######## block 1 ########
Fig. 1: block 1, pin placement
The bar under the picture is 20 µm long. Pins as bars across the die edge, other pins in grey.
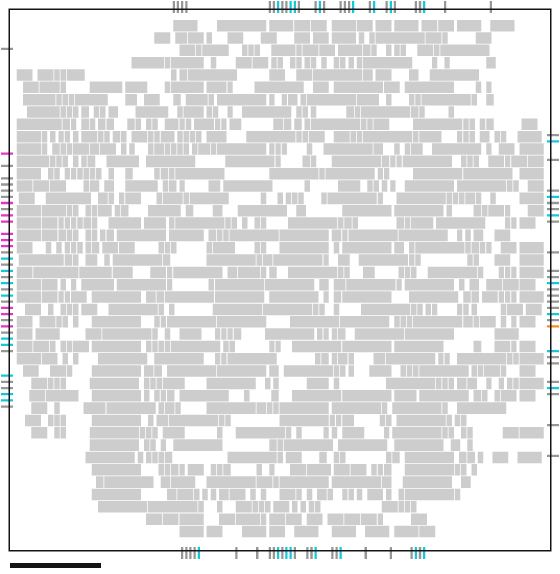

## config.mk

```make
export PLATFORM = sky130hd
export DESIGN_NAME = bp_update_scheduler
export DESIGN_NICKNAME = d
export VERILOG_FILES = /design/src/rtl/bp_pkg.sv /design/src/rtl/bp_upd_fifo.sv /design/src/rtl/bp_update_scheduler.sv
export SDC_FILE = /design/constraint.sdc
export NUM_CORES = 1
export LEC_CHECK = 0
export ABC_AREA = 1
export CAP_MARGIN = 40
export CORE_UTILIZATION = 50
export CTS_BUF_LIST = sky130_fd_sc_hd__clkbuf_4 sky130_fd_sc_hd__clkbuf_8
export DETAILED_ROUTE_END_ITERATION = 8
export GPL_ROUTABILITY_DRIVEN = 0
export PLACE_DENSITY = 0.76
export SYNTH_ARGS = -nofsm -noshare
export SYNTH_HDL_FRONTEND = slang
export SYNTH_HIERARCHICAL = 1
export SYNTH_SLANG_ARGS = --single-unit
```

## constraint.sdc

```tcl
create_clock -name clk -period 7 [get_ports clk]
set_clock_uncertainty 0.15 [all_clocks]
set_input_delay 1.4 -clock clk [delete_from_list [all_inputs] [get_ports clk]]
set_output_delay 1.4 -clock clk [all_outputs]
set_load 0.1 [all_outputs]
```

## src/rtl/bp_pkg.sv

```systemverilog
// Shared types and defaults for the branch-predictor update scheduler.
// The update record is {pc, taken}; the scheduler runs INIT (table sweep) or RUN.
package bp_pkg;
   localparam int BP_IDX_W = 10;
   localparam int BP_PC_W  = 32;

   typedef struct packed {
      logic [BP_PC_W-1:0] pc;
      logic               taken;
   } upd_rec_t;

   typedef enum logic {
      ST_INIT = 1'b0,
      ST_RUN  = 1'b1
   } bp_state_e;
endpackage

```

## src/rtl/bp_upd_fifo.sv

```systemverilog
// Small registered FIFO for pending predictor updates; no same-cycle passthrough.
// Pointers carry one extra wrap bit so full and empty are distinguishable.
module bp_upd_fifo #(
   parameter int DEPTH = 4,
   parameter int W     = 33
) (
   input  logic         clk,
   input  logic         reset,
   input  logic         clear,
   input  logic         push,
   input  logic         pop,
   input  logic [W-1:0] din,
   output logic [W-1:0] dout,
   output logic         full,
   output logic         empty
);
   localparam int AW = $clog2(DEPTH);
   localparam logic [AW:0] PTR_ONE = {{AW{1'b0}}, 1'b1};

   logic [AW:0]  wr_q, wr_d, rd_q, rd_d;
   logic [W-1:0] mem_q [DEPTH];
   logic [W-1:0] mem_d [DEPTH];

   // clear wins over push/pop so a flush discards whatever moved this cycle
   always_comb begin
      mem_d = mem_q;
      wr_d  = wr_q;
      rd_d  = rd_q;
      if (push) begin
         mem_d[wr_q[AW-1:0]] = din;
         wr_d                = wr_q + PTR_ONE;
      end
      if (pop) begin
         rd_d = rd_q + PTR_ONE;
      end
      if (clear) begin
         wr_d = '0;
         rd_d = '0;
      end
   end

   always_ff @(posedge clk) begin
      if (reset) begin
         wr_q <= '0;
         rd_q <= '0;
      end else begin
         wr_q <= wr_d;
         rd_q <= rd_d;
      end
   end

   always_ff @(posedge clk) begin
      mem_q <= mem_d;
   end

   assign full  = (wr_q[AW-1:0] == rd_q[AW-1:0]) && (wr_q[AW] != rd_q[AW]);
   assign empty = (wr_q == rd_q);
   assign dout  = mem_q[rd_q[AW-1:0]];
endmodule

```

## src/rtl/bp_update_scheduler.sv

```systemverilog
// Sequences the predictor's single update port: post-reset/flush table sweep,
// then round-robin arbitration of two requesters into a FIFO drained one per cycle.
module bp_update_scheduler
   import bp_pkg::*;
#(
   parameter int DEPTH = 4,
   parameter int IDX_W = BP_IDX_W,
   parameter int PC_W  = BP_PC_W
) (
   input  logic             clk,
   input  logic             reset,
   input  logic             req0_valid,
   input  logic [PC_W-1:0]  req0_pc,
   input  logic             req0_taken,
   output logic             req0_ready,
   input  logic             req1_valid,
   input  logic [PC_W-1:0]  req1_pc,
   input  logic             req1_taken,
   output logic             req1_ready,
   input  logic             flush_req,
   input  logic             upd_stall,
   output logic             update_en,
   output logic [PC_W-1:0]  update_pc,
   output logic             actual_taken,
   output logic             init_en,
   output logic [IDX_W-1:0] init_idx,
   output logic             init_busy
);
   localparam int REC_W = PC_W + 1;
   localparam logic [IDX_W-1:0] IDX_LAST = '1;
   localparam logic [IDX_W-1:0] IDX_ONE  = {{(IDX_W-1){1'b0}}, 1'b1};

   bp_state_e        state_q, state_d;
   logic [IDX_W-1:0] cnt_q, cnt_d;
   logic             rr_q, rr_d;
   logic             run, push, pop, clear;
   logic             grant_valid, grant_sel;
   logic             fifo_full, fifo_empty;
   logic [REC_W-1:0] push_rec, head_rec;

   always_ff @(posedge clk) begin
      if (reset) begin
         state_q <= ST_INIT;
         cnt_q   <= '0;
         rr_q    <= 1'b0;
      end else begin
         state_q <= state_d;
         cnt_q   <= cnt_d;
         rr_q    <= rr_d;
      end
   end

   always_comb begin
      state_d = state_q;
      cnt_d   = cnt_q;
      case (state_q)
         ST_INIT: begin
            if (flush_req) begin
               cnt_d = '0;
            end else if (cnt_q == IDX_LAST) begin
               state_d = ST_RUN;
               cnt_d   = '0;
            end else begin
               cnt_d = cnt_q + IDX_ONE;
            end
         end
         ST_RUN: begin
            if (flush_req) begin
               state_d = ST_INIT;
               cnt_d   = '0;
            end
         end
         default: state_d = ST_INIT;
      endcase
   end

   // rr names the preferred requester on a tie; it points away from the last winner
   always_comb begin
      grant_valid = 1'b0;
      grant_sel   = 1'b0;
      if (req0_valid && req1_valid) begin
         grant_valid = 1'b1;
         grant_sel   = rr_q;
      end else if (req0_valid) begin
         grant_valid = 1'b1;
      end else if (req1_valid) begin
         grant_valid = 1'b1;
         grant_sel   = 1'b1;
      end
   end

   // Outputs are gated with reset so they hold safe values even mid-drain
   always_comb begin
      run        = (state_q == ST_RUN) && !reset;
      push       = run && grant_valid && !fifo_full;
      pop        = run && !fifo_empty && !upd_stall;
      clear      = run && flush_req;
      req0_ready = push && !grant_sel;
      req1_ready = push && grant_sel;
      update_en  = pop;
      init_en    = (state_q == ST_INIT) && !reset;
      init_busy  = (state_q == ST_INIT) || reset;
      init_idx   = cnt_q;
      rr_d       = push ? !grant_sel : rr_q;
      push_rec   = grant_sel ? {req1_pc, req1_taken} : {req0_pc, req0_taken};
   end

   assign update_pc    = head_rec[REC_W-1:1];
   assign actual_taken = head_rec[0];

   bp_upd_fifo #(
      .DEPTH (DEPTH),
      .W     (REC_W)
   ) u_fifo (
      .clk   (clk),
      .reset (reset),
      .clear (clear),
      .push  (push),
      .pop   (pop),
      .din   (push_rec),
      .dout  (head_rec),
      .full  (fifo_full),
      .empty (fifo_empty)
   );
endmodule

```

######## block 2 ########
`src/rtl/cda_sum_pkg.sv`:
```
// Shared types and width helpers for the cda_sum_unit arithmetic block.
package cda_sum_pkg;

    typedef enum logic [1:0] {
        MODE_ADD = 2'd0,
        MODE_SAT = 2'd1,
        MODE_ACC = 2'd2,
        MODE_WIN = 2'd3
    } cda_mode_e;

    // Running-sum width for a DEPTH-entry window of WIDTH-bit samples.
    function automatic int unsigned rsum_width(input int unsigned width, input int unsigned depth);
        return width + $clog2(depth);
    endfunction

endpackage

```
`src/rtl/cda_sum_unit_if.sv`:
```
// Sample/result bus of cda_sum_unit; master drives samples, slave returns results.
interface cda_sum_unit_if #(
    parameter int unsigned WIDTH = 8
);
    logic             in_valid;
    logic [WIDTH-1:0] in_a;
    logic [WIDTH-1:0] in_b;
    logic [1:0]       mode;
    logic             clr;
    logic             out_valid;
    logic [WIDTH-1:0] out_data;
    logic             out_ovf;

    modport master (
        output in_valid, in_a, in_b, mode, clr,
        input  out_valid, out_data, out_ovf
    );

    modport slave (
        input  in_valid, in_a, in_b, mode, clr,
        output out_valid, out_data, out_ovf
    );
endinterface

```
`src/rtl/cda_window_buf.sv`:
```
// Moving-average window: circular sample buffer, write pointer and running sum.
module cda_window_buf
    import cda_sum_pkg::*;
#(
    parameter int unsigned WIDTH = 8,
    parameter int unsigned DEPTH = 4
) (
    input  logic             clk,
    input  logic             rst_n,
    input  logic             push,
    input  logic             clr,
    input  logic [WIDTH-1:0] din,
    output logic [WIDTH-1:0] avg
);
    localparam int unsigned LOG2 = $clog2(DEPTH);
    localparam int unsigned RW   = rsum_width(WIDTH, DEPTH);

    logic [WIDTH-1:0] mem_q [DEPTH];
    logic [WIDTH-1:0] mem_d [DEPTH];
    logic [LOG2-1:0]  wptr_q, wptr_d;
    logic [RW-1:0]    rsum_q, rsum_d, rsum_new;

    always_comb begin
        // Intermediate may underflow; the final value is exact modulo 2^RW.
        rsum_new = rsum_q - RW'(mem_q[wptr_q]) + RW'(din);
        avg      = rsum_new[RW-1:LOG2];
        mem_d    = mem_q;
        wptr_d   = wptr_q;
        rsum_d   = rsum_q;
        if (clr) begin
            mem_d  = '{default: '0};
            wptr_d = '0;
            rsum_d = '0;
        end else if (push) begin
            mem_d[wptr_q] = din;
            wptr_d        = wptr_q + LOG2'(1);
            rsum_d        = rsum_new;
        end
    end

    always_ff @(posedge clk or negedge rst_n) begin
        if (!rst_n) begin
            mem_q  <= '{default: '0};
            wptr_q <= '0;
            rsum_q <= '0;
        end else begin
            mem_q  <= mem_d;
            wptr_q <= wptr_d;
            rsum_q <= rsum_d;
        end
    end

endmodule

```
`src/rtl/cda_sum_unit.sv`:
```
// Registered multi-mode adder: wrapping/saturating add, accumulate, moving average.
module cda_sum_unit
    import cda_sum_pkg::*;
#(
    parameter int unsigned WIDTH = 8,
    parameter int unsigned DEPTH = 4,
    parameter int unsigned INC   = 1
) (
    input logic           clk,
    input logic           rst_n,
    cda_sum_unit_if.slave bus
);
    localparam logic [WIDTH:0] INC_EXT = (WIDTH+1)'(INC);

    cda_mode_e        mode;
    logic             accept, win_push;
    logic [WIDTH:0]   sum_full, acc_full;
    logic [WIDTH-1:0] win_avg;
    logic [WIDTH-1:0] acc_q, acc_d;
    logic             out_valid_q, out_valid_d;
    logic [WIDTH-1:0] out_data_q, out_data_d;
    logic             out_ovf_q, out_ovf_d;

    cda_window_buf #(
        .WIDTH(WIDTH),
        .DEPTH(DEPTH)
    ) u_win (
        .clk  (clk),
        .rst_n(rst_n),
        .push (win_push),
        .clr  (bus.clr),
        .din  (bus.in_a),
        .avg  (win_avg)
    );

    always_comb begin
        mode        = cda_mode_e'(bus.mode);
        // A clear in the same cycle drops the sample entirely.
        accept      = bus.in_valid & ~bus.clr;
        win_push    = accept && (mode == MODE_WIN);
        sum_full    = {1'b0, bus.in_a} + {1'b0, bus.in_b} + INC_EXT;
        acc_full    = {1'b0, acc_q} + {1'b0, bus.in_a};
        acc_d       = acc_q;
        out_valid_d = accept;
        out_data_d  = out_data_q;
        out_ovf_d   = out_ovf_q;
        if (bus.clr) begin
            acc_d = '0;
        end
        if (accept) begin
            case (mode)
                MODE_ADD: begin
                    out_data_d = sum_full[WIDTH-1:0];
                    out_ovf_d  = sum_full[WIDTH];
                end
                MODE_SAT: begin
                    out_data_d = sum_full[WIDTH] ? '1 : sum_full[WIDTH-1:0];
                    out_ovf_d  = sum_full[WIDTH];
                end
                MODE_ACC: begin
                    acc_d      = acc_full[WIDTH-1:0];
                    out_data_d = acc_full[WIDTH-1:0];
                    out_ovf_d  = acc_full[WIDTH];
                end
                MODE_WIN: begin
                    out_data_d = win_avg;
                    out_ovf_d  = 1'b0;
                end
            endcase
        end
    end

    always_ff @(posedge clk or negedge rst_n) begin
        if (!rst_n) begin
            acc_q       <= '0;
            out_valid_q <= 1'b0;
            out_data_q  <= '0;
            out_ovf_q   <= 1'b0;
        end else begin
            acc_q       <= acc_d;
            out_valid_q <= out_valid_d;
            out_data_q  <= out_data_d;
            out_ovf_q   <= out_ovf_d;
        end
    end

    assign bus.out_valid = out_valid_q;
    assign bus.out_data  = out_data_q;
    assign bus.out_ovf   = out_ovf_q;

endmodule

```
`src/flat_wrapper.sv`:
```
// flat-port wrapper written by rule: the top's interface ports become plain ports
module cda_sum_unit_flat import cda_sum_pkg::*;
#(
    parameter int unsigned WIDTH = 8,
    parameter int unsigned DEPTH = 4,
    parameter int unsigned INC   = 1
)
  (clk, rst_n, bus_in_valid, bus_in_a, bus_in_b, bus_mode, bus_clr, bus_out_valid, bus_out_data, bus_out_ovf);
  cda_sum_unit_if #(.WIDTH(WIDTH)) bus_i ();
  input logic clk;
  input logic rst_n;
  input wire logic [$bits(bus_i.in_valid)-1:0] bus_in_valid;
  input wire logic [$bits(bus_i.in_a)-1:0] bus_in_a;
  input wire logic [$bits(bus_i.in_b)-1:0] bus_in_b;
  input wire logic [$bits(bus_i.mode)-1:0] bus_mode;
  input wire logic [$bits(bus_i.clr)-1:0] bus_clr;
  output wire logic [$bits(bus_i.out_valid)-1:0] bus_out_valid;
  output wire logic [$bits(bus_i.out_data)-1:0] bus_out_data;
  output wire logic [$bits(bus_i.out_ovf)-1:0] bus_out_ovf;
  assign bus_i.in_valid = bus_in_valid;
  assign bus_i.in_a = bus_in_a;
  assign bus_i.in_b = bus_in_b;
  assign bus_i.mode = bus_mode;
  assign bus_i.clr = bus_clr;
  assign bus_out_valid = bus_i.out_valid;
  assign bus_out_data = bus_i.out_data;
  assign bus_out_ovf = bus_i.out_ovf;
  cda_sum_unit #(.WIDTH(WIDTH), .DEPTH(DEPTH), .INC(INC)) u_core (.clk(clk), .rst_n(rst_n), .bus(bus_i));
endmodule
```
`config.mk`:
```
export PLATFORM = sky130hd
export DESIGN_NAME = cda_sum_unit_flat
export DESIGN_NICKNAME = d
export VERILOG_FILES = /design/src/rtl/cda_sum_pkg.sv /design/src/rtl/cda_sum_unit_if.sv /design/src/rtl/cda_window_buf.sv /design/src/rtl/cda_sum_unit.sv /design/src/flat_wrapper.sv
export SDC_FILE = /design/constraint.sdc
export NUM_CORES = 1
export LEC_CHECK = 0
export CAP_MARGIN = 20
export CORE_UTILIZATION = 35
export DETAILED_ROUTE_END_ITERATION = 16
export SYNTH_ARGS = -nofsm -noshare
export SYNTH_HDL_FRONTEND = slang
export SYNTH_SLANG_ARGS = --single-unit
export TNS_END_PERCENT = 100
```
`constraint.sdc`:
```
create_clock -name clk -period 4.5 [get_ports clk]
set_input_delay 0.45 -clock clk [delete_from_list [all_inputs] [get_ports clk]]
set_output_delay 0.45 -clock clk [all_outputs]
set_load 0.01 [all_outputs]
```
Fig. 2: block 2, cell outlines without signal wires
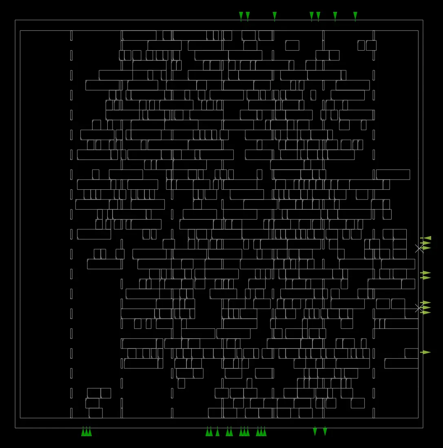
Layout Utilization: 0.429
CORE AREA: 11,600 µm²

==> GITHUB_STEP_SUMMARY, block 2 <==
## Implementation flow summary

| Metric | Value |
|---|---|
| VDD IR max | ~0.19 mV |
| Synth warnings | 0 |
| Reg2reg path depth | 10 |
| Flop count | roughly 62 |
| Gr usage total | 0.186 |
| Min cycle time layout | 3680 ps |
| # Post-CTS Setup Buffers | 0 |
| Status | finished with violations |
| Pre-Place Util | 0.364 |
| Top sig layer | met4 |
| Mapped Avg Cell Area | between 8 and 9 µm² |
| Fin area | a little under 5000 µm² |
| Largest class | logic gates |
| CP arrival | between 3000 and 4000 ps |
| # nets final | around 560 |
| Fmax | 0.272 GHz |
| Final worst clock skew | 7.60 ps |
| Violated checks | design-rule violations |
| Non-clk invs | roughly 46 |
| Critical Path Fanout Max | 11 |
| Pin count of the biggest net entering global routing | 63 |
| Worst reg2reg setup slack | 820 ps |
| FF-to-FF End | u_core.bus.out_data[6] |
| Remaining DRCs | 2 |
| Max reg flops | 32 |
| Slew Limit Fails | 0 |
[block 2: critical path, stage by stage, from the launching register on]
cell and delay, ps:
dfrtp_1 750, mux4_2 590, fa_1 490, inv_1 70, fa_1 460, a21o_1 220
a211oi_1 360, o21ai_0 170, o211ai_1 130, xor2_1 190, a22oi_1 110
[block 2: metal layers]
metal	global-route usage	vias up
li1	-	1679
met1	0.249	1593
met2	0.307	65
met3	0.0278	13
met4	0.0649	0
met5	0	-
[block 2: cells in the mapped netlist, types with 6 or more instances]
cell type   n  share of area
ha_1       30          0.089
a21o_1      6          0.011
a21oi_1    41          0.049
o21bai_1    6          0.011
mux4_2      8          0.043
inv_1      45          0.040
o31ai_1    10          0.018
buf_2       7         0.0083
o21ai_0    32          0.038
nand3b_1    7          0.012
clkbuf_1   13          0.012
nand2b_1   11          0.016
nor3_1      6         0.0071
o211ai_1    6          0.011
nor2_1     14          0.012
xnor2_1    13          0.027
nand2_1    83          0.074
fa_1       10          0.048
a211oi_1    6          0.011
dfrtp_1    62           0.37
Fig. 3: block 1, cell outlines without signal wires
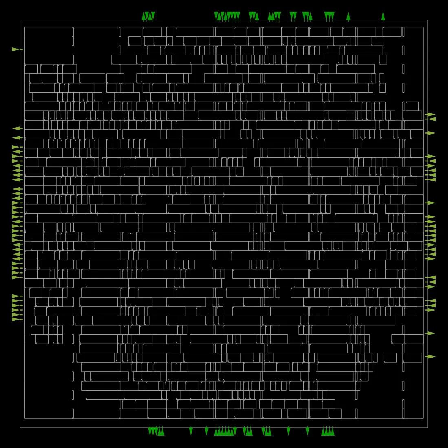
Layout Utilization: 0.702
row count: 42

Fig. 4: block 1, sizing map
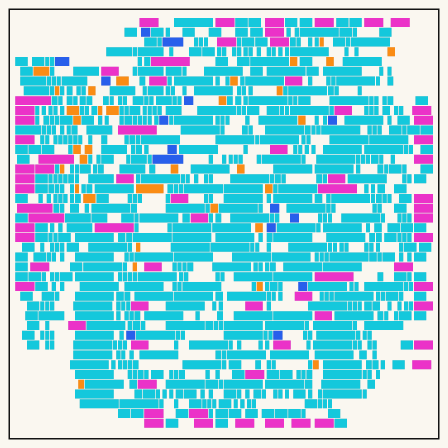
| size | colour | cells | most used |
|---|---|---|---|
| x1 and smaller | cyan | 784 | nand2_1 |
| x2 | orange | 33 | or2_2 |
| x6 and larger | magenta | 69 | buf_8 |
| x3 and x4 | blue | 15 | buf_4 |
Layout area overhead: 36.2%
nonclk buf count: 171
final setup margin: 1710 ps
fin area: 9330 µm²

Notes on Fig. 1 above:
| port | colour | pins | direction | edge |
|---|---|---|---|---|
| req1_pc | cyan | 32 | input | 9 left, 8 bottom, 8 top, 7 right |
| init_idx | magenta | 10 | output | left |
| actual_taken | orange | 1 | output | right |
die height: 119 µm
Die W: 119 µm

==> GITHUB_STEP_SUMMARY, block 1 <==
## Implementation flow summary

| Metric | Value |
|---|---|
| Reg2reg path depth | 9 |
| Async SR Flop Fraction | 0 |
| CLK BUF | 18 |
| R2R Path Start | u_fifo/rd_q[0] |
| Die area | 14,200 µm² |
| Worst-Margin Slew | 959 ps |
| Final Instance Count excl. Fillers | approximately 1,100 |
| Post-synthesis xor/xnor area fraction | 0.00384 |
| Flop count | 150 |
| Met3 Use GR | 0.0512 |
| Clock sink count | 150 |
| Detailed Route Iter0 Violations | around 300 |
| Main flop type | edfxtp_1 |
| P_clk | roughly 0.73 mW |
| Antenna Nets Post-Route | 0 |
| Mapped Avg Cell Area | 9.44 µm² |
| Pwr dens | roughly 200 nW/µm² |
| CORE AREA | between 10,000 and 15,000 µm² |
| Lkg Pwr | roughly 3.8 nW |
| ClkCell Share | 0.0481 |
| Hold Path Origin | init_idx[3] |
| WL met3 | ~760 µm |
| Flops after synth | ~150 |
| Status | finished clean |
| Setup Crit Path Kind | flip-flop to primary output |
| Placed insts | around 1,000 |
| Syn Inst Count | around 730 |
| Post-synthesis compound-gate area fraction | 0.0152 |
| Comb gates | around 500 |
| Total CTS buffers | 17 |
| Fillers | about 900 |
| Netlist cell types | 30 |
| Worst hold path depth | 2 |
| Cycle use final | 0.756 |
| # diodes | 0 |
[block 1: sequential cells by signal, summed over array words and instances (netlist names)]
signal	flops
state_q	1
u_fifo/rd_q	3
init_idx	10
u_fifo/wr_q	3
rr_q	1
u_fifo/mem_q	132
[block 1: critical path, stage by stage (launching register included)]
cell             delay [ps]
dfxtp_4                 960
inv_2                   550
nand2_1                 160
nand2_1                  60
nand2_1                  80
nor2_1                   50
nor3_1                  530
clkdlybuf4s50_1         690
buf_16                  190
[block 1: placed cells by master, fill, tap and decap left out, types with 2 or more instances in the layout]
cell	instances
a21oi_1	11
buf_16	4
buf_4	6
buf_8	43
bufinv_16	5
clkbuf_8	17
clkdlybuf4s50_1	118
clkinv_2	4
clkinvlp_4	5
dfxtp_1	16
edfxtp_1	132
ha_1	6
inv_1	52
inv_2	7
nand2_1	347
nand2_2	2
nand3_1	38
nand3_2	2
nor2_1	30
nor2_2	3
nor3_2	2
o21ai_0	5
or2_0	7
or2_1	15
or2_2	11
xor2_1	2

==> notes/layouts.md <==
Pictures saved along the way, in no particular order.

Cell area per tile.
shot_01.png
The die is cut into 12 by 12 equal tiles; white is low, dark blue is high, 0 to 100% covered.
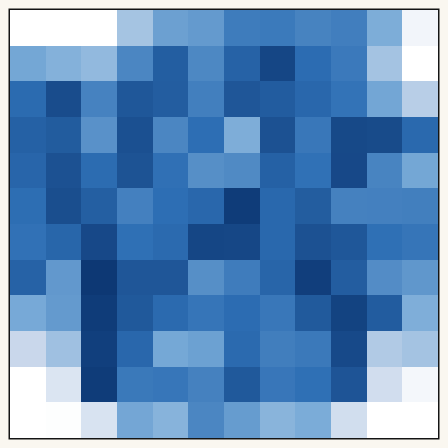
shot_02.png
The die is cut into 11 by 11 equal tiles; white is low, dark blue is high, 0 to 100% covered.
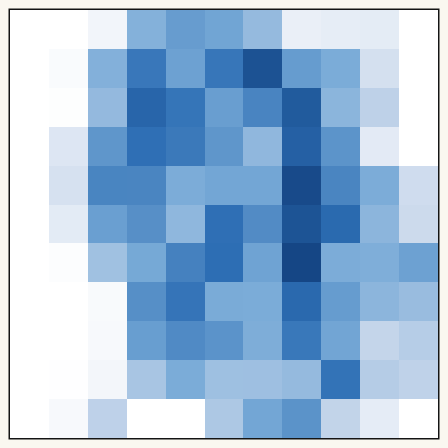
shot_01.png: block 1
shot_02.png: block 2
- highest utilization: shot_01.png

Key to shot_01.png:
nearly empty tiles: 6.2%
tiles over 75% full: 42%
fullest tile: 97%
mean over tiles: 64%


######## block 3 ########
Fig. 5: block 3, cell outlines without signal wires
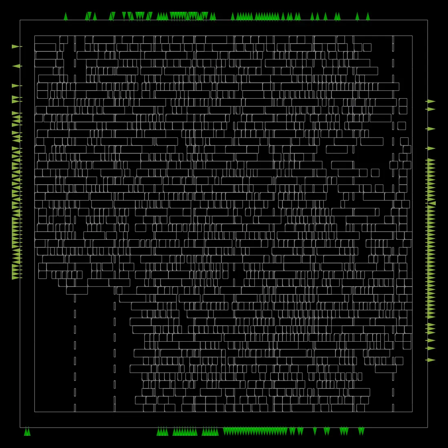

[src/rtl/fetch_stage_pkg.sv]
// Shared definitions for the instruction-fetch stage and its neighbours.
// Holds the NOP encoding, the fetch FSM state encoding, the default reset
// PC, the opcode constants shared with the hazard detector, and a small
// saturating-increment helper.
package fetch_stage_pkg;

    // Encoding of an empty slot in the IF/ID register
    localparam logic [31:0] NOP_INSTR        = 32'h0000_0000;

    // Fetch address used after reset unless the top is overridden
    localparam logic [31:0] RESET_PC_DEFAULT = 32'h0000_0000;

    // Opcode field values shared with the hazard detector
    localparam logic [5:0]  OP_RTYPE         = 6'h00;
    localparam logic [5:0]  OP_J             = 6'h02;
    localparam logic [5:0]  OP_BEQ           = 6'h04;
    localparam logic [5:0]  OP_BNE           = 6'h05;
    localparam logic [5:0]  OP_LW            = 6'h23;
    localparam logic [5:0]  OP_SW            = 6'h2B;

    // Fetch FSM states
    typedef enum logic [1:0] {
        ST_REQ  = 2'd0,
        ST_HOLD = 2'd1,
        ST_DROP = 2'd2
    } fetch_state_e;

    // Increment that sticks at all-ones instead of wrapping
    function automatic logic [15:0] sat_inc16(input logic [15:0] value);
        logic [15:0] result;
        if (value == 16'hFFFF) begin
            result = value;
        end else begin
            result = value + 16'd1;
        end
        return result;
    endfunction

endpackage : fetch_stage_pkg

[src/rtl/if_id_reg.sv]
// IF/ID pipeline register: {instruction, PC+4, valid}, 65 bits in total.
// Ports:
//   clk, reset     - clock and synchronous active-high reset (clears all bits)
//   we             - load {instr_d, pc_plus4_d, 1}
//   bubble         - load a bubble: instruction NOP, PC+4 kept, valid 0
//                    (takes priority over we)
//   instr_d, pc_plus4_d - data to load
//   instr_q, pc_plus4_q, valid_q - register contents
module if_id_reg
    import fetch_stage_pkg::*;
(
    input  logic        clk,
    input  logic        reset,
    input  logic        we,
    input  logic        bubble,
    input  logic [31:0] instr_d,
    input  logic [31:0] pc_plus4_d,
    output logic [31:0] instr_q,
    output logic [31:0] pc_plus4_q,
    output logic        valid_q
);

    logic [64:0] data_r;

    // Pipeline register storage; a bubble keeps the previous PC+4 field
    always_ff @(posedge clk) begin
        if (reset) begin
            data_r <= 65'd0;
        end else if (bubble) begin
            data_r <= {NOP_INSTR, data_r[32:1], 1'b0};
        end else if (we) begin
            data_r <= {instr_d, pc_plus4_d, 1'b1};
        end else begin
            data_r <= data_r;
        end
    end

    assign instr_q    = data_r[64:33];
    assign pc_plus4_q = data_r[32:1];
    assign valid_q    = data_r[0];

endmodule : if_id_reg

[src/rtl/fetch_stage.sv]
// Instruction-fetch stage. Owns the fetch PC, runs the instruction-memory
// request/response handshake and loads the IF/ID register. Obeys PCWrite /
// IF_IDWrite from the hazard detector and redirects on taken branches
// resolved in ID. A one-entry hold buffer keeps a returned instruction that
// cannot enter IF/ID because decode is stalled.
// Ports:
//   Clk, Reset                 - clock, synchronous active-high reset
//   PCWrite, IF_IDWrite        - hazard detector enables
//   BranchTaken, BranchTarget  - redirect from ID (target bits [1:0] ignored)
//   IMemReq, IMemAddr          - fetch request and address (registered)
//   IMemReady, IMemData        - response strobe and instruction word
//   IF_IDInstruction, IF_IDPCPlus4, IF_IDValid - IF/ID register contents
//   PC                         - current fetch PC
//   BubbleCount                - saturating count of memory-wait bubbles
module fetch_stage
    import fetch_stage_pkg::*;
#(
    parameter logic [31:0] RESET_PC = RESET_PC_DEFAULT
) (
    input  logic        Clk,
    input  logic        Reset,
    input  logic        PCWrite,
    input  logic        IF_IDWrite,
    input  logic        BranchTaken,
    input  logic [31:0] BranchTarget,
    output logic        IMemReq,
    output logic [31:0] IMemAddr,
    input  logic        IMemReady,
    input  logic [31:0] IMemData,
    output logic [31:0] IF_IDInstruction,
    output logic [31:0] IF_IDPCPlus4,
    output logic        IF_IDValid,
    output logic [31:0] PC,
    output logic [15:0] BubbleCount
);

    fetch_state_e state_r, state_nxt_s;
    logic [31:0]  pc_r, pc_nxt_s;
    logic [31:0]  pending_pc_r, pending_pc_nxt_s;
    logic [31:0]  hold_buf_r, hold_buf_nxt_s;
    logic [15:0]  bubble_cnt_r;
    logic         bubble_inc_s;
    logic         req_r;

    logic         advance_s;
    logic         redirect_s;
    logic [31:0]  target_s;
    logic [31:0]  pc_plus4_s;

    logic         ifid_we_s;
    logic         ifid_bubble_s;
    logic [31:0]  ifid_instr_s;

    assign advance_s  = PCWrite & IF_IDWrite;
    // A branch stalled in ID re-asserts later, so it only counts when IF/ID moves
    assign redirect_s = BranchTaken & IF_IDWrite;
    assign target_s   = {BranchTarget[31:2], 2'b00};
    assign pc_plus4_s = pc_r + 32'd4;

    // Next-state, PC, buffer and IF/ID load decisions
    always_comb begin
        state_nxt_s      = state_r;
        pc_nxt_s         = pc_r;
        pending_pc_nxt_s = pending_pc_r;
        hold_buf_nxt_s   = hold_buf_r;
        bubble_inc_s     = 1'b0;
        ifid_we_s        = 1'b0;
        ifid_bubble_s    = 1'b0;
        ifid_instr_s     = IMemData;

        case (state_r)
            ST_REQ: begin
                if (redirect_s) begin
                    ifid_bubble_s    = 1'b1;
                    pending_pc_nxt_s = target_s;
                    if (IMemReady) begin
                        // Response for the old PC arrives now: drop it and retarget
                        pc_nxt_s    = target_s;
                        state_nxt_s = ST_REQ;
                    end else begin
                        state_nxt_s = ST_DROP;
                    end
                end else if (IMemReady && advance_s) begin
                    ifid_we_s = 1'b1;
                    pc_nxt_s  = pc_plus4_s;
                end else if (IMemReady) begin
                    hold_buf_nxt_s = IMemData;
                    state_nxt_s    = ST_HOLD;
                end else if (IF_IDWrite) begin
                    ifid_bubble_s = 1'b1;
                    bubble_inc_s  = 1'b1;
                end else begin
                    state_nxt_s = ST_REQ;
                end
            end
            ST_HOLD: begin
                if (redirect_s) begin
                    ifid_bubble_s = 1'b1;
                    pc_nxt_s      = target_s;
                    state_nxt_s   = ST_REQ;
                end else if (advance_s) begin
                    ifid_we_s    = 1'b1;
                    ifid_instr_s = hold_buf_r;
                    pc_nxt_s     = pc_plus4_s;
                    state_nxt_s  = ST_REQ;
                end else begin
                    state_nxt_s = ST_HOLD;
                end
            end
            ST_DROP: begin
                if (redirect_s) begin
                    pending_pc_nxt_s = target_s;
                end else begin
                    pending_pc_nxt_s = pending_pc_r;
                end
                if (IMemReady) begin
                    // A same-cycle redirect is newer than the latched target
                    pc_nxt_s    = redirect_s ? target_s : pending_pc_r;
                    state_nxt_s = ST_REQ;
                end else begin
                    state_nxt_s = ST_DROP;
                end
                if (IF_IDWrite) begin
                    ifid_bubble_s = 1'b1;
                end else begin
                    ifid_bubble_s = 1'b0;
                end
            end
            default: begin
                state_nxt_s = ST_REQ;
            end
        endcase
    end

    // FSM, PC, pending target, hold buffer and request register
    always_ff @(posedge Clk) begin
        if (Reset) begin
            state_r      <= ST_REQ;
            pc_r         <= RESET_PC;
            pending_pc_r <= RESET_PC;
            hold_buf_r   <= NOP_INSTR;
            req_r        <= 1'b0;
        end else begin
            state_r      <= state_nxt_s;
            pc_r         <= pc_nxt_s;
            pending_pc_r <= pending_pc_nxt_s;
            hold_buf_r   <= hold_buf_nxt_s;
            req_r        <= (state_nxt_s != ST_HOLD);
        end
    end

    // Memory-wait bubble counter, sticks at its maximum
    always_ff @(posedge Clk) begin
        if (Reset) begin
            bubble_cnt_r <= 16'd0;
        end else if (bubble_inc_s) begin
            bubble_cnt_r <= sat_inc16(bubble_cnt_r);
        end else begin
            bubble_cnt_r <= bubble_cnt_r;
        end
    end

    if_id_reg u_if_id_reg (
        .clk        (Clk),
        .reset      (Reset),
        .we         (ifid_we_s),
        .bubble     (ifid_bubble_s),
        .instr_d    (ifid_instr_s),
        .pc_plus4_d (pc_plus4_s),
        .instr_q    (IF_IDInstruction),
        .pc_plus4_q (IF_IDPCPlus4),
        .valid_q    (IF_IDValid)
    );

    assign IMemReq     = req_r;
    assign IMemAddr    = pc_r;
    assign PC          = pc_r;
    assign BubbleCount = bubble_cnt_r;

endmodule : fetch_stage

[config.mk]
export PLATFORM = sky130hd
export DESIGN_NAME = fetch_stage
export DESIGN_NICKNAME = d
export VERILOG_FILES = /design/src/rtl/fetch_stage_pkg.sv /design/src/rtl/if_id_reg.sv /design/src/rtl/fetch_stage.sv
export SDC_FILE = /design/constraint.sdc
export NUM_CORES = 1
export LEC_CHECK = 0
export ABC_AREA = 1
export CAP_MARGIN = 20
export CORE_MARGIN = 5
export CORE_UTILIZATION = 49
export DETAILED_ROUTE_END_ITERATION = 12
export PLACE_DENSITY = 0.81
export SLEW_MARGIN = 20
export SYNTH_ARGS = -nofsm -noshare
export SYNTH_HDL_FRONTEND = slang
export SYNTH_SLANG_ARGS = --single-unit
[constraint.sdc]
create_clock -name Clk -period 2.31 [get_ports Clk]
set_clock_uncertainty 0.1 [all_clocks]
set_input_delay 0.462 -clock Clk [delete_from_list [all_inputs] [get_ports Clk]]
set_output_delay 0.462 -clock Clk [all_outputs]
set_load 0.1 [all_outputs]
######## block 4 ########
===== src/rtl/lamp_pkg.sv =====
// Colour codes, FSM states, fault causes and the colour successor rule shared by
// the lamp sequencer and the lamp output driver.
package lamp_pkg;

  localparam logic [2:0] ColRed    = 3'b000;
  localparam logic [2:0] ColGreen  = 3'b001;
  localparam logic [2:0] ColYellow = 3'b010;

  localparam logic [1:0] FaultNone    = 2'b00;
  localparam logic [1:0] FaultIllegal = 2'b01;
  localparam logic [1:0] FaultSeq     = 2'b10;

  typedef enum logic [1:0] {
    StInit,
    StRun,
    StFault
  } state_e;

  function automatic logic is_legal(input logic [2:0] c);
    return (c == ColRed) || (c == ColGreen) || (c == ColYellow);
  endfunction

  // GREEN -> YELLOW -> RED -> GREEN; only meaningful for legal codes.
  function automatic logic [2:0] next_colour(input logic [2:0] c);
    logic [2:0] n;
    n = ColGreen;
    case (c)
      ColGreen:  n = ColYellow;
      ColYellow: n = ColRed;
      default:   n = ColGreen;
    endcase
    return n;
  endfunction

endpackage


===== src/rtl/lamp_output_driver_if.sv =====
// Sequencer-to-driver link: colour code, brightness and fault clear in,
// lamp drives and fault status back.
interface lamp_output_driver_if #(
  parameter int unsigned PWM_BITS = 8
);
  logic [2:0]          light;
  logic [PWM_BITS-1:0] duty;
  logic                fault_clr;
  logic                lamp_r;
  logic                lamp_y;
  logic                lamp_g;
  logic                fault;
  logic [1:0]          fault_code;

  modport master (
    output light, duty, fault_clr,
    input  lamp_r, lamp_y, lamp_g, fault, fault_code
  );

  modport slave (
    input  light, duty, fault_clr,
    output lamp_r, lamp_y, lamp_g, fault, fault_code
  );
endinterface


===== src/rtl/lamp_pwm.sv =====
// Free-running PWM counter and duty compare; all-ones duty means always on.
module lamp_pwm #(
  parameter int unsigned PWM_BITS = 8
) (
  input  logic                clk,
  input  logic                rst_n,
  input  logic [PWM_BITS-1:0] duty,
  output logic                pwm_on
);

  logic [PWM_BITS-1:0] cnt_q;

  always_ff @(posedge clk or negedge rst_n) begin
    if (!rst_n) begin
      cnt_q <= '0;
    end else begin
      cnt_q <= cnt_q + 1'b1;
    end
  end

  assign pwm_on = (&duty) || (cnt_q < duty);

endmodule


===== src/rtl/lamp_output_driver.sv =====
// Lamp output stage: registers the colour code, checks legality and sequence order,
// and drives one-hot PWM-dimmed lamps or fail-safe flashing red on a fault.
module lamp_output_driver
  import lamp_pkg::*;
#(
  parameter int unsigned PWM_BITS   = 8,
  parameter int unsigned FLASH_HALF = 4
) (
  input logic               clk,
  input logic               rst_n,
  lamp_output_driver_if.slave bus
);

  localparam int unsigned FlashW = (FLASH_HALF > 1) ? $clog2(FLASH_HALF) : 1;
  localparam logic [FlashW-1:0] FlashLast = FlashW'(FLASH_HALF - 1);

  logic [2:0]        code_q;
  logic              code_v_q;
  state_e            state_q, state_d;
  logic [2:0]        cur_col_q, cur_col_d;
  logic [1:0]        fault_code_q, fault_code_d;
  logic [FlashW-1:0] flash_cnt_q, flash_cnt_d;
  logic              flash_phase_q, flash_phase_d;
  logic              lamp_r_q, lamp_y_q, lamp_g_q, fault_q;
  logic              lamp_r_d, lamp_y_d, lamp_g_d;
  logic              pwm_on;

  lamp_pwm #(
    .PWM_BITS(PWM_BITS)
  ) u_pwm (
    .clk   (clk),
    .rst_n (rst_n),
    .duty  (bus.duty),
    .pwm_on(pwm_on)
  );

  always_comb begin
    state_d       = state_q;
    cur_col_d     = cur_col_q;
    fault_code_d  = fault_code_q;
    flash_cnt_d   = flash_cnt_q;
    flash_phase_d = flash_phase_q;

    unique case (state_q)
      StInit: begin
        if (code_v_q) begin
          if (is_legal(code_q)) begin
            state_d   = StRun;
            cur_col_d = code_q;
          end else begin
            state_d      = StFault;
            fault_code_d = FaultIllegal;
          end
        end
      end
      StRun: begin
        if (!is_legal(code_q)) begin
          state_d      = StFault;
          fault_code_d = FaultIllegal;
        end else if (code_q == cur_col_q || code_q == next_colour(cur_col_q)) begin
          cur_col_d = code_q;
        end else begin
          state_d      = StFault;
          fault_code_d = FaultSeq;
        end
      end
      StFault: begin
        if (bus.fault_clr && code_q == ColRed) begin
          state_d      = StRun;
          cur_col_d    = ColRed;
          fault_code_d = FaultNone;
        end else if (flash_cnt_q == FlashLast) begin
          flash_cnt_d   = '0;
          flash_phase_d = ~flash_phase_q;
        end else begin
          flash_cnt_d = flash_cnt_q + 1'b1;
        end
      end
      default: state_d = StInit;
    endcase

    // Flashing always starts with the lamp lit.
    if (state_q != StFault && state_d == StFault) begin
      flash_cnt_d   = '0;
      flash_phase_d = 1'b1;
    end
  end

  // Lamps are decoded from next state so they move on the same edge as the FSM.
  always_comb begin
    lamp_r_d = 1'b0;
    lamp_y_d = 1'b0;
    lamp_g_d = 1'b0;
    unique case (state_d)
      StInit:  lamp_r_d = pwm_on;
      StRun: begin
        lamp_r_d = pwm_on && (cur_col_d == ColRed);
        lamp_y_d = pwm_on && (cur_col_d == ColYellow);
        lamp_g_d = pwm_on && (cur_col_d == ColGreen);
      end
      StFault: lamp_r_d = flash_phase_d;
      default: ;
    endcase
  end

  always_ff @(posedge clk or negedge rst_n) begin
    if (!rst_n) begin
      code_q        <= ColRed;
      code_v_q      <= 1'b0;
      state_q       <= StInit;
      cur_col_q     <= ColRed;
      fault_code_q  <= FaultNone;
      flash_cnt_q   <= '0;
      flash_phase_q <= 1'b0;
      lamp_r_q      <= 1'b0;
      lamp_y_q      <= 1'b0;
      lamp_g_q      <= 1'b0;
      fault_q       <= 1'b0;
    end else begin
      code_q        <= bus.light;
      code_v_q      <= 1'b1;
      state_q       <= state_d;
      cur_col_q     <= cur_col_d;
      fault_code_q  <= fault_code_d;
      flash_cnt_q   <= flash_cnt_d;
      flash_phase_q <= flash_phase_d;
      lamp_r_q      <= lamp_r_d;
      lamp_y_q      <= lamp_y_d;
      lamp_g_q      <= lamp_g_d;
      fault_q       <= (state_d == StFault);
    end
  end

  assign bus.lamp_r     = lamp_r_q;
  assign bus.lamp_y     = lamp_y_q;
  assign bus.lamp_g     = lamp_g_q;
  assign bus.fault      = fault_q;
  assign bus.fault_code = fault_code_q;

endmodule


===== src/flat_wrapper.sv =====
// flat-port wrapper written by rule: the top's interface ports become plain ports
module lamp_output_driver_flat import lamp_pkg::*;
#(
  parameter int unsigned PWM_BITS   = 8,
  parameter int unsigned FLASH_HALF = 4
)
  (clk, rst_n, bus_light, bus_duty, bus_fault_clr, bus_lamp_r, bus_lamp_y, bus_lamp_g, bus_fault, bus_fault_code);
  lamp_output_driver_if #(.PWM_BITS(PWM_BITS)) bus_i ();
  input logic clk;
  input logic rst_n;
  input wire logic [$bits(bus_i.light)-1:0] bus_light;
  input wire logic [$bits(bus_i.duty)-1:0] bus_duty;
  input wire logic [$bits(bus_i.fault_clr)-1:0] bus_fault_clr;
  output wire logic [$bits(bus_i.lamp_r)-1:0] bus_lamp_r;
  output wire logic [$bits(bus_i.lamp_y)-1:0] bus_lamp_y;
  output wire logic [$bits(bus_i.lamp_g)-1:0] bus_lamp_g;
  output wire logic [$bits(bus_i.fault)-1:0] bus_fault;
  output wire logic [$bits(bus_i.fault_code)-1:0] bus_fault_code;
  assign bus_i.light = bus_light;
  assign bus_i.duty = bus_duty;
  assign bus_i.fault_clr = bus_fault_clr;
  assign bus_lamp_r = bus_i.lamp_r;
  assign bus_lamp_y = bus_i.lamp_y;
  assign bus_lamp_g = bus_i.lamp_g;
  assign bus_fault = bus_i.fault;
  assign bus_fault_code = bus_i.fault_code;
  lamp_output_driver #(.PWM_BITS(PWM_BITS), .FLASH_HALF(FLASH_HALF)) u_core (.clk(clk), .rst_n(rst_n), .bus(bus_i));
endmodule

===== config.mk =====
export PLATFORM = sky130hd
export DESIGN_NAME = lamp_output_driver_flat
export DESIGN_NICKNAME = d
export VERILOG_FILES = /design/src/rtl/lamp_pkg.sv /design/src/rtl/lamp_output_driver_if.sv /design/src/rtl/lamp_pwm.sv /design/src/rtl/lamp_output_driver.sv /design/src/flat_wrapper.sv
export SDC_FILE = /design/constraint.sdc
export NUM_CORES = 1
export LEC_CHECK = 0
export CORE_MARGIN = 2
export CORE_UTILIZATION = 30
export CTS_BUF_LIST = sky130_fd_sc_hd__clkbuf_4 sky130_fd_sc_hd__clkbuf_8
export DETAILED_ROUTE_END_ITERATION = 8
export MAX_ROUTING_LAYER = met4
export PLACE_DENSITY_LB_ADDON = 0.2
export SLEW_MARGIN = 20
export SYNTH_ARGS = -nofsm -noshare
export SYNTH_HDL_FRONTEND = slang
export SYNTH_SLANG_ARGS = --single-unit

===== constraint.sdc =====
create_clock -name clk -period 2 [get_ports clk]
set_input_delay 0.2 -clock clk [delete_from_list [all_inputs] [get_ports clk]]
set_output_delay 0.2 -clock clk [all_outputs]
set_load 0.02 [all_outputs]

######## block 5 ########
## src/rtl/rr_mux8_collector.sv

```systemverilog
// rr_mux8_collector
// Eight-channel round-robin collector. Each producer channel (a..h) offers a
// word with its own valid/ready pair; one channel at a time is granted and its
// word is captured into a single output register. The source index travels
// with the data so the consumer can tell which lane a beat came from.
//
// Handshake semantics (both sides):
//   A transfer happens on a rising clk_i edge where valid and ready are both
//   high. A producer raises valid when it has data and keeps valid and data
//   stable until that edge. Ready may depend combinationally on valid, and on
//   the input side it also depends on out_ready_i, but valid never depends on
//   ready.
//
// The output register is reloaded whenever it is empty or being drained in
// the same cycle, so back-to-back beats flow at one beat per clock.
module rr_mux8_collector #(
    parameter int Width = 5
) (
    input  logic             clk_i,
    input  logic             rst_i,
    input  logic [7:0]       valid_i,
    output logic [7:0]       ready_o,
    input  logic [Width-1:0] a_i,
    input  logic [Width-1:0] b_i,
    input  logic [Width-1:0] c_i,
    input  logic [Width-1:0] d_i,
    input  logic [Width-1:0] e_i,
    input  logic [Width-1:0] f_i,
    input  logic [Width-1:0] g_i,
    input  logic [Width-1:0] h_i,
    output logic             out_valid_o,
    input  logic             out_ready_i,
    output logic [Width-1:0] out_data_o,
    output logic [2:0]       out_sel_o
);

    // Round-robin pointer: the channel with the highest priority this cycle.
    logic [2:0]       ptr;
    // Output register may accept a new beat this cycle.
    logic             load;
    // Search result: some channel is requesting, and which one wins.
    logic             grant_found;
    logic [2:0]       grant_idx;
    // Data word of the winning channel.
    logic [Width-1:0] grant_data;
    // A transfer on some input channel happens at the next edge.
    logic             take;

    // The register is free when it is empty or its beat leaves this cycle.
    always_comb begin
        load = !out_valid_o || out_ready_i;
    end

    // Scan the requests starting at ptr, wrapping 7 -> 0; first hit wins.
    always_comb begin
        logic [2:0] idx;
        grant_found = 1'b0;
        grant_idx   = ptr;
        idx         = ptr;
        for (int i = 0; i < 8; i++) begin
            idx = ptr + 3'(i);
            if (!grant_found && valid_i[idx]) begin
                grant_found = 1'b1;
                grant_idx   = idx;
            end
        end
    end

    // Accept only when the register can take the beat; nothing while in reset.
    always_comb begin
        ready_o = 8'h00;
        if (!rst_i && load && grant_found) begin
            ready_o = 8'b0000_0001 << grant_idx;
        end
        take = |ready_o;
    end

    // Route the winning channel's word towards the output register.
    always_comb begin
        grant_data = a_i;
        case (grant_idx)
            3'd0:    grant_data = a_i;
            3'd1:    grant_data = b_i;
            3'd2:    grant_data = c_i;
            3'd3:    grant_data = d_i;
            3'd4:    grant_data = e_i;
            3'd5:    grant_data = f_i;
            3'd6:    grant_data = g_i;
            3'd7:    grant_data = h_i;
            default: grant_data = a_i;
        endcase
    end

    // Output register: load on a grant, clear valid on a plain drain, else hold.
    always_ff @(posedge clk_i or posedge rst_i) begin
        if (rst_i) begin
            out_valid_o <= 1'b0;
            out_data_o  <= '0;
            out_sel_o   <= 3'd0;
        end else if (take) begin
            out_valid_o <= 1'b1;
            out_data_o  <= grant_data;
            out_sel_o   <= grant_idx;
        end else if (out_valid_o && out_ready_i) begin
            out_valid_o <= 1'b0;
        end
    end

    // Priority moves to the channel just after the one served; idle keeps it.
    always_ff @(posedge clk_i or posedge rst_i) begin
        if (rst_i) begin
            ptr <= 3'd0;
        end else if (take) begin
            ptr <= grant_idx + 3'd1;
        end
    end

endmodule

```

## config.mk

```make
export PLATFORM = sky130hd
export DESIGN_NAME = rr_mux8_collector
export DESIGN_NICKNAME = d
export VERILOG_FILES = /design/src/rtl/rr_mux8_collector.sv
export SDC_FILE = /design/constraint.sdc
export NUM_CORES = 1
export LEC_CHECK = 0
export CAP_MARGIN = 20
export CORE_AREA = 2 2 64 72
export CTS_CLUSTER_DIAMETER = 100
export DETAILED_ROUTE_END_ITERATION = 7
export DIE_AREA = 0 0 66 74
export GPL_TIMING_DRIVEN = 1
export PLACE_DENSITY = 0.87
export REMOVE_ABC_BUFFERS = 1
export SLEW_MARGIN = 0
export SYNTH_ARGS = -nofsm -noshare
export SYNTH_HDL_FRONTEND = slang
export SYNTH_SLANG_ARGS = --single-unit
```

## constraint.sdc

```tcl
create_clock -name clk_i -period 6.15 [get_ports clk_i]
set_input_delay 0.9225 -clock clk_i [delete_from_list [all_inputs] [get_ports clk_i]]
set_output_delay 0.9225 -clock clk_i [all_outputs]
set_load 0.1 [all_outputs]
```

Fig. 6: block 4, sizing map
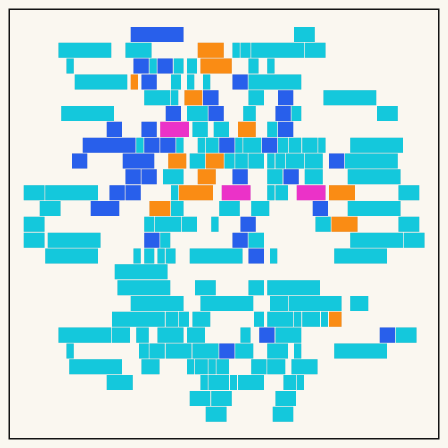
| size | colour | cells | most used |
|---|---|---|---|
| x3 and x4 | blue | 36 | buf_4 |
| x1 and smaller | cyan | 143 | dfrtp_1 |
| x6 and larger | magenta | 3 | clkbuf_8 |
| x2 | orange | 13 | a21oi_2 |
nonclk buf count: 51
Layout area overhead: 41.5%
final setup margin: -75.3 ps
fin area: 2050 µm²

Fig. 7: block 4, layout detail
Window x 45 to 65, y 45 to 65 µm. Cells in grey, sequential cells in the stronger grey; small squares are vias.
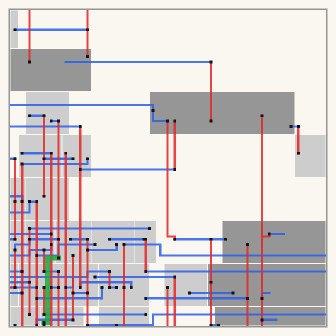
| layer | colour |
|---|---|
| M3 | green |
| M2 | red |
| M1 | blue |
cells with their middle in the window: 18
sequential cells in the window: 4
most frequent: buf_4 (4), dfrtp_1 (4), a22o_1 (2)
netlist names of flops here include: u_core.cur_col_q (2)

==> GITHUB_STEP_SUMMARY, block 4 <==
## Implementation flow summary

| Metric | Value |
|---|---|
| Met3 Use GR | 0.0425 |
| Final setup margin | -75.3 ps |
| Violated checks | negative setup slack |
| Slowest stage delay, CP | just under 600 ps |
| Min cycle time layout | between 2000 and 2500 ps |
| Dominant logic cell types in the final layout | 32 x buf_4, 26 x dfrtp_1, 19 x clkdlybuf4s50_1 |
| Main flop type | dfrtp_1 |
| GR Util met1 | 0.178 |
| First-pass GRT wire length | about 5600 µm |
| Worst Path Buf+Inv | 0 |
| Logic share of the area | 0.395 |
| Status | finished with violations |
| Endpoints failing setup | 1 |
| Non-clk invs | 14 |
| Total CTS buffers | 3 |
| Tap cell count | ~54 |
| Die height | roughly 74 µm |
| Antenna violations before repair | 0 |
| H-tree depth | 1 |
| Crit path DRT | 2150 ps |
| Hold WC Path Type | primary input to asynchronous set/reset pin |
| Met2 Routed Length | ~1500 µm |
| # Post-CTS Setup Buffers | 2 |
| Cycle use final | 1.04 |
| Post-synthesis compound-gate area fraction | 0.179 |
| Final Hold Fails | 0 |
| Io pins | 20 |
| CTS tree | done |
| Drt via density | 4.94 |
| Placed insts | approximately 240 |
| Combinational gate area | between 800 and 900 µm² |
## block 4: synth_stat cells, types with 2 or more instances
master    instances  share of area
a21oi_1           8          0.028
a31oi_1           3          0.013
nor2_1            7          0.018
nand4_1           4          0.017
xnor2_1           5          0.030
o21ai_0           4          0.014
nand2b_1          2         0.0086
nand2_1           7          0.018
ha_1             13           0.11
a22o_1            2          0.012
inv_1            14          0.036
and3_1            3          0.013
xor2_1            2          0.012
nand3_1           7          0.024
nor3b_1           3          0.016
a21o_1            6          0.031
dfrtp_1          26           0.45
nor3_1            2         0.0069
## block 4: logic make-up after synthesis
kind of cell               Yosys count
and+or+nand+nor                     42
adders and majority gates           13
buffers and inverters               15
xor gates and xnor gates             8
other                                1
DFF                                 26
AOI/OAI and AO/OA                   37
## block 4: state kept, by name (all words and copies together), names as in the netlist
name and cells:
u_core.code_q 3, u_core.bus.fault_code 2, u_core.bus.lamp_g 1, u_core.bus.lamp_y 1
u_core.state_q 2, u_core.cur_col_q 3, u_core.bus.fault 1, u_core.bus.lamp_r 1
u_core.flash_cnt_q 2, u_core.code_v_q 1, u_core.flash_phase_q 1, u_core.u_pwm.cnt_q 8
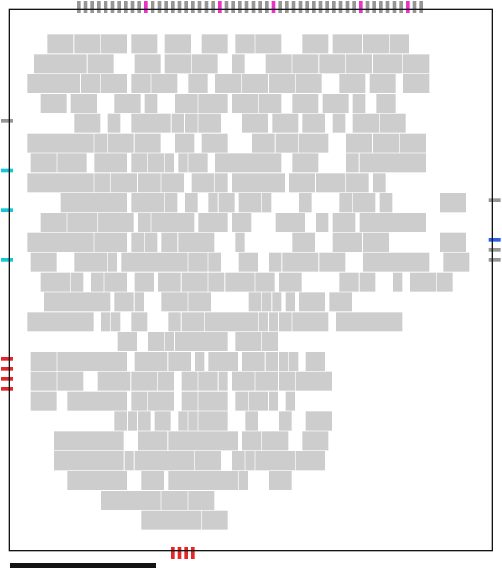
Fig. 8. Pin placement (block 5).
The bar under the picture is 20 µm long. Pins as bars across the die edge, other pins in grey.
| port | colour | pins | direction | edge |
|---|---|---|---|---|
| out_ready_i | blue | 1 | input | right |
| valid_i | red | 8 | input | 4 left, 4 bottom |
| g_i | magenta | 5 | input | top |
| out_sel_o | cyan | 3 | output | left |
all pins by edge: 52 top, 8 left, 4 right, 4 bottom
tally of buffers added on design ports: 67
die height: 74 µm
Die W: 66 µm

==> GITHUB_STEP_SUMMARY, block 5 <==
## Implementation flow summary

| Metric | Value |
|---|---|
| Status | finished clean |
| CLK BUF | 4 |
| Fin area | ~2600 µm² |
| Tool warnings | 28 |
| Row count | 25 |
| CP top delay family | multiplexers |
| Placed insts | 306 |
| Largest class | logic gates |
| CP arrival | between 4000 and 5000 ps |
| Crit path from | ptr[0] |
| Drt via density | between 6 and 7 |
| Seq/Total Area, Yosys | 0.165 |
| CP endpoint kind | primary output |
| Final GP Congestion | about 1 |
| Main flop type | dfrtp_1 |
| Busiest metal layer after global routing | met2 |
| First-pass GRT wire length | 8640 µm |
| ClkCell Share | 0.0213 |
| Layout area overhead | 41.7% |
| FF-to-FF End | out_sel_o[1] |
| Crit path DRT | 5230 ps |
| Setup tns final | 0 ps |
| # nets final | approximately 310 |
| M2 GR Usage | 0.380 |
| Vias in the first global route | roughly 1,800 |
| Cell Area, Synth | around 1800 µm² |
| Most frequent logic cell in the layout | clkdlybuf4s50_1 |
| WL met3 | between 300 and 400 µm |
| Post-synth EDFFs | 0 |
| Setup Crit Path Kind | flip-flop to primary output |
| Logic share of the area | 0.544 |
| Worst hold path depth | 1 |
| Crit path to | ready_o[1] |
| Nonclk buf count | ~70 |
| Final Hold Fails | 0 |
| Synth warnings | 0 |
| Combinational gate area | about 1400 µm² |
| Final wirelength | approximately 5700 µm |
| Antenna Nets Post-Route | 0 |
| Via count | 1,908 |
| Register fraction of the total cell area | 0.116 |
| GR Util met1 | 0.312 |
| CTS clk-pin slew, worst paths | ~50 ps |
| Layout Utilization | 0.616 |
| Post-CTS sizing | 0 |
| # Max-Cap Violations | 0 |
| Die area | slightly below 5000 µm² |
[block 5: kinds of logic (layout without fill, tap and decap cells)]
logic type | Yosys count | count (layout) | share of synthesized area
AND-OR/OR-AND | 63 | 63 | 0.261
AND/OR/NAND/NOR | 51 | 51 | 0.165
multiplexers | 34 | 34 | 0.279
buffers and inverters | 23 | 85 | 0.0645
flip-flops | 12 | 12 | 0.165
adder cells (fa/ha/maj) | 6 | 6 | 0.0412
XOR/XNOR | 5 | 5 | 0.0240
[block 5: cell usage after synthesis (3+ instances only)]
library cell and instances:
o221a_2 4, a21oi_1 18, clkbuf_1 5, a31oi_1 3, xnor2_1 3, nor2_1 11
o221ai_1 3, o22ai_1 3, a22oi_1 3, mux4_2 5, mux2i_1 10, ha_1 6
nand2b_1 4, nand2_1 7, nor3_1 12, buf_6 3, a22o_1 6, mux2_2 11
mux4_1 5, a221oi_1 9, dfrtp_1 12, o21ai_0 3, inv_1 10
[block 5: state kept, by name (all words and copies together) (netlist names)]
| name | cells |
|---|---|
| out_valid_o | 1 |
| out_sel_o | 3 |
| out_data_o | 5 |
| ptr | 3 |
Fig. 9: block 3, sizing map
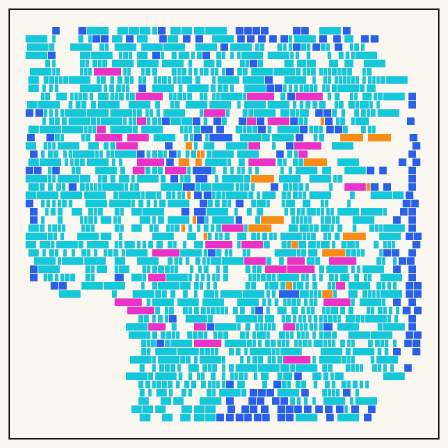
| size | colour | cells |
|---|---|---|
| x3 and x4 | blue | 187 |
| x6 and larger | magenta | 39 |
| x1 and smaller | cyan | 1,165 |
| x2 | orange | 22 |
fin area: 11,000 µm²
Layout area overhead: 29.9%
nonclk buf count: 253
final setup margin: 272 ps

Notes on Fig. 5 above:
Final Instance Count excl. Fillers: 1,639
CORE AREA: 17,100 µm²
Layout Utilization: 0.643
tap cell count: 225

==> GITHUB_STEP_SUMMARY, block 3 <==
## Implementation flow summary

| Metric | Value |
|---|---|
| Status | finished clean |
| Placed Area | approximately 10,000 µm² |
| Synth warnings | 0 |
| Top cells by count | 271 x nor2_1, 207 x nand2_1, 180 x dfxtp_1 |
| Post-synth EDFFs | 0 |
| Hold-fix buffers, CTS | 0 |
| Dpl ws | -65.2 ps |
| Post-synth top area cell | dfxtp_1 |
| Top cell type's share of synthesized area | 0.425 |
| Io pins | about 220 |
| Hold worst-path end | pending_pc_r[24] |
| Root buffer cell | clkbuf_16 |
| CP top delay family | simple AND/OR/NAND/NOR gates |
| Crit path cell chain | ha_1, nand2_1, nor2_1, nand2_2, nor2_1, nand3_1, xnor2_1, nand2_1, a21oi_1 |
| H-tree depth | 4 |
| TritonRoute pass-1 iters | 5 |
| Post-CTS sizing | 0 |
| Layout cells sized above 1 | 0.176 |
| Post-synthesis xor/xnor area fraction | 0.0341 |
| FF-to-FF End | IMemAddr[28] |
| # nets final | ~1,500 |
| # Post-CTS Setup Buffers | 0 |
| Via count | 8,583 |
| Slowest stage delay, CP | slightly below 400 ps |
| Syn Inst Count | roughly 1,200 |
block 3: cell usage in the layout, fill, tap and decap left out, drive strengths merged, types with 2 or more instances in the layout:
master	synthesis	final
a21o	2	2
a21oi	100	100
a22o	2	2
a31oi	2	2
buf	62	186
clkbuf	35	17
clkdlybuf4s50	0	67
clkinv	1	5
dfxtp	180	180
ha	2	2
inv	81	91
nand2	209	209
nand3	30	30
nand3b	2	2
nand4	7	7
nor2	277	277
nor3	10	10
o211ai	2	2
o21ai	172	172
o21bai	3	3
o22ai	7	7
xnor2	13	13
xor2	20	20
block 3: layout make-up:
type	count	area, µm²	area share
timing repair buffer	253	2190	0.199
inverter	82	310	0.0282
tap	225	282	0.0256
antenna	1	2.50	0.000227
sequential	180	3610	0.328
multi-input combinational	866	4020	0.365
clock buffer	17	425	0.0387
clock inverter	15	163	0.0148
block 3: metal layers:
layer  share of wire  routed length [µm]  global-route usage
met2            0.47               11500               0.383
met3           0.088                2160              0.0688
met5               0                   0                   0
met4           0.027                 657              0.0808
met1            0.42               10300               0.315

######## block 6 ########
Fig. 10: block 6, cell outlines without signal wires
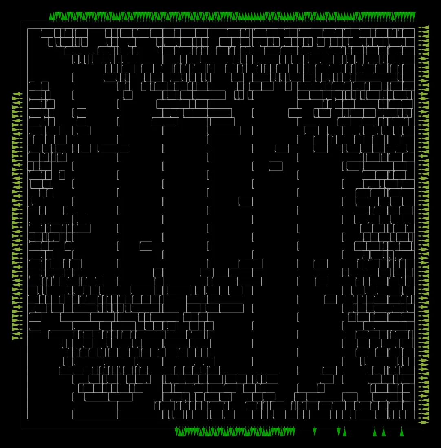

--- src/rtl/wb_arbiter.sv ---
// Round-robin Wishbone arbiter: shares one slave port between NUM_MASTERS masters,
// holds the grant for the bus cycle (and while locked), and times out stalled strobes.
module wb_arbiter #(
    parameter int NUM_MASTERS = 2,
    parameter int TAGSIZE     = 2,
    parameter int TIMEOUT     = 255
) (
    input  logic                           clk,
    input  logic                           rst,
    // master side
    input  logic [NUM_MASTERS*32-1:0]      m_wb_adr_o,
    input  logic [NUM_MASTERS*32-1:0]      m_wb_dat_o,
    input  logic [NUM_MASTERS*4-1:0]       m_wb_sel_o,
    input  logic [NUM_MASTERS*TAGSIZE-1:0] m_wb_tga_o,
    input  logic [NUM_MASTERS*TAGSIZE-1:0] m_wb_tgd_o,
    input  logic [NUM_MASTERS*TAGSIZE-1:0] m_wb_tgc_o,
    input  logic [NUM_MASTERS-1:0]         m_wb_cyc_o,
    input  logic [NUM_MASTERS-1:0]         m_wb_stb_o,
    input  logic [NUM_MASTERS-1:0]         m_wb_we_o,
    input  logic [NUM_MASTERS-1:0]         m_wb_lock_o,
    output logic [31:0]                    m_wb_dat_i,
    output logic [TAGSIZE-1:0]             m_wb_tgd_i,
    output logic [NUM_MASTERS-1:0]         m_wb_ack_i,
    output logic [NUM_MASTERS-1:0]         m_wb_err_i,
    output logic [NUM_MASTERS-1:0]         m_wb_rty_i,
    output logic [NUM_MASTERS-1:0]         m_wb_gnt_i,
    // slave side
    output logic [31:0]                    s_wb_adr_i,
    output logic [31:0]                    s_wb_dat_i,
    output logic [3:0]                     s_wb_sel_i,
    output logic [TAGSIZE-1:0]             s_wb_tga_i,
    output logic [TAGSIZE-1:0]             s_wb_tgd_i,
    output logic [TAGSIZE-1:0]             s_wb_tgc_i,
    output logic                           s_wb_cyc_i,
    output logic                           s_wb_stb_i,
    output logic                           s_wb_we_i,
    input  logic [31:0]                    s_wb_dat_o,
    input  logic [TAGSIZE-1:0]             s_wb_tgd_o,
    input  logic                           s_wb_ack_o,
    input  logic                           s_wb_err_o,
    input  logic                           s_wb_rty_o
);

    localparam int IDX_W = $clog2(NUM_MASTERS);
    localparam int WD_W  = (TIMEOUT > 0) ? $clog2(TIMEOUT + 1) : 1;

    typedef enum logic {IDLE, BUSY} state_t;

    state_t                 state, state_next;
    logic [IDX_W-1:0]       owner, owner_next;
    logic [IDX_W-1:0]       prio, prio_next;
    logic [IDX_W-1:0]       pick;
    logic [WD_W-1:0]        wdog, wdog_next;
    logic [NUM_MASTERS-1:0] owner_hot;

    logic busy, any_req, release_bus, slave_resp, timeout_hit;
    logic own_cyc, own_stb, own_we, own_lock;
    logic [31:0]        sel_adr, sel_dat;
    logic [3:0]         sel_sel;
    logic [TAGSIZE-1:0] sel_tga, sel_tgd, sel_tgc;

    assign busy       = (state == BUSY);
    assign any_req    = |m_wb_cyc_o;
    assign slave_resp = s_wb_ack_o | s_wb_err_o | s_wb_rty_o;
    assign owner_hot  = NUM_MASTERS'(1) << owner;

    // Read data path is a plain broadcast; only the handshakes are steered.
    assign m_wb_dat_i = s_wb_dat_o;
    assign m_wb_tgd_i = s_wb_tgd_o;

    // Request mux: every master field selected by the current owner.
    always_comb begin
        // NOTE: every combinational output gets a default first so no path infers a latch.
        sel_adr  = '0;
        sel_dat  = '0;
        sel_sel  = '0;
        sel_tga  = '0;
        sel_tgd  = '0;
        sel_tgc  = '0;
        own_cyc  = 1'b0;
        own_stb  = 1'b0;
        own_we   = 1'b0;
        own_lock = 1'b0;
        for (int i = 0; i < NUM_MASTERS; i++) begin
            if (owner == IDX_W'(i)) begin
                sel_adr  = m_wb_adr_o[i*32 +: 32];
                sel_dat  = m_wb_dat_o[i*32 +: 32];
                sel_sel  = m_wb_sel_o[i*4 +: 4];
                sel_tga  = m_wb_tga_o[i*TAGSIZE +: TAGSIZE];
                sel_tgd  = m_wb_tgd_o[i*TAGSIZE +: TAGSIZE];
                sel_tgc  = m_wb_tgc_o[i*TAGSIZE +: TAGSIZE];
                own_cyc  = m_wb_cyc_o[i];
                own_stb  = m_wb_stb_o[i];
                own_we   = m_wb_we_o[i];
                own_lock = m_wb_lock_o[i];
            end
        end
    end

    // Round-robin pick: scan downward so the requester closest to prio wins last.
    always_comb begin
        logic [IDX_W:0] idx;
        idx  = '0;
        pick = '0;
        for (int i = NUM_MASTERS - 1; i >= 0; i--) begin
            idx = {1'b0, prio} + (IDX_W + 1)'(i);
            if (idx >= (IDX_W + 1)'(NUM_MASTERS))
                idx = idx - (IDX_W + 1)'(NUM_MASTERS);
            if (m_wb_cyc_o[idx[IDX_W-1:0]])
                pick = idx[IDX_W-1:0];
        end
    end

    assign release_bus = !own_cyc && !own_lock;
    assign timeout_hit = (TIMEOUT > 0) && busy && own_stb && !slave_resp
                         && (wdog == WD_W'(TIMEOUT));

    // State register
    always_ff @(posedge clk) begin
        // NOTE: registered state uses non-blocking assignments so every flop samples pre-edge values.
        if (rst) begin
            state <= IDLE;
            owner <= '0;
            prio  <= '0;
            wdog  <= '0;
        end else begin
            state <= state_next;
            owner <= owner_next;
            prio  <= prio_next;
            wdog  <= wdog_next;
        end
    end

    // Next-state logic
    always_comb begin
        state_next = state;
        owner_next = owner;
        prio_next  = prio;
        wdog_next  = '0;
        case (state)
            IDLE: begin
                if (any_req) begin
                    state_next = BUSY;
                    owner_next = pick;
                end
            end
            BUSY: begin
                if (release_bus) begin
                    state_next = IDLE;
                    prio_next  = (owner == IDX_W'(NUM_MASTERS - 1)) ? '0 : owner + 1'b1;
                end
                if ((TIMEOUT > 0) && own_stb && !slave_resp && !timeout_hit)
                    wdog_next = wdog + 1'b1;
            end
            default: state_next = IDLE;
        endcase
    end

    // Output logic
    always_comb begin
        m_wb_gnt_i = '0;
        m_wb_ack_i = '0;
        m_wb_err_i = '0;
        m_wb_rty_i = '0;
        s_wb_cyc_i = 1'b0;
        s_wb_stb_i = 1'b0;
        s_wb_we_i  = 1'b0;
        s_wb_adr_i = sel_adr;
        s_wb_dat_i = sel_dat;
        s_wb_sel_i = sel_sel;
        s_wb_tga_i = sel_tga;
        s_wb_tgd_i = sel_tgd;
        s_wb_tgc_i = sel_tgc;
        if (busy) begin
            m_wb_gnt_i = owner_hot;
            m_wb_ack_i = s_wb_ack_o ? owner_hot : '0;
            m_wb_err_i = (s_wb_err_o || timeout_hit) ? owner_hot : '0;
            m_wb_rty_i = s_wb_rty_o ? owner_hot : '0;
            s_wb_cyc_i = own_cyc;
            s_wb_stb_i = own_stb && !timeout_hit;
            s_wb_we_i  = own_we;
        end
    end

endmodule

--- config.mk ---
export PLATFORM = sky130hd
export DESIGN_NAME = wb_arbiter
export DESIGN_NICKNAME = d
export VERILOG_FILES = /design/src/rtl/wb_arbiter.sv
export SDC_FILE = /design/constraint.sdc
export NUM_CORES = 1
export LEC_CHECK = 0
export ABC_AREA = 1
export CAP_MARGIN = 25
export CORE_AREA = 2 2 121 123
export DETAILED_ROUTE_END_ITERATION = 6
export DIE_AREA = 0 0 123 125
export GPL_ROUTABILITY_DRIVEN = 0
export HOLD_SLACK_MARGIN = 0.1
export SLEW_MARGIN = 30
export SYNTH_ARGS = -nofsm -noshare
export SYNTH_HDL_FRONTEND = slang
export SYNTH_SLANG_ARGS = --single-unit
--- constraint.sdc ---
create_clock -name clk -period 1.6 [get_ports clk]
set_input_delay 0.24 -clock clk [delete_from_list [all_inputs] [get_ports clk]]
set_output_delay 0.24 -clock clk [all_outputs]
set_load 0.005 [all_outputs]
######## block 7 ########
<file path="config.mk">
export PLATFORM = sky130hd
export DESIGN_NAME = adder_arbiter
export DESIGN_NICKNAME = d
export VERILOG_FILES = /design/src/rtl/adder_arb_pkg.sv /design/src/rtl/Add.sv /design/src/rtl/rr_arbiter.sv /design/src/rtl/adder_arbiter.sv
export SDC_FILE = /design/constraint.sdc
export NUM_CORES = 1
export LEC_CHECK = 0
export CAP_MARGIN = 25
export CORE_MARGIN = 4
export CORE_UTILIZATION = 34
export CTS_CLUSTER_SIZE = 40
export DETAILED_ROUTE_END_ITERATION = 12
export PLACE_DENSITY = 0.68
export SYNTH_ARGS = -nofsm -noshare
export SYNTH_HDL_FRONTEND = slang
export SYNTH_SLANG_ARGS = --single-unit
</file>
<file path="constraint.sdc">
create_clock -name clk -period 13.5 [get_ports clk]
set_clock_uncertainty 0.05 [all_clocks]
set_input_delay 2.025 -clock clk [delete_from_list [all_inputs] [get_ports clk]]
set_output_delay 2.025 -clock clk [all_outputs]
set_load 0.05 [all_outputs]
</file>
<file path="src/rtl/adder_arb_pkg.sv">
// adder_arb_pkg: shared width constants, operand record and round-robin search for adder_arbiter
package adder_arb_pkg;
    localparam int ADD_W     = 32;
    localparam int N_REQ_DEF = 4;
    localparam int MAX_REQ   = 8;
    localparam int IDX_W     = 3;

    typedef struct packed {
        logic [ADD_W-1:0] a;
        logic [ADD_W-1:0] b;
        logic [IDX_W-1:0] id;
    } op_t;

    typedef struct packed {
        logic             found;
        logic [IDX_W-1:0] idx;
    } pick_t;

    // first set bit of valid at or after ptr, wrapping modulo n; lowest offset wins
    function automatic pick_t rr_pick(input logic [MAX_REQ-1:0] valid, input logic [IDX_W-1:0] ptr, input int n);
        pick_t p;
        int    j;
        p = '0;
        for (int k = MAX_REQ - 1; k >= 0; k--) begin
            j = (int'(ptr) + k) % n;
            if (k < n && valid[j]) begin
                p.found = 1'b1;
                p.idx   = IDX_W'(j);
            end
        end
        return p;
    endfunction
endpackage

</file>
<file path="src/rtl/Add.sv">
// Add: 32-bit ripple-carry adder shared by all requesters of adder_arbiter
module Add (
    input  logic [31:0] a,
    input  logic [31:0] b,
    output logic [31:0] sum
);
    logic cy;

    // carry ripples from bit 0 upward; the final carry-out is dropped
    always_comb begin
        cy  = 1'b0;
        sum = '0;
        for (int k = 0; k < 32; k++) begin
            sum[k] = a[k] ^ b[k] ^ cy;
            cy     = (a[k] & b[k]) | (cy & (a[k] ^ b[k]));
        end
    end
endmodule

</file>
<file path="src/rtl/rr_arbiter.sv">
// rr_arbiter: round-robin grant with a pointer that moves past each accepted winner
module rr_arbiter
    import adder_arb_pkg::*;
#(
    parameter int N_REQ = N_REQ_DEF,
    parameter int ID_W  = 2
) (
    input  logic             clk,
    input  logic             rst_n,
    input  logic [N_REQ-1:0] valid,
    input  logic             en,
    output logic [N_REQ-1:0] grant,
    output logic [ID_W-1:0]  win
);
    logic [ID_W-1:0]    ptr;
    logic [MAX_REQ-1:0] valid_x;
    pick_t              pick;

    // search from the pointer; grant only when downstream has room and not in reset
    always_comb begin
        valid_x              = '0;
        valid_x[N_REQ-1:0]   = valid;
        pick                 = rr_pick(valid_x, IDX_W'(ptr), N_REQ);
        win                  = ID_W'(pick.idx);
        grant                = (pick.found && en && rst_n) ? (N_REQ'(1) << win) : '0;
    end

    // pointer moves to the requester after the one just accepted, otherwise holds
    always_ff @(posedge clk or negedge rst_n) begin
        if (!rst_n)
            ptr <= '0;
        else if (|(grant & valid))
            ptr <= (int'(win) == N_REQ - 1) ? '0 : win + 1'b1;
    end
endmodule

</file>
<file path="src/rtl/adder_arbiter.sv">
// adder_arbiter: N_REQ requesters share one Add through a 2-stage valid/ready pipeline.
// Optional ADDER_ARB_CARRY_EN adds a registered rsp_carry output.
module adder_arbiter
    import adder_arb_pkg::*;
#(
    parameter int N_REQ = N_REQ_DEF,
    parameter int ID_W  = 2,
    parameter int W     = ADD_W
) (
    input  logic               clk,
    input  logic               rst_n,
    input  logic [N_REQ-1:0]   req_valid,
    output logic [N_REQ-1:0]   req_ready,
    input  logic [N_REQ*W-1:0] req_a,
    input  logic [N_REQ*W-1:0] req_b,
    output logic               rsp_valid,
    input  logic               rsp_ready,
    output logic [W-1:0]       rsp_sum,
    output logic [ID_W-1:0]    rsp_id
`ifdef ADDER_ARB_CARRY_EN
    ,
    output logic               rsp_carry
`endif
);
    op_t             op;
    logic            op_vld;
    logic [W-1:0]    sum;
    logic [ID_W-1:0] win;
    logic            stage1_free;
    logic            stage2_free;
    logic            take;

    assign stage2_free = !rsp_valid || rsp_ready;
    assign stage1_free = !op_vld || stage2_free;
    assign take        = |(req_valid & req_ready);

    rr_arbiter #(.N_REQ(N_REQ), .ID_W(ID_W)) u_arb (
        .clk   (clk),
        .rst_n (rst_n),
        .valid (req_valid),
        .en    (stage1_free),
        .grant (req_ready),
        .win   (win)
    );

    Add u_add (
        .a   (op.a),
        .b   (op.b),
        .sum (sum)
    );

    // operand stage: load the accepted requester, or go empty when free and idle
    always_ff @(posedge clk or negedge rst_n) begin
        if (!rst_n) begin
            op_vld <= 1'b0;
            op     <= '0;
        end else if (stage1_free) begin
            op_vld <= take;
            if (take)
                op <= {req_a[int'(win)*W +: W], req_b[int'(win)*W +: W], IDX_W'(win)};
        end
    end

    // result stage: capture the adder output while it can move, else hold for downstream
    always_ff @(posedge clk or negedge rst_n) begin
        if (!rst_n) begin
            rsp_valid <= 1'b0;
            rsp_sum   <= '0;
            rsp_id    <= '0;
        end else if (stage2_free) begin
            rsp_valid <= op_vld;
            if (op_vld) begin
                rsp_sum <= sum;
                rsp_id  <= ID_W'(op.id);
            end
        end
    end

`ifdef ADDER_ARB_CARRY_EN
    // a wrapped sum is smaller than either operand, which marks the carry-out
    always_ff @(posedge clk or negedge rst_n) begin
        if (!rst_n)
            rsp_carry <= 1'b0;
        else if (stage2_free && op_vld)
            rsp_carry <= sum < op.a;
    end
`endif
endmodule

</file>
######## block 8 ########
$ cat src/rtl/amba_test_apb_ram_slave.sv
// -----------------------------------------------------------------------------
// apb_ram_slave
// Zero-wait-state APB word RAM. Writes commit on the rising edge that ends the
// ACCESS phase; reads are combinational while the slave is selected.
// Ports:
//   clk        system clock
//   reset      synchronous active-high reset; only blocks a pending write
//   i_psel     slave select
//   i_penable  ACCESS phase
//   i_pwrite   1 = write, 0 = read
//   i_paddr    word index into the array
//   i_pwdata   write data
//   o_prdata   read data (0 when not selected)
//   o_pready   always ready
// -----------------------------------------------------------------------------
module apb_ram_slave #(
    parameter int WORDS  = 15,
    parameter int ADDR_W = 4
) (
    input  logic              clk,
    input  logic              reset,
    input  logic              i_psel,
    input  logic              i_penable,
    input  logic              i_pwrite,
    input  logic [ADDR_W-1:0] i_paddr,
    input  logic [31:0]       i_pwdata,
    output logic [31:0]       o_prdata,
    output logic              o_pready
);

    logic [31:0] r_mem [WORDS];
    logic        w_we;

    // A reset landing on the ACCESS edge aborts the transfer, so it also
    // suppresses the write.
    assign w_we = i_psel && i_penable && i_pwrite && !reset;

    // NOTE: the array has no reset branch; clearing storage on reset would
    // prevent mapping onto RAM macros, and contents are meant to survive reset.
    always_ff @(posedge clk) begin
        if (w_we) begin
            r_mem[i_paddr] <= i_pwdata;
        end
    end

    assign o_prdata = i_psel ? r_mem[i_paddr] : 32'd0;
    assign o_pready = 1'b1;

endmodule

$ cat config.mk
export PLATFORM = sky130hd
export DESIGN_NAME = apb_ram_slave
export DESIGN_NICKNAME = d
export VERILOG_FILES = /design/src/rtl/amba_test_apb_ram_slave.sv
export SDC_FILE = /design/constraint.sdc
export NUM_CORES = 1
export LEC_CHECK = 0
export ABC_CLOCK_PERIOD_IN_PS = 9100
export CORE_ASPECT_RATIO = 2
export CORE_MARGIN = 2
export CORE_UTILIZATION = 44
export CTS_CLUSTER_DIAMETER = 100
export DETAILED_ROUTE_END_ITERATION = 10
export SLEW_MARGIN = 5
export SYNTH_ARGS = -nofsm -noshare
export SYNTH_HDL_FRONTEND = slang
export SYNTH_SLANG_ARGS = --single-unit
$ cat constraint.sdc
create_clock -name clk -period 9.1 [get_ports clk]
set_clock_uncertainty 0.2 [all_clocks]
set_input_delay 1.82 -clock clk [delete_from_list [all_inputs] [get_ports clk]]
set_output_delay 1.82 -clock clk [all_outputs]
set_load 0.02 [all_outputs]
Fig. 11: block 6, sizing map
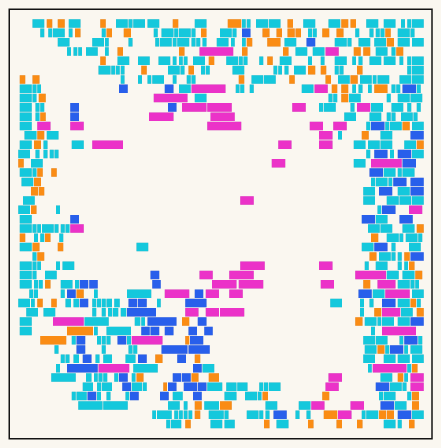
| size | colour | cells | most used |
|---|---|---|---|
| x6 and larger | magenta | 54 | buf_6 |
| x1 and smaller | cyan | 398 | nand2_1 |
| x3 and x4 | blue | 73 | buf_4 |
| x2 | orange | 110 | nand2_2 |
nonclk buf count: 319
fin area: 5260 µm²
final setup margin: -80.3 ps
Layout area overhead: 192%

Notes on Fig. 10 above:
row count: 44
tap cell count: 184
Final Instance Count excl. Fillers: 819
flop count: 11

==> GITHUB_STEP_SUMMARY, block 6 <==
## Implementation flow summary

| Metric | Value |
|---|---|
| Tool warnings | 28 |
| Top cell type's share of synthesized area | 0.499 |
| Cell Area, Synth | 1800 µm² |
| Post-synth top area cell | nand2_1 |
| FF/Latch Area | 230 µm² |
| Fillers | around 1,500 |
| Hold WC Path Type | primary input to primary output |
| Final setup margin | -80.3 ps |
| Violated checks | negative setup slack |
| CTS clk-pin slew, worst paths | around 40 ps |
| Endpoints failing setup | 16 |
| Slew Limit Fails | 0 |
| Post-CTS sizing | ~250 |
| Status | finished with violations |
| Comb. pwr | about 1.4 mW |
| Clock sink count | 11 |
| Remaining DRCs | 0 |
[block 6: routing by layer]
metal	vias up	routed length, µm	track usage
met5	-	0	0
met4	0	112	0.0160
met3	14	1730	0.0689
met2	173	5580	0.225
met1	1362	4590	0.152
li1	1597	-	-
[block 6: cells in the final DEF (no fill, tap or decap), types with 3 or more instances in the layout]
cell	count
dlymetal6s2s_1	4
buf_6	28
nand3_1	5
clkbuf_16	6
dlygate4sd2_1	4
nor2_2	3
nor2_1	21
clkbuf_2	34
nand2_2	43
dfxtp_1	7
buf_12	11
clkdlybuf4s50_1	158
clkdlybuf4s15_2	4
buf_4	40
clkdlybuf4s15_1	5
inv_1	10
xnor2_1	3
nand2_4	26
nand2_1	172
buf_2	20
buf_16	6
[block 6: final cells by class]
class	count	area share
Multi-Input combinational cell	288	0.290
Clock buffer	4	0.0150
Sequential cell	11	0.0438
Timing Repair Buffer	319	0.597
Tap cell	184	0.0438
Inverter	13	0.0107
[block 6: critical path: stages, from the launching register on]
cell	delay, ps
dfxtp_4	410
inv_8	50
buf_12	120
buf_12	120
buf_16	130
buf_8	120
nand2_2	60
nand2_2	50
buf_6	120
[block 6: state kept, by name (all words and copies together) (netlist names)]
register,count
owner,1
prio,1
busy,1
wdog,8
Fig. 12: block 8, pin placement
The bar under the picture is 50 µm long. Pins as bars across the die edge, other pins in grey.
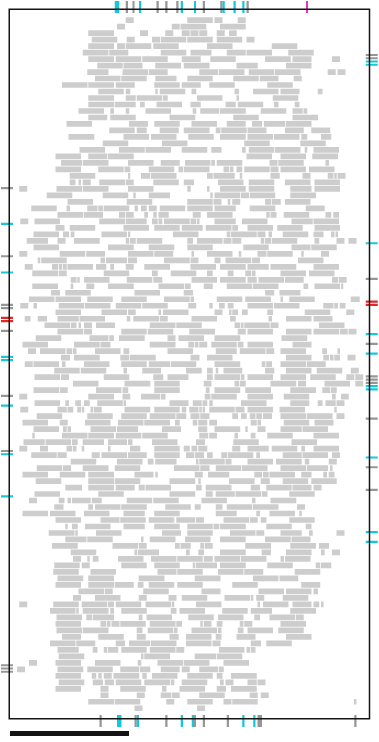
| port | colour | pins | direction | edge |
|---|---|---|---|---|
| o_prdata | cyan | 32 | output | 10 right, 8 top, 7 left, 7 bottom |
| clk | magenta | 1 | input | top |
| i_paddr | red | 4 | input | 2 right, 2 left |
Die W: 150 µm
tally of buffers added on design ports: 72

Fig. 13: block 8, sizing map
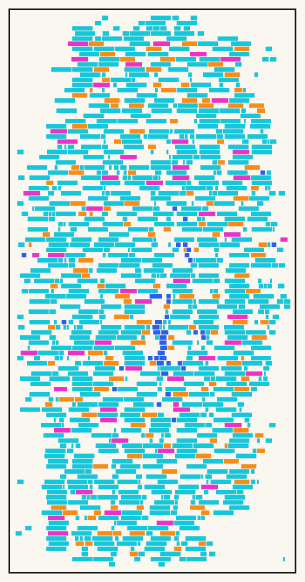
| size | colour | cells | most used |
|---|---|---|---|
| x6 and larger | magenta | 52 | clkbuf_16 |
| x2 | orange | 136 | mux4_2 |
| x3 and x4 | blue | 39 | buf_4 |
| x1 and smaller | cyan | 837 | edfxtp_1 |
nonclk buf count: 97
final setup margin: 2010 ps
Layout area overhead: 14.4%
fin area: 21,600 µm²

==> GITHUB_STEP_SUMMARY, block 8 <==
## Implementation flow summary

| Metric | Value |
|---|---|
| Top cells by count | 480 x edfxtp_1, 64 x mux2i_1, 64 x mux4_2 |
| Flop count | between 400 and 500 |
| Max reg flops | roughly 480 |
| Row count | ~110 |
| CTS clk-pin slew, worst paths | 60 ps |
| Synth warnings | 0 |
| Unrepaired setup endpoints after global routing | no |
| Critical Path Fanout Max | 35 |
| Top cell type's share of synthesized area | 0.765 |
| Hold Path Origin | i_paddr[3] |
| Busiest metal layer after global routing | met2 |
| Status | finished clean |
| Adder share | 0 |
| CTS tree | done |
| Io pins | ~74 |
| CORE AREA | 42,400 µm² |
| WL/cell | between 20 and 30 µm |
| Slowest stage cell on the critical path | nor3b_4 |
| Crit path DRT | 7080 ps |
| Crit path to | o_prdata[30] |
| Post-synth area hogs | edfxtp_1 77%, mux4_2 7.7%, mux2i_1 3.4% |
| Dpl ws | between 1500 and 2000 ps |
| Area fraction in mux cells | 0.130 |
| Layout Utilization | 0.508 |
| Combinational gate area | about 4200 µm² |
| Total gr overflow | 0 |
| Lkg Pwr | 6.73 nW |
| Final wirelength | 42,500 µm |
| Mapped Avg Cell Area | about 20 µm² |
| Tool warnings | 26 |
| Pwr dens | 207 nW/µm² |
| CP endpoint kind | primary output |
| Hold-fix buffers, CTS | 0 |
| Biggest register | r_mem |
| Seq/Total Area, Yosys | 0.765 |
| Post-synth top area cell | edfxtp_1 |
| Placed Area | around 20,000 µm² |
| Root buffer cell | clkbuf_16 |
| Worst Path Buf+Inv | 3 |
| Largest regs | r_mem (480) |
| Cycle use final | 0.780 |
| Remaining DRCs | 0 |
| Non-clk invs | 1 |
| Total CTS buffers | 41 |
| Antenna Nets Post-Route | 0 |
| Critical path launch point type | primary input |
| Detailed Route Iter0 Violations | about 740 |
| Cell Area, Synth | about 19,000 µm² |
| Most frequent cell after synthesis | edfxtp_1 |
==> block 8: placed cells by master, fill, tap and decap left out, types with 2 or more instances in the layout <==
| cell | n |
|---|---|
| o21ai_0 | 32 |
| mux2i_1 | 64 |
| clkdlybuf4s50_1 | 67 |
| a22oi_1 | 32 |
| a21oi_1 | 32 |
| a211oi_1 | 3 |
| nand2_1 | 35 |
| buf_4 | 26 |
| mux4_2 | 64 |
| bufinv_16 | 5 |
| buf_6 | 2 |
| mux2_2 | 32 |
| o211ai_1 | 32 |
| clkinv_1 | 10 |
| nor2_4 | 11 |
| clkbuf_1 | 10 |
| clkbuf_16 | 43 |
| edfxtp_1 | 480 |
| a211oi_2 | 29 |
| nor2b_1 | 33 |
| clkinv_2 | 4 |
| nand3_1 | 2 |
| nand2b_1 | 3 |
| nor3_2 | 4 |
==> block 8: power by group <==
group          internal, mW  total [mW]  switching [mW]
clock network          1.01        1.76           0.754
logic                 0.105       0.259           0.154
registers              2.44        2.44         0.00183
Fig. 14: block 7, pin placement
The bar under the picture is 50 µm long. Pins as bars across the die edge, other pins in grey.
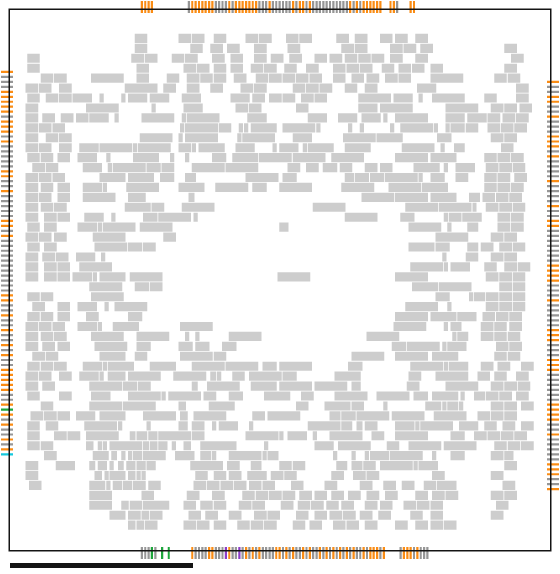
| port | colour | pins | direction | edge |
|---|---|---|---|---|
| rsp_id | purple | 2 | output | bottom |
| req_a | orange | 128 | input | 36 top, 32 right, 32 left, 28 bottom |
| req_ready | green | 4 | output | 3 bottom, 1 left |
| clk | cyan | 1 | input | left |
Die W: 148 µm
die height: 148 µm
tally of buffers added on design ports: 301

Fig. 15: block 7, layout detail
Window x 101 to 121, y 101 to 121 µm. Cells in grey, sequential cells in the stronger grey; small squares are vias.
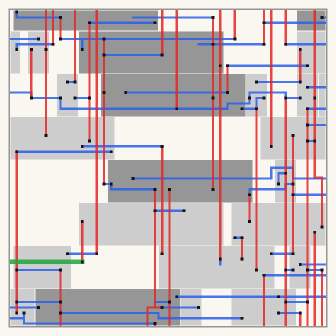
| layer | colour |
|---|---|
| M1 | blue |
| M3 | green |
| M2 | red |
netlist names of flops here include: op (3), rsp_sum (1)
cells with their middle in the window: 18
sequential cells in the window: 4
most frequent: nand2_1 (6), dfrtp_1 (4), fa_1 (3)

==> GITHUB_STEP_SUMMARY, block 7 <==
## Implementation flow summary

| Metric | Value |
|---|---|
| Status | finished clean |
| Worst Path Buf+Inv | 2 |
| Crit path from | op[3] |
| DP HPWL | 14,400 µm |
| Simple-Gate Area Share | 0.0632 |
| Worst-Margin Slew | 1010 ps |
| Fillers | 1,690 |
| Clk pwr share | 0.126 |
| Yosys stat chip area | roughly 6700 µm² |
| Adder share | 0.0997 |
| Hold worst-path end | op[0] |
| Final GP Congestion | 0.816 |
| CTS max path bufs | 2 |
| Hold-fix buffers, CTS | 0 |
| Combinational power share | 0.581 |
| CORE AREA | between 15,000 and 20,000 µm² |
| Reg2reg path depth | 36 |
-- block 7: cells in the mapped netlist (all sizes together) (3+ instances only) --
| cell type | count |
|---|---|
| o221ai | 64 |
| dfrtp | 104 |
| clkbuf | 3 |
| ha | 5 |
| nand2 | 75 |
| fa | 30 |
| mux2i | 128 |
| and2 | 4 |
| nand2b | 3 |
| nand3b | 3 |
| o21ai | 6 |
| buf | 36 |
| nand3 | 5 |
| mux2 | 32 |
| inv | 7 |
-- block 7: flip-flops by register name, indices dropped and copies added, names as in the netlist --
register and cells:
op_vld 1, rsp_id 2, op 66, u_arb.ptr 2
rsp_valid 1, rsp_sum 32
-- block 7: worst min-delay path, cell delays in order, from the launching register on --
cell     delay [ps]
dfrtp_1         340
nand2_1          50
nand2_1          50
-- block 7: cell type report --
type / instances / area (µm²) / area share
sequential: 104 / 2600 / 0.259
inverter: 7 / 26.3 / 0.00262
clock buffer: 12 / 256 / 0.0255
clock inverter: 4 / 28.8 / 0.00286
multi-input combinational: 366 / 3700 / 0.368
timing repair buffer: 308 / 3110 / 0.309
tap: 260 / 325 / 0.0324

## Gallery

Cell area per tile.
Plate I
The die is cut into 15 by 30 equal tiles; white is low, dark blue is high, 0 to 100% covered.
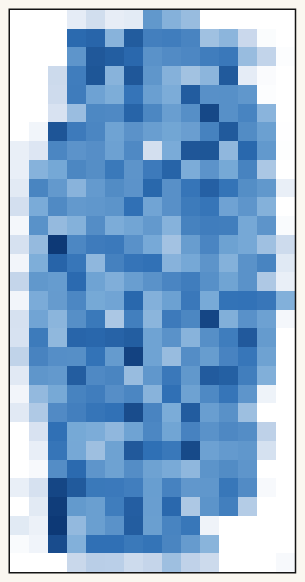
Plate II
The die is cut into 12 by 12 equal tiles; white is low, dark blue is high, 0 to 100% covered.
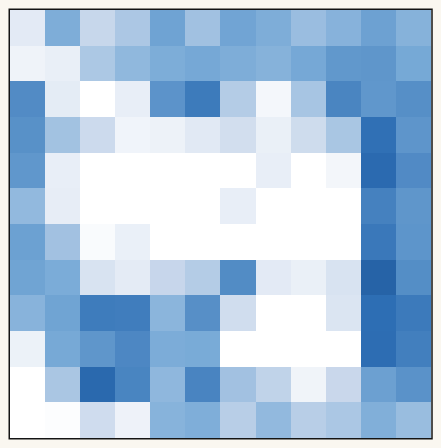
Plate III
The die is cut into 15 by 15 equal tiles; white is low, dark blue is high, 0 to 100% covered.
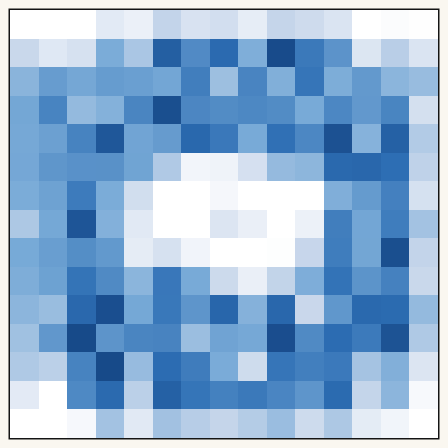
block 8 -> Plate I
block 7 -> Plate III
block 6 -> Plate II
The one with the lowest utilization is Plate II.


######## block 9 ########
Fig. 16: block 9, cell area per tile
The die is cut into 7 by 7 equal tiles; white is low, dark blue is high, 0 to 100% covered.
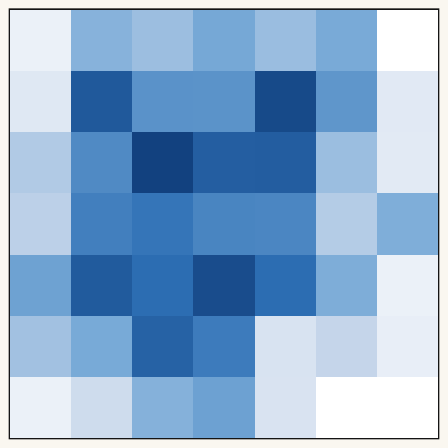

===== config.mk =====
export PLATFORM = sky130hd
export DESIGN_NAME = s2p_rx
export DESIGN_NICKNAME = d
export VERILOG_FILES = /design/src/rtl/s2p_rx.sv
export SDC_FILE = /design/constraint.sdc
export NUM_CORES = 1
export LEC_CHECK = 0
export CELL_PAD_IN_SITES_DETAIL_PLACEMENT = 0
export CELL_PAD_IN_SITES_GLOBAL_PLACEMENT = 1
export CORE_MARGIN = 2
export CORE_UTILIZATION = 44
export CTS_CLUSTER_SIZE = 25
export DETAILED_ROUTE_END_ITERATION = 12
export GPL_ROUTABILITY_DRIVEN = 0
export GPL_TIMING_DRIVEN = 0
export PLACE_DENSITY = 0.84
export SLEW_MARGIN = 0
export SYNTH_ARGS = -nofsm -noshare
export SYNTH_HDL_FRONTEND = slang
export SYNTH_SLANG_ARGS = --single-unit

===== constraint.sdc =====
create_clock -name clk -period 2.65 [get_ports clk]
set_clock_uncertainty 0.2 [all_clocks]
set_input_delay 0.53 -clock clk [delete_from_list [all_inputs] [get_ports clk]]
set_output_delay 0.53 -clock clk [all_outputs]
set_load 0.005 [all_outputs]

===== src/rtl/s2p_rx.sv =====
// ============================================================================
// s2p_rx : serial-to-parallel receiver (sck/cs/mosi) with ready/valid output
// Revision: 1.0
// ============================================================================
`timescale 1ns/1ps
`default_nettype none

module s2p_rx #(
    parameter int WIDTH       = 14,
    parameter int SYNC_STAGES = 2
) (
    input  logic             clk,
    input  logic             rstn,
    input  logic             sck,
    input  logic             cs,
    input  logic             mosi,
    output logic [WIDTH-1:0] out_s2p,
    output logic             out_valid,
    input  logic             out_ready,
    output logic             busy,
    output logic             frame_err,
    output logic             overrun
);

    localparam int CNT_W  = $clog2(WIDTH + 1);
    localparam int FILL_W = $clog2(SYNC_STAGES + 1);

    typedef enum logic [1:0] {
        ARM   = 2'd0,
        IDLE  = 2'd1,
        SHIFT = 2'd2
    } state_t;

    state_t                 state;
    state_t                 state_nx;
    logic [SYNC_STAGES-1:0] sck_ff;
    logic [SYNC_STAGES-1:0] cs_ff;
    logic [SYNC_STAGES-1:0] mosi_ff;
    logic                   sck_prev;
    logic [FILL_W-1:0]      fill;
    logic [WIDTH-1:0]       shreg;
    logic [CNT_W-1:0]       bit_cnt;

    logic             sck_sync;
    logic             cs_sync;
    logic             mosi_sync;
    logic             sck_rise;
    logic             filled;
    logic             shift_en;
    logic             word_done;
    logic [WIDTH-1:0] next_word;

    assign sck_sync  = sck_ff[SYNC_STAGES-1];
    assign cs_sync   = cs_ff[SYNC_STAGES-1];
    assign mosi_sync = mosi_ff[SYNC_STAGES-1];
    assign sck_rise  = sck_sync & ~sck_prev;
    assign filled    = (fill == FILL_W'(SYNC_STAGES));
    assign shift_en  = (state == SHIFT) && !cs_sync && sck_rise;
    assign word_done = shift_en && (bit_cnt == CNT_W'(WIDTH - 1));
    assign next_word = {shreg[WIDTH-2:0], mosi_sync};
    assign busy      = (state == SHIFT);

    always_ff @(posedge clk or negedge rstn) begin
        if (!rstn) begin
            sck_ff   <= '0;
            cs_ff    <= '1;
            mosi_ff  <= '0;
            sck_prev <= 1'b0;
            fill     <= '0;
        end else begin
            sck_ff   <= {sck_ff[SYNC_STAGES-2:0], sck};
            cs_ff    <= {cs_ff[SYNC_STAGES-2:0], cs};
            mosi_ff  <= {mosi_ff[SYNC_STAGES-2:0], mosi};
            sck_prev <= sck_sync;
            // cs_sync only reflects the pin once the reset-seeded ones have drained
            if (!filled) begin
                fill <= fill + FILL_W'(1);
            end
        end
    end

    always_ff @(posedge clk or negedge rstn) begin
        if (!rstn) begin
            state <= ARM;
        end else begin
            state <= state_nx;
        end
    end

    always_comb begin
        state_nx = state;
        case (state)
            ARM:     if (filled && cs_sync) state_nx = IDLE;
            IDLE:    if (!cs_sync)          state_nx = SHIFT;
            SHIFT:   if (cs_sync)           state_nx = IDLE;
            default:                        state_nx = ARM;
        endcase
    end

    always_ff @(posedge clk or negedge rstn) begin
        if (!rstn) begin
            shreg     <= '0;
            bit_cnt   <= '0;
            out_s2p   <= '0;
            out_valid <= 1'b0;
            frame_err <= 1'b0;
            overrun   <= 1'b0;
        end else begin
            frame_err <= (state == SHIFT) && cs_sync && (bit_cnt != '0);
            overrun   <= word_done && out_valid && !out_ready;

            if ((state == IDLE && !cs_sync) || (state == SHIFT && cs_sync)) begin
                bit_cnt <= '0;
            end else if (shift_en) begin
                shreg   <= next_word;
                bit_cnt <= word_done ? '0 : bit_cnt + CNT_W'(1);
            end

            // a completing word may replace the current one only if it is taken this cycle
            if (word_done && (!out_valid || out_ready)) begin
                out_s2p   <= next_word;
                out_valid <= 1'b1;
            end else if (out_valid && out_ready) begin
                out_valid <= 1'b0;
            end
        end
    end

endmodule

`default_nettype wire


######## block 10 ########
===== src/rtl/mul_pkg.sv =====
// Shared constants and types for the sequential Booth multiplier.
// Define MUL_RADIX4_EN for radix-4 recoding; the default build uses radix-2.
package mul_pkg;

    localparam int OPW      = 32;
    localparam int RESW     = 64;
    // Wide enough for a sign-extended 2x multiplicand plus one guard bit.
    localparam int ACCW     = OPW + 2;
    localparam int STEPS_R4 = 16;
    localparam int STEPS_R2 = 32;

`ifdef MUL_RADIX4_EN
    localparam int NUM_STEPS     = STEPS_R4;
    localparam int BITS_PER_STEP = 2;
`else
    localparam int NUM_STEPS     = STEPS_R2;
    localparam int BITS_PER_STEP = 1;
`endif

    localparam int CNTW = $clog2(NUM_STEPS);

    typedef enum logic [1:0] {
        IDLE = 2'd0,
        EXEC = 2'd1,
        DONE = 2'd2
    } state_t;

endpackage


===== src/rtl/mul_booth_enc.sv =====
// Booth digit selector: maps recoded multiplier bits to an addend of 0, +/-M
// or (with MUL_RADIX4_EN) +/-2M, sign-extended to the accumulator width.
module mul_booth_enc
    import mul_pkg::*;
(
    input  logic [BITS_PER_STEP:0] booth_bits,
    input  logic [OPW-1:0]         mcand,
    output logic [ACCW-1:0]        addend
);

    logic [ACCW-1:0] m_ext;

    assign m_ext = {{(ACCW-OPW){mcand[OPW-1]}}, mcand};

`ifdef MUL_RADIX4_EN
    logic [ACCW-1:0] m2_ext;

    assign m2_ext = m_ext << 1;

    // NOTE: assign every always_comb output before the case so no path leaves it unassigned (no latch).
    always_comb begin
        addend = '0;
        case (booth_bits)
            3'b001, 3'b010: addend = m_ext;
            3'b011:         addend = m2_ext;
            3'b100:         addend = -m2_ext;
            3'b101, 3'b110: addend = -m_ext;
            default:        addend = '0;
        endcase
    end
`else
    always_comb begin
        addend = '0;
        case (booth_bits)
            2'b01:   addend = m_ext;
            2'b10:   addend = -m_ext;
            default: addend = '0;
        endcase
    end
`endif

endmodule


===== src/rtl/mul_unit.sv =====
// Sequential signed 32x32 Booth multiplier with IDLE/EXEC/DONE control.
// Radix-4 when MUL_RADIX4_EN is defined, radix-2 otherwise.
module mul_unit
    import mul_pkg::*;
(
    input  logic            clk,
    input  logic            reset_n,
    input  logic [OPW-1:0]  multiplier,
    input  logic [OPW-1:0]  multiplicand,
    input  logic            op_start,
    input  logic            op_clear,
    output logic            op_done,
    output logic [RESW-1:0] MUL_result
);

    localparam logic [CNTW-1:0] LAST_STEP = CNTW'(NUM_STEPS - 1);

    state_t                 state, state_nxt;
    logic [ACCW-1:0]        acc;
    logic [OPW-1:0]         q;
    logic                   q_m1;
    logic [OPW-1:0]         mcand_q;
    logic [CNTW-1:0]        cnt;

    logic [ACCW-1:0]        addend;
    logic [ACCW-1:0]        sum;
    logic signed [ACCW+OPW:0] shifted;

    mul_booth_enc u_booth_enc (
        .booth_bits (({q[BITS_PER_STEP-1:0], q_m1})),
        .mcand      (mcand_q),
        .addend     (addend)
    );

    // One Booth step: add the selected digit, then shift {acc, q, q_m1} arithmetically.
    assign sum     = acc + addend;
    assign shifted = $signed({sum, q, q_m1}) >>> BITS_PER_STEP;

    always_comb begin
        state_nxt = state;
        case (state)
            IDLE:    if (op_start) state_nxt = EXEC;
            EXEC:    if (cnt == LAST_STEP) state_nxt = DONE;
            DONE:    state_nxt = DONE;
            default: state_nxt = IDLE;
        endcase
        if (op_clear) state_nxt = IDLE;
    end

    // NOTE: sequential state uses non-blocking assignments so every flop samples pre-edge values.
    always_ff @(posedge clk or negedge reset_n) begin
        if (!reset_n) state <= IDLE;
        else          state <= state_nxt;
    end

    always_ff @(posedge clk or negedge reset_n) begin
        if (!reset_n) begin
            acc     <= '0;
            q       <= '0;
            q_m1    <= 1'b0;
            mcand_q <= '0;
            cnt     <= '0;
        end else if (op_clear) begin
            acc     <= '0;
            q       <= '0;
            q_m1    <= 1'b0;
            mcand_q <= '0;
            cnt     <= '0;
        end else begin
            case (state)
                IDLE: if (op_start) begin
                    acc     <= '0;
                    q       <= multiplier;
                    q_m1    <= 1'b0;
                    mcand_q <= multiplicand;
                    cnt     <= '0;
                end
                EXEC: begin
                    acc  <= shifted[ACCW+OPW:OPW+1];
                    q    <= shifted[OPW:1];
                    q_m1 <= shifted[0];
                    cnt  <= cnt + 1'b1;
                end
                default: ;
            endcase
        end
    end

    assign op_done    = (state == DONE);
    assign MUL_result = {acc[OPW-1:0], q};

endmodule


===== config.mk =====
export PLATFORM = sky130hd
export DESIGN_NAME = mul_unit
export DESIGN_NICKNAME = d
export VERILOG_FILES = /design/src/rtl/mul_pkg.sv /design/src/rtl/mul_booth_enc.sv /design/src/rtl/mul_unit.sv
export SDC_FILE = /design/constraint.sdc
export NUM_CORES = 1
export LEC_CHECK = 0
export ABC_AREA = 1
export CORE_MARGIN = 2
export CORE_UTILIZATION = 50
export CTS_CLUSTER_DIAMETER = 150
export DETAILED_ROUTE_END_ITERATION = 8
export HOLD_SLACK_MARGIN = 0.03
export PLACE_DENSITY = 0.75
export SLEW_MARGIN = 25
export SYNTH_ARGS = -nofsm -noshare
export SYNTH_HDL_FRONTEND = slang
export SYNTH_SLANG_ARGS = --single-unit

===== constraint.sdc =====
create_clock -name clk -period 3.05 [get_ports clk]
set_clock_uncertainty 0.15 [all_clocks]
set_input_delay 0.61 -clock clk [delete_from_list [all_inputs] [get_ports clk]]
set_output_delay 0.61 -clock clk [all_outputs]
set_load 0.05 [all_outputs]

######## block 11 ########
### config.mk
export PLATFORM = sky130hd
export DESIGN_NAME = csa_tree_pipe
export DESIGN_NICKNAME = d
export VERILOG_FILES = /design/src/rtl/csa_tree_pkg.sv /design/src/rtl/csa_3to2_level.sv /design/src/rtl/csa_tree_pipe.sv
export SDC_FILE = /design/constraint.sdc
export NUM_CORES = 2
export LEC_CHECK = 0
export ABC_AREA = 1
export CORE_MARGIN = 5
export CORE_UTILIZATION = 55
export CTS_BUF_LIST = sky130_fd_sc_hd__clkbuf_8
export CTS_CLUSTER_SIZE = 14
export DETAILED_ROUTE_END_ITERATION = 6
export GPL_ROUTABILITY_DRIVEN = 0
export PLACE_DENSITY_LB_ADDON = 0.12
export SLEW_MARGIN = 5
export SYNTH_ARGS = -nofsm -noshare
export SYNTH_HDL_FRONTEND = slang
export SYNTH_SLANG_ARGS = --single-unit
### constraint.sdc
create_clock -name clk -period 1.6 [get_ports clk]
set_input_delay 0.24 -clock clk [delete_from_list [all_inputs] [get_ports clk]]
set_output_delay 0.24 -clock clk [all_outputs]
set_load 0.02 [all_outputs]
### src/rtl/csa_tree_pkg.sv
// Shared elaboration-time helpers for the pipelined carry-save reduction tree:
// operand-count bookkeeping per 3:2 level, level count and register-stage count.
package csa_tree_pkg;

    // Operand count left after 'levels' 3:2 levels, starting from m operands.
    function automatic int csa_ops_after(input int m, input int levels);
        int cnt;
        cnt = m;
        for (int i = 0; i < levels; i++) begin
            cnt = 2 * (cnt / 3) + (cnt % 3);
        end
        return cnt;
    endfunction

    // Number of 3:2 levels needed to bring m operands down to a pair.
    function automatic int csa_level_count(input int m);
        int cnt;
        int lvl;
        cnt = m;
        lvl = 0;
        while (cnt > 2) begin
            cnt = 2 * (cnt / 3) + (cnt % 3);
            lvl++;
        end
        return lvl;
    endfunction

    // Register stage count: one stage per lps levels, but never fewer than one.
    function automatic int csa_lat(input int l, input int lps);
        return (l == 0) ? 1 : (l + lps - 1) / lps;
    endfunction

endpackage

### src/rtl/csa_3to2_level.sv
// One combinational 3:2 reduction level. Operands are taken in groups of three;
// each group becomes a sum word and a left-shifted carry word. The m%3 leftover
// operands pass straight through after the compressed pairs.
module csa_3to2_level
    import csa_tree_pkg::*;
#(
    parameter int W    = 8,
    parameter int M_IN = 3
) (
    input  logic [M_IN*W-1:0]                    in_ops,
    output logic [csa_ops_after(M_IN, 1)*W-1:0] out_ops
);

    localparam int G = M_IN / 3;
    localparam int R = M_IN % 3;

    for (genvar g = 0; g < G; g++) begin : g_fa
        logic [W-1:0] a;
        logic [W-1:0] b;
        logic [W-1:0] c;

        assign a = in_ops[(3*g)*W +: W];
        assign b = in_ops[(3*g+1)*W +: W];
        assign c = in_ops[(3*g+2)*W +: W];

        // The carry out of the top bit is dropped: the true total fits in W bits.
        assign out_ops[(2*g)*W +: W]   = a ^ b ^ c;
        assign out_ops[(2*g+1)*W +: W] = {(a[W-2:0] & b[W-2:0]) |
                                          (a[W-2:0] & c[W-2:0]) |
                                          (b[W-2:0] & c[W-2:0]), 1'b0};
    end

    for (genvar r = 0; r < R; r++) begin : g_pass
        assign out_ops[(2*G+r)*W +: W] = in_ops[(3*G+r)*W +: W];
    end

endmodule

### src/rtl/csa_tree_pipe.sv
// Pipelined, elastic carry-save reduction tree: NUM_IN unsigned N-bit operands
// in, a redundant pair (sum_a, sum_b) out whose sum is the exact total.
// Each register stage holds a valid bit; an empty stage always loads, so
// bubbles collapse and backpressure ripples back to in_ready combinationally.
// Optional: define CSA_TREE_PIPE_SUM_CHECK_EN to carry a reference total down
// the pipe and raise a sticky err when an output pair disagrees with it.
module csa_tree_pipe
    import csa_tree_pkg::*;
#(
    parameter int N                = 64,
    parameter int NUM_IN           = 8,
    parameter int LEVELS_PER_STAGE = 1
) (
    input  logic                          clk,
    input  logic                          reset,
    input  logic                          in_valid,
    output logic                          in_ready,
    input  logic [NUM_IN*N-1:0]           in_ops,
    output logic                          out_valid,
    input  logic                          out_ready,
    output logic [N+$clog2(NUM_IN)-1:0]   sum_a,
    output logic [N+$clog2(NUM_IN)-1:0]   sum_b,
    output logic                          err
);

    localparam int W   = N + $clog2(NUM_IN);
    localparam int L   = csa_level_count(NUM_IN);
    localparam int LAT = csa_lat(L, LEVELS_PER_STAGE);
    localparam int LPS = LEVELS_PER_STAGE;

    for (genvar s = 0; s < LAT; s++) begin : g_stage
        // Levels [FIRST, LAST) sit in front of this stage's registers; the last
        // stage takes whatever levels remain.
        localparam int FIRST = s * LPS;
        localparam int LAST  = ((s == LAT - 1) || ((s + 1) * LPS > L)) ? L : (s + 1) * LPS;
        localparam int NL    = LAST - FIRST;
        localparam int M_IN  = csa_ops_after(NUM_IN, FIRST);
        localparam int M_OUT = csa_ops_after(NUM_IN, LAST);

        logic [M_IN*W-1:0]  stage_in;
        logic [M_OUT*W-1:0] stage_res;
        logic [M_OUT*W-1:0] data_q;
        logic               v_in;
        logic               v_q;
        logic               stage_ready;
`ifdef CSA_TREE_PIPE_SUM_CHECK_EN
        logic [W-1:0]       ref_in;
        logic [W-1:0]       ref_q;
`endif

        if (s == 0) begin : g_head
            for (genvar k = 0; k < NUM_IN; k++) begin : g_zext
                assign stage_in[k*W +: W] = W'(in_ops[k*N +: N]);
            end
            assign v_in = in_valid;
`ifdef CSA_TREE_PIPE_SUM_CHECK_EN
            // Reference total via a plain adder chain over the raw operands.
            always_comb begin
                // NOTE: default first so every path assigns ref_in; no latch.
                ref_in = '0;
                for (int k = 0; k < NUM_IN; k++) begin
                    ref_in = ref_in + W'(in_ops[k*N +: N]);
                end
            end
`endif
        end else begin : g_body
            assign stage_in = g_stage[s-1].data_q;
            assign v_in     = g_stage[s-1].v_q;
`ifdef CSA_TREE_PIPE_SUM_CHECK_EN
            assign ref_in   = g_stage[s-1].ref_q;
`endif
        end

        if (s == LAT - 1) begin : g_tail_rdy
            assign stage_ready = ~v_q | out_ready;
        end else begin : g_mid_rdy
            assign stage_ready = ~v_q | g_stage[s+1].stage_ready;
        end

        if (NL == 0) begin : g_no_lvl
            assign stage_res = stage_in;
        end else begin : g_lvls
            for (genvar j = 0; j < NL; j++) begin : g_lvl
                localparam int MI = csa_ops_after(NUM_IN, FIRST + j);
                localparam int MO = csa_ops_after(NUM_IN, FIRST + j + 1);
                logic [MI*W-1:0] lvl_in;
                logic [MO*W-1:0] lvl_out;

                if (j == 0) begin : g_first
                    assign lvl_in = stage_in;
                end else begin : g_next
                    assign lvl_in = g_lvl[j-1].lvl_out;
                end

                csa_3to2_level #(
                    .W    (W),
                    .M_IN (MI)
                ) u_level (
                    .in_ops  (lvl_in),
                    .out_ops (lvl_out)
                );
            end
            assign stage_res = g_lvl[NL-1].lvl_out;
        end

        // Stage valid: cleared by reset, advances whenever this stage can load.
        always_ff @(posedge clk) begin
            // NOTE: sequential state uses <= so every stage samples pre-edge values.
            if (reset) begin
                v_q <= 1'b0;
            end else if (stage_ready) begin
                v_q <= v_in;
            end
        end

        // Stage data: loads only with a valid word so bubbles leave it untouched.
        always_ff @(posedge clk) begin
            // NOTE: data is reset too, so the outputs read zero right after reset.
            if (reset) begin
                data_q <= '0;
            end else if (stage_ready && v_in) begin
                data_q <= stage_res;
            end
        end

`ifdef CSA_TREE_PIPE_SUM_CHECK_EN
        // Reference total travels alongside the data with the same enable.
        always_ff @(posedge clk) begin
            if (reset) begin
                ref_q <= '0;
            end else if (stage_ready && v_in) begin
                ref_q <= ref_in;
            end
        end
`endif
    end

    assign in_ready  = g_stage[0].stage_ready;
    assign out_valid = g_stage[LAT-1].v_q;
    assign sum_a     = g_stage[LAT-1].data_q[W-1:0];
    assign sum_b     = g_stage[LAT-1].data_q[2*W-1:W];

`ifdef CSA_TREE_PIPE_SUM_CHECK_EN
    logic [W-1:0] pair_total;

    assign pair_total = sum_a + sum_b;

    // Sticky mismatch flag, evaluated on every output transfer.
    always_ff @(posedge clk) begin
        if (reset) begin
            err <= 1'b0;
        end else if (out_valid && out_ready && (pair_total != g_stage[LAT-1].ref_q)) begin
            err <= 1'b1;
        end
    end
`else
    assign err = 1'b0;
`endif

endmodule

Fig. 17: block 10, cell outlines without signal wires
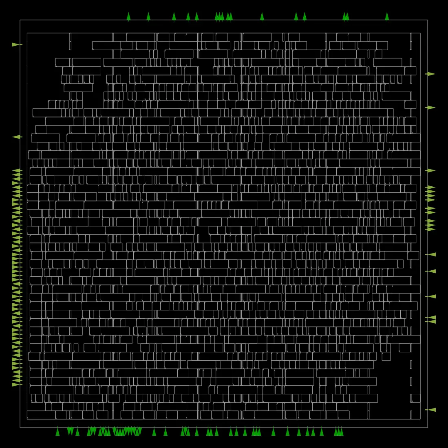
Final Instance Count excl. Fillers: 1,665
Layout Utilization: 0.741

Fig. 18: block 10, layout detail
Window x 89 to 109, y 89 to 109 µm. Cells in grey, sequential cells in the stronger grey; small squares are vias.
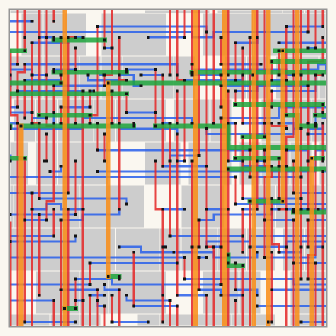
| layer | colour |
|---|---|
| M3 | green |
| M1 | blue |
| M2 | red |
| M4 | orange |
cells with their middle in the window: 51
most frequent: nand2_1 (13), nand2_2 (7)
sequential cells in the window: 0

==> GITHUB_STEP_SUMMARY, block 10 <==
## Implementation flow summary

| Metric | Value |
|---|---|
| Status | finished with violations |
| Violated checks | negative setup slack |
| Tool warnings | 31 |
| Yosys stat chip area | 8200 µm² |
| Largest class | logic gates |
| Critical Path Fanout Max | 4 |
| Final setup margin | -13.6 ps |
| Layout cells sized above 1 | 0.293 |
| Overall power | approximately 9.5 mW |
| Cell Area, Synth | slightly above 8000 µm² |
| Seq/Total Area, Yosys | 0.320 |
| Total gr overflow | 0 |
| Non-clk invs | 135 |
| WL/cell | 16.4 µm |
| Tap cell count | between 200 and 250 |
| Remaining DRCs | 0 |
| M1 wire length | ~11,000 µm |
| Die W | 132 µm |
| H-tree depth | 3 |
| First-pass GRT wire length | around 42,000 µm |
| # Max-Cap Violations | 0 |
| Flop count | about 110 |
| Dpl ws | -306 ps |
| CORE AREA | 15,900 µm² |
| Io pins | roughly 130 |
| Placed Area | ~10,000 µm² |
| Endpoints failing setup | 1 |
| Met2 Routed Length | around 13,000 µm |
## block 10: report_power, final
part | total [mW] | internal [mW] | switching, mW
combinational | 6.23 | 2.42 | 3.81
sequential | 2.07 | 1.74 | 0.336
clock | 1.22 | 0.580 | 0.637
total | 9.52 | 4.74 | 4.79
## block 10: cells in the final DEF (no fill, tap or decap), drive strengths merged, types with 2 or more instances in the layout
master	instances
a21oi	87
nor4	2
nand2	344
and2	3
clkbuf	9
o31ai	3
inv	137
a31oi	34
nand3b	7
a21boi	2
nor2	121
o21bai	4
o21ai	93
nand4	19
dfrtp	105
or2	3
o21a	2
nor3	10
a22o	2
buf	147
nor3b	2
clkinv	4
nand3	129
ha	41
o22ai	2
clkdlybuf4s50	131
## block 10: worst max path at each step
stage	to	slack, ps	cells past startpoint	from
floorplan	acc[27]	10	20	q[0]
global placement	acc[16]	-230	19	mcand_q[2]
detailed placement	acc[16]	-310	19	mcand_q[2]
CTS	acc[31]	-10	20	mcand_q[2]
global route	acc[20]	-190	20	mcand_q[2]
finish	acc[20]	-10	17	mcand_q[7]
## block 10: what timing repair did
item                                    CTS  global route
endpoints found under the setup margin   22            26
buffers inserted                          6            23
pin swaps                                25            85
gates resized                            70           200
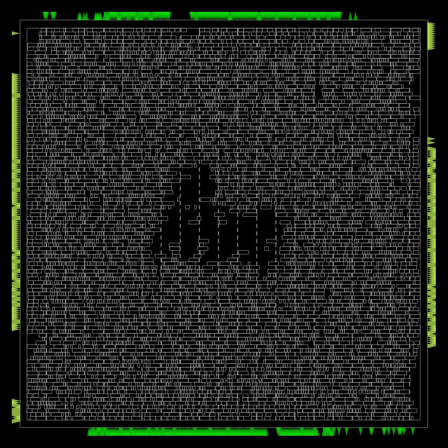
Fig. 19. Cell outlines without signal wires (block 11).
Layout Utilization: 0.723
flop count: 970
Final Instance Count excl. Fillers: 7,309
CORE AREA: 80,300 µm²

==> GITHUB_STEP_SUMMARY, block 11 <==
## Implementation flow summary

| Metric | Value |
|---|---|
| M1 wire length | 52,500 µm |
| M2 GR Usage | 0.455 |
| Most frequent cell after synthesis | nor2_1 |
| Main logic family | simple AND/OR/NAND/NOR gates |
| Final setup margin | -329 ps |
| Worst reg2reg setup slack | -260 ps |
| Setup Crit Path Kind | flip-flop to primary output |
| Fillers | about 6,300 |
| CTS tree | done |
| Busiest metal layer after global routing | met2 |
| Post-synth EDFFs | 0 |
| GR Util met1 | 0.362 |
| Min cycle time layout | about 1900 ps |
| Fmax | roughly 0.52 GHz |
| CP endpoint kind | primary output |
| Status | finished with violations |
| Final hold slack | 79.3 ps |
| Simple-Gate Area Share | 0.208 |
| Io pins | around 650 |
| Violated checks | negative setup slack |
| Detailed Route Iter0 Violations | 2,412 |
| Worst Path Buf+Inv | 3 |
| Area fraction in mux cells | 0 |
| # Post-CTS Setup Buffers | 9 |
| FF/Latch Area | 19,500 µm² |
| Antenna Nets Post-Route | 0 |
| H-tree depth | 4 |
| CP arrival | 1690 ps |
| R2R Path Start | out_valid |
| P_int | 41.4 mW |
| P_sw | around 16 mW |
| Pwr dens | 987 nW/µm² |
| CLK BUF | 195 |
| Reg power frac | 0.471 |
| Yosys stat chip area | 44,400 µm² |
| Crit path cell chain | inv_2, nor2_4, nand4_1, buf_6, buf_6 |
| Endpoints failing setup | 826 |
==> block 11: worst max-delay path by stage <==
stage / from / to / slack [ps] / cells past startpoint
after floorplan: out_valid / g_stage[0].data_q[0] / 30 / 8
after global placement: out_ready / in_ready / -430 / 5
after detailed placement: out_ready / g_stage[1].data_q[118] / -410 / 8
after CTS: out_valid / in_ready / -420 / 5
after global routing: out_valid / in_ready / -430 / 5
final: out_valid / in_ready / -330 / 5
==> block 11: registers in the layout, summed over array words and instances (netlist names) <==
signal          flops
g_stage.data_q    966
g_stage.v_q         3
out_valid           1
==> block 11: power groups by stage <==
stage,clock (mW),combinational (mW),sequential (mW)
global placement,0,8.38,27.4
floorplan,0,4.41,27.4
CTS,21.9,8.64,27.0
global route,23.2,9.88,27.2
detailed placement,0,8.53,27.5
finish,21.6,8.72,27.0
==> block 11: worst register-to-register path, delay by kind of cell, from the launching register on <==
kind,cells,cell delay [ps]
AND-OR/OR-AND,1,240
AND/OR/NAND/NOR,4,470
flip-flops,1,320
buffers and inverters,5,660
Fig. 20: block 9, pin placement
The bar under the picture is 20 µm long. Pins as bars across the die edge, other pins in grey.
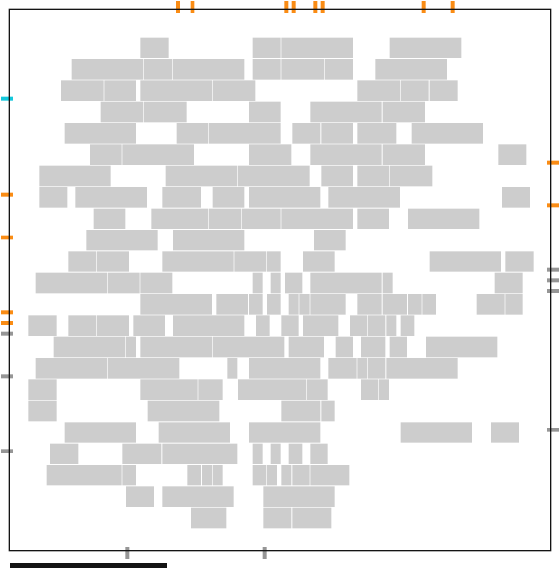
| port | colour | pins | direction | edge |
|---|---|---|---|---|
| out_s2p | orange | 14 | output | 8 top, 4 left, 2 right |
| clk | cyan | 1 | input | left |
all pins by edge: 8 left, 8 top, 6 right, 2 bottom
die height: 68.7 µm
Die W: 68.7 µm
tally of buffers added on design ports: 23

Fig. 21: block 9, layout detail
Window x 42 to 62, y 42 to 62 µm. Cells in grey, sequential cells in the stronger grey; small squares are vias.
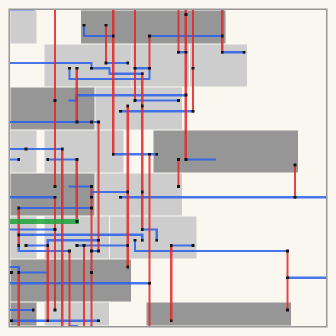
| layer | colour |
|---|---|
| M2 | red |
| M1 | blue |
| M3 | green |
netlist names of flops here include: out_s2p (3), shreg (3)
cells with their middle in the window: 15
most frequent: dfrtp_1 (6), mux2_4 (4)
sequential cells in the window: 6

About Fig. 16:
mean over tiles: 46%
nearly empty tiles: 6.1%
fullest tile: 93%
emptiest ninth of the die: lower right
Pre-Place Util: 0.458
Layout Utilization: 0.558
CORE AREA: 4030 µm²

==> GITHUB_STEP_SUMMARY, block 9 <==
## Implementation flow summary

| Metric | Value |
|---|---|
| Status | finished clean |
| Most frequent cell after synthesis | dfrtp_1 |
| Final wirelength | 2900 µm |
| CLK BUF | 7 |
| Area fraction in mux cells | 0.185 |
| CP top delay family | buffers and inverters |
| Flops after synth | 45 |
| Logic share of the area | 0.286 |
| Detailed Route Iter0 Violations | roughly 62 |
| Antenna violations before repair | 0 |
| Async SR Flop Fraction | 1.00 |
| Crit path cell chain | nand2b_1, inv_1, clkdlybuf4s50_1 |
| Drt via density | ~5.2 |
| Met3 Use GR | 0.0584 |
| Final Instance Count excl. Fillers | approximately 210 |
| Hold Path Origin | mosi_ff[0] |
| Gr usage total | 0.140 |
| Layout cells sized above 1 | 0.274 |
| Worst hold path depth | 0 |
| Synth warnings | 0 |
| Fillers | 331 |
| Final setup margin | 414 ps |
| Critical path launch point type | flip-flop |
==> block 9: final timing paths <==
kind | endpoint
setup / recovery | busy
hold / removal | mosi_ff[1]
setup reg to reg | out_s2p[9]
hold reg to reg | mosi_ff[1]
max in group asynchronous | cs_ff[1]
min in group asynchronous | out_s2p[0]
==> block 9: power by group through the flow <==
stage	Combinational (mW)	Clock [mW]	Sequential (mW)
global route	0.0574	0.464	0.718
global placement	0.0474	0	0.728
detailed placement	0.0517	0	0.729
CTS	0.0528	0.436	0.716
finish	0.0515	0.418	0.716
floorplan	0.0224	0	0.726
==> block 9: stage by stage <==
step                instance area (µm²)  hold slack, ps  total power, mW  TNS (ps)
finish                             2250             150             1.19         0
global route                       2250             161             1.24         0
CTS                                2250             152             1.20         0
detailed placement                 2150             135            0.781         0
global placement                   2140             132            0.776    -11560
floorplan                          1840            34.4            0.748         0
==> block 9: sequential cells by signal (all words and copies together), names as in the netlist <==
signal / cells
overrun: 1
out_valid: 1
cs_ff: 2
state: 2
sck_ff: 2
mosi_ff: 2
bit_cnt: 4
frame_err: 1
fill: 2
shreg: 13
sck_prev: 1
out_s2p: 14


==> gallery <==
Pin placement.
panel A
The bar under the picture is 50 µm long. Pins as bars across the die edge, other pins in grey.
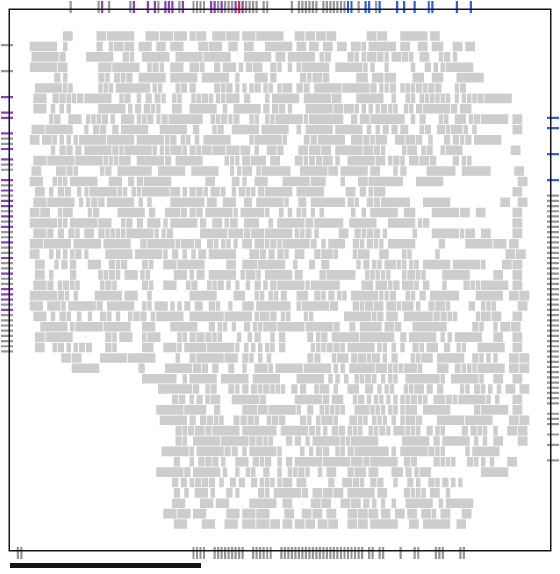
panel B
The bar under the picture is 20 µm long. Pins as bars across the die edge, other pins in grey.
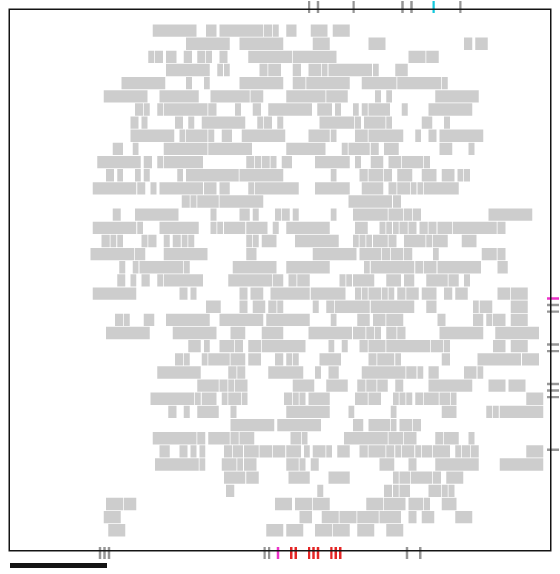
panel C
The bar under the picture is 20 µm long. Pins as bars across the die edge, other pins in grey.
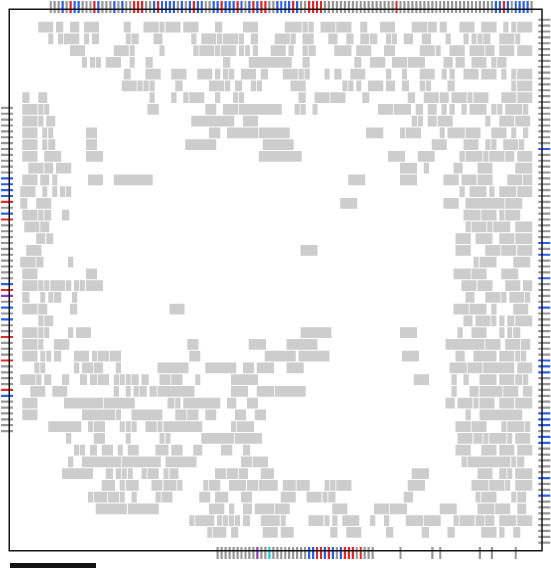
panel D
The bar under the picture is 20 µm long. Pins as bars across the die edge, other pins in grey.
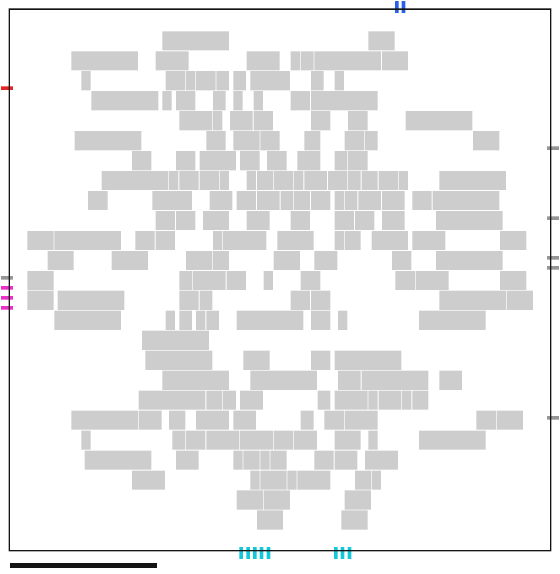
panel E
The bar under the picture is 50 µm long. Pins as bars across the die edge, other pins in grey.
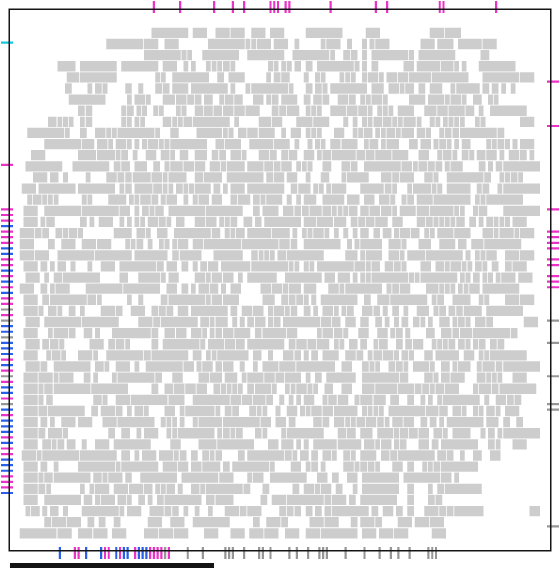
panel F
The bar under the picture is 100 µm long. Pins as bars across the die edge, other pins in grey.
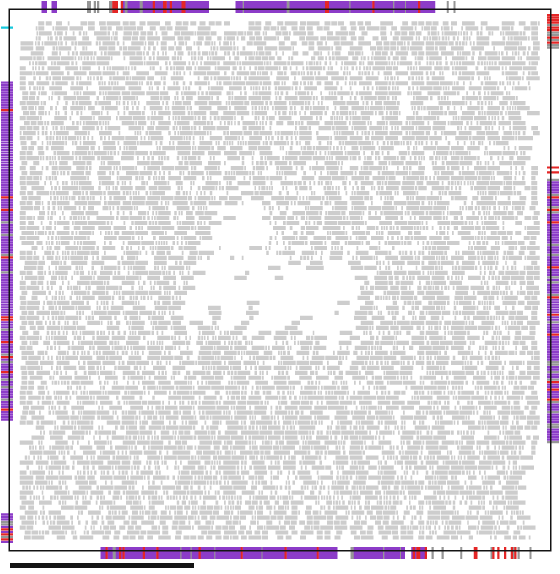
The one with the most pins is panel F.
| from | picture |
|---|---|
| block 4 | panel D |
| block 3 | panel A |
| block 10 | panel E |
| block 11 | panel F |
| block 2 | panel B |
| block 6 | panel C |


## Gallery

Layout detail.
(a)
Window x 211 to 231, y 211 to 231 µm. Cells in grey, sequential cells in the stronger grey; small squares are vias.
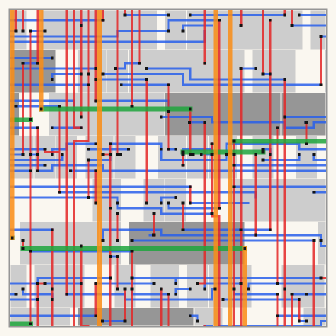
(b)
Window x 79 to 99, y 79 to 99 µm. Cells in grey, sequential cells in the stronger grey; small squares are vias.
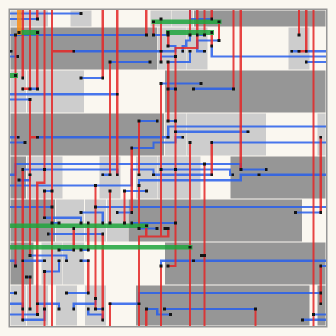
(c)
Window x 74 to 94, y 74 to 94 µm. Cells in grey, sequential cells in the stronger grey; small squares are vias.
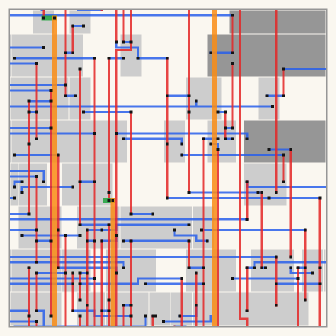
(d)
Window x 82 to 102, y 84 to 104 µm. Cells in grey, sequential cells in the stronger grey; small squares are vias.
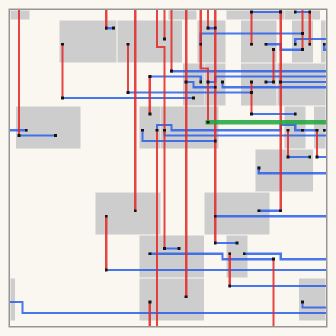
(e)
Window x 40 to 60, y 46 to 66 µm. Cells in grey, sequential cells in the stronger grey; small squares are vias.
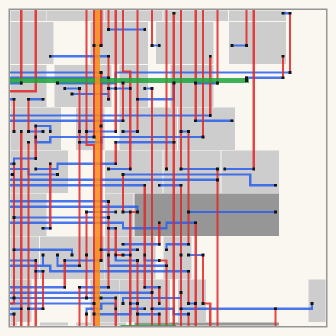
(f)
Window x 103 to 123, y 212 to 232 µm. Cells in grey, sequential cells in the stronger grey; small squares are vias.
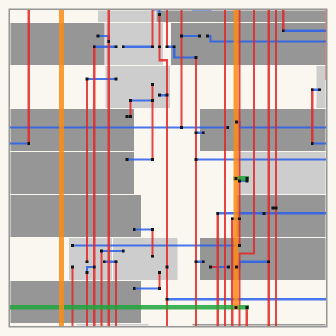
(e): block 5
(c): block 2
(a): block 11
(b): block 1
(d): block 6
(f): block 8

Key to (f):
| layer | colour |
|---|---|
| M4 | orange |
| M2 | red |
| M1 | blue |
| M3 | green |
cells with their middle in the window: 14
most frequent: edfxtp_1 (9), mux2_2 (2)
netlist names of flops here include: r_mem (9)
sequential cells in the window: 9

Power figures rest on the tool's default switching activity, not on a simulated workload.
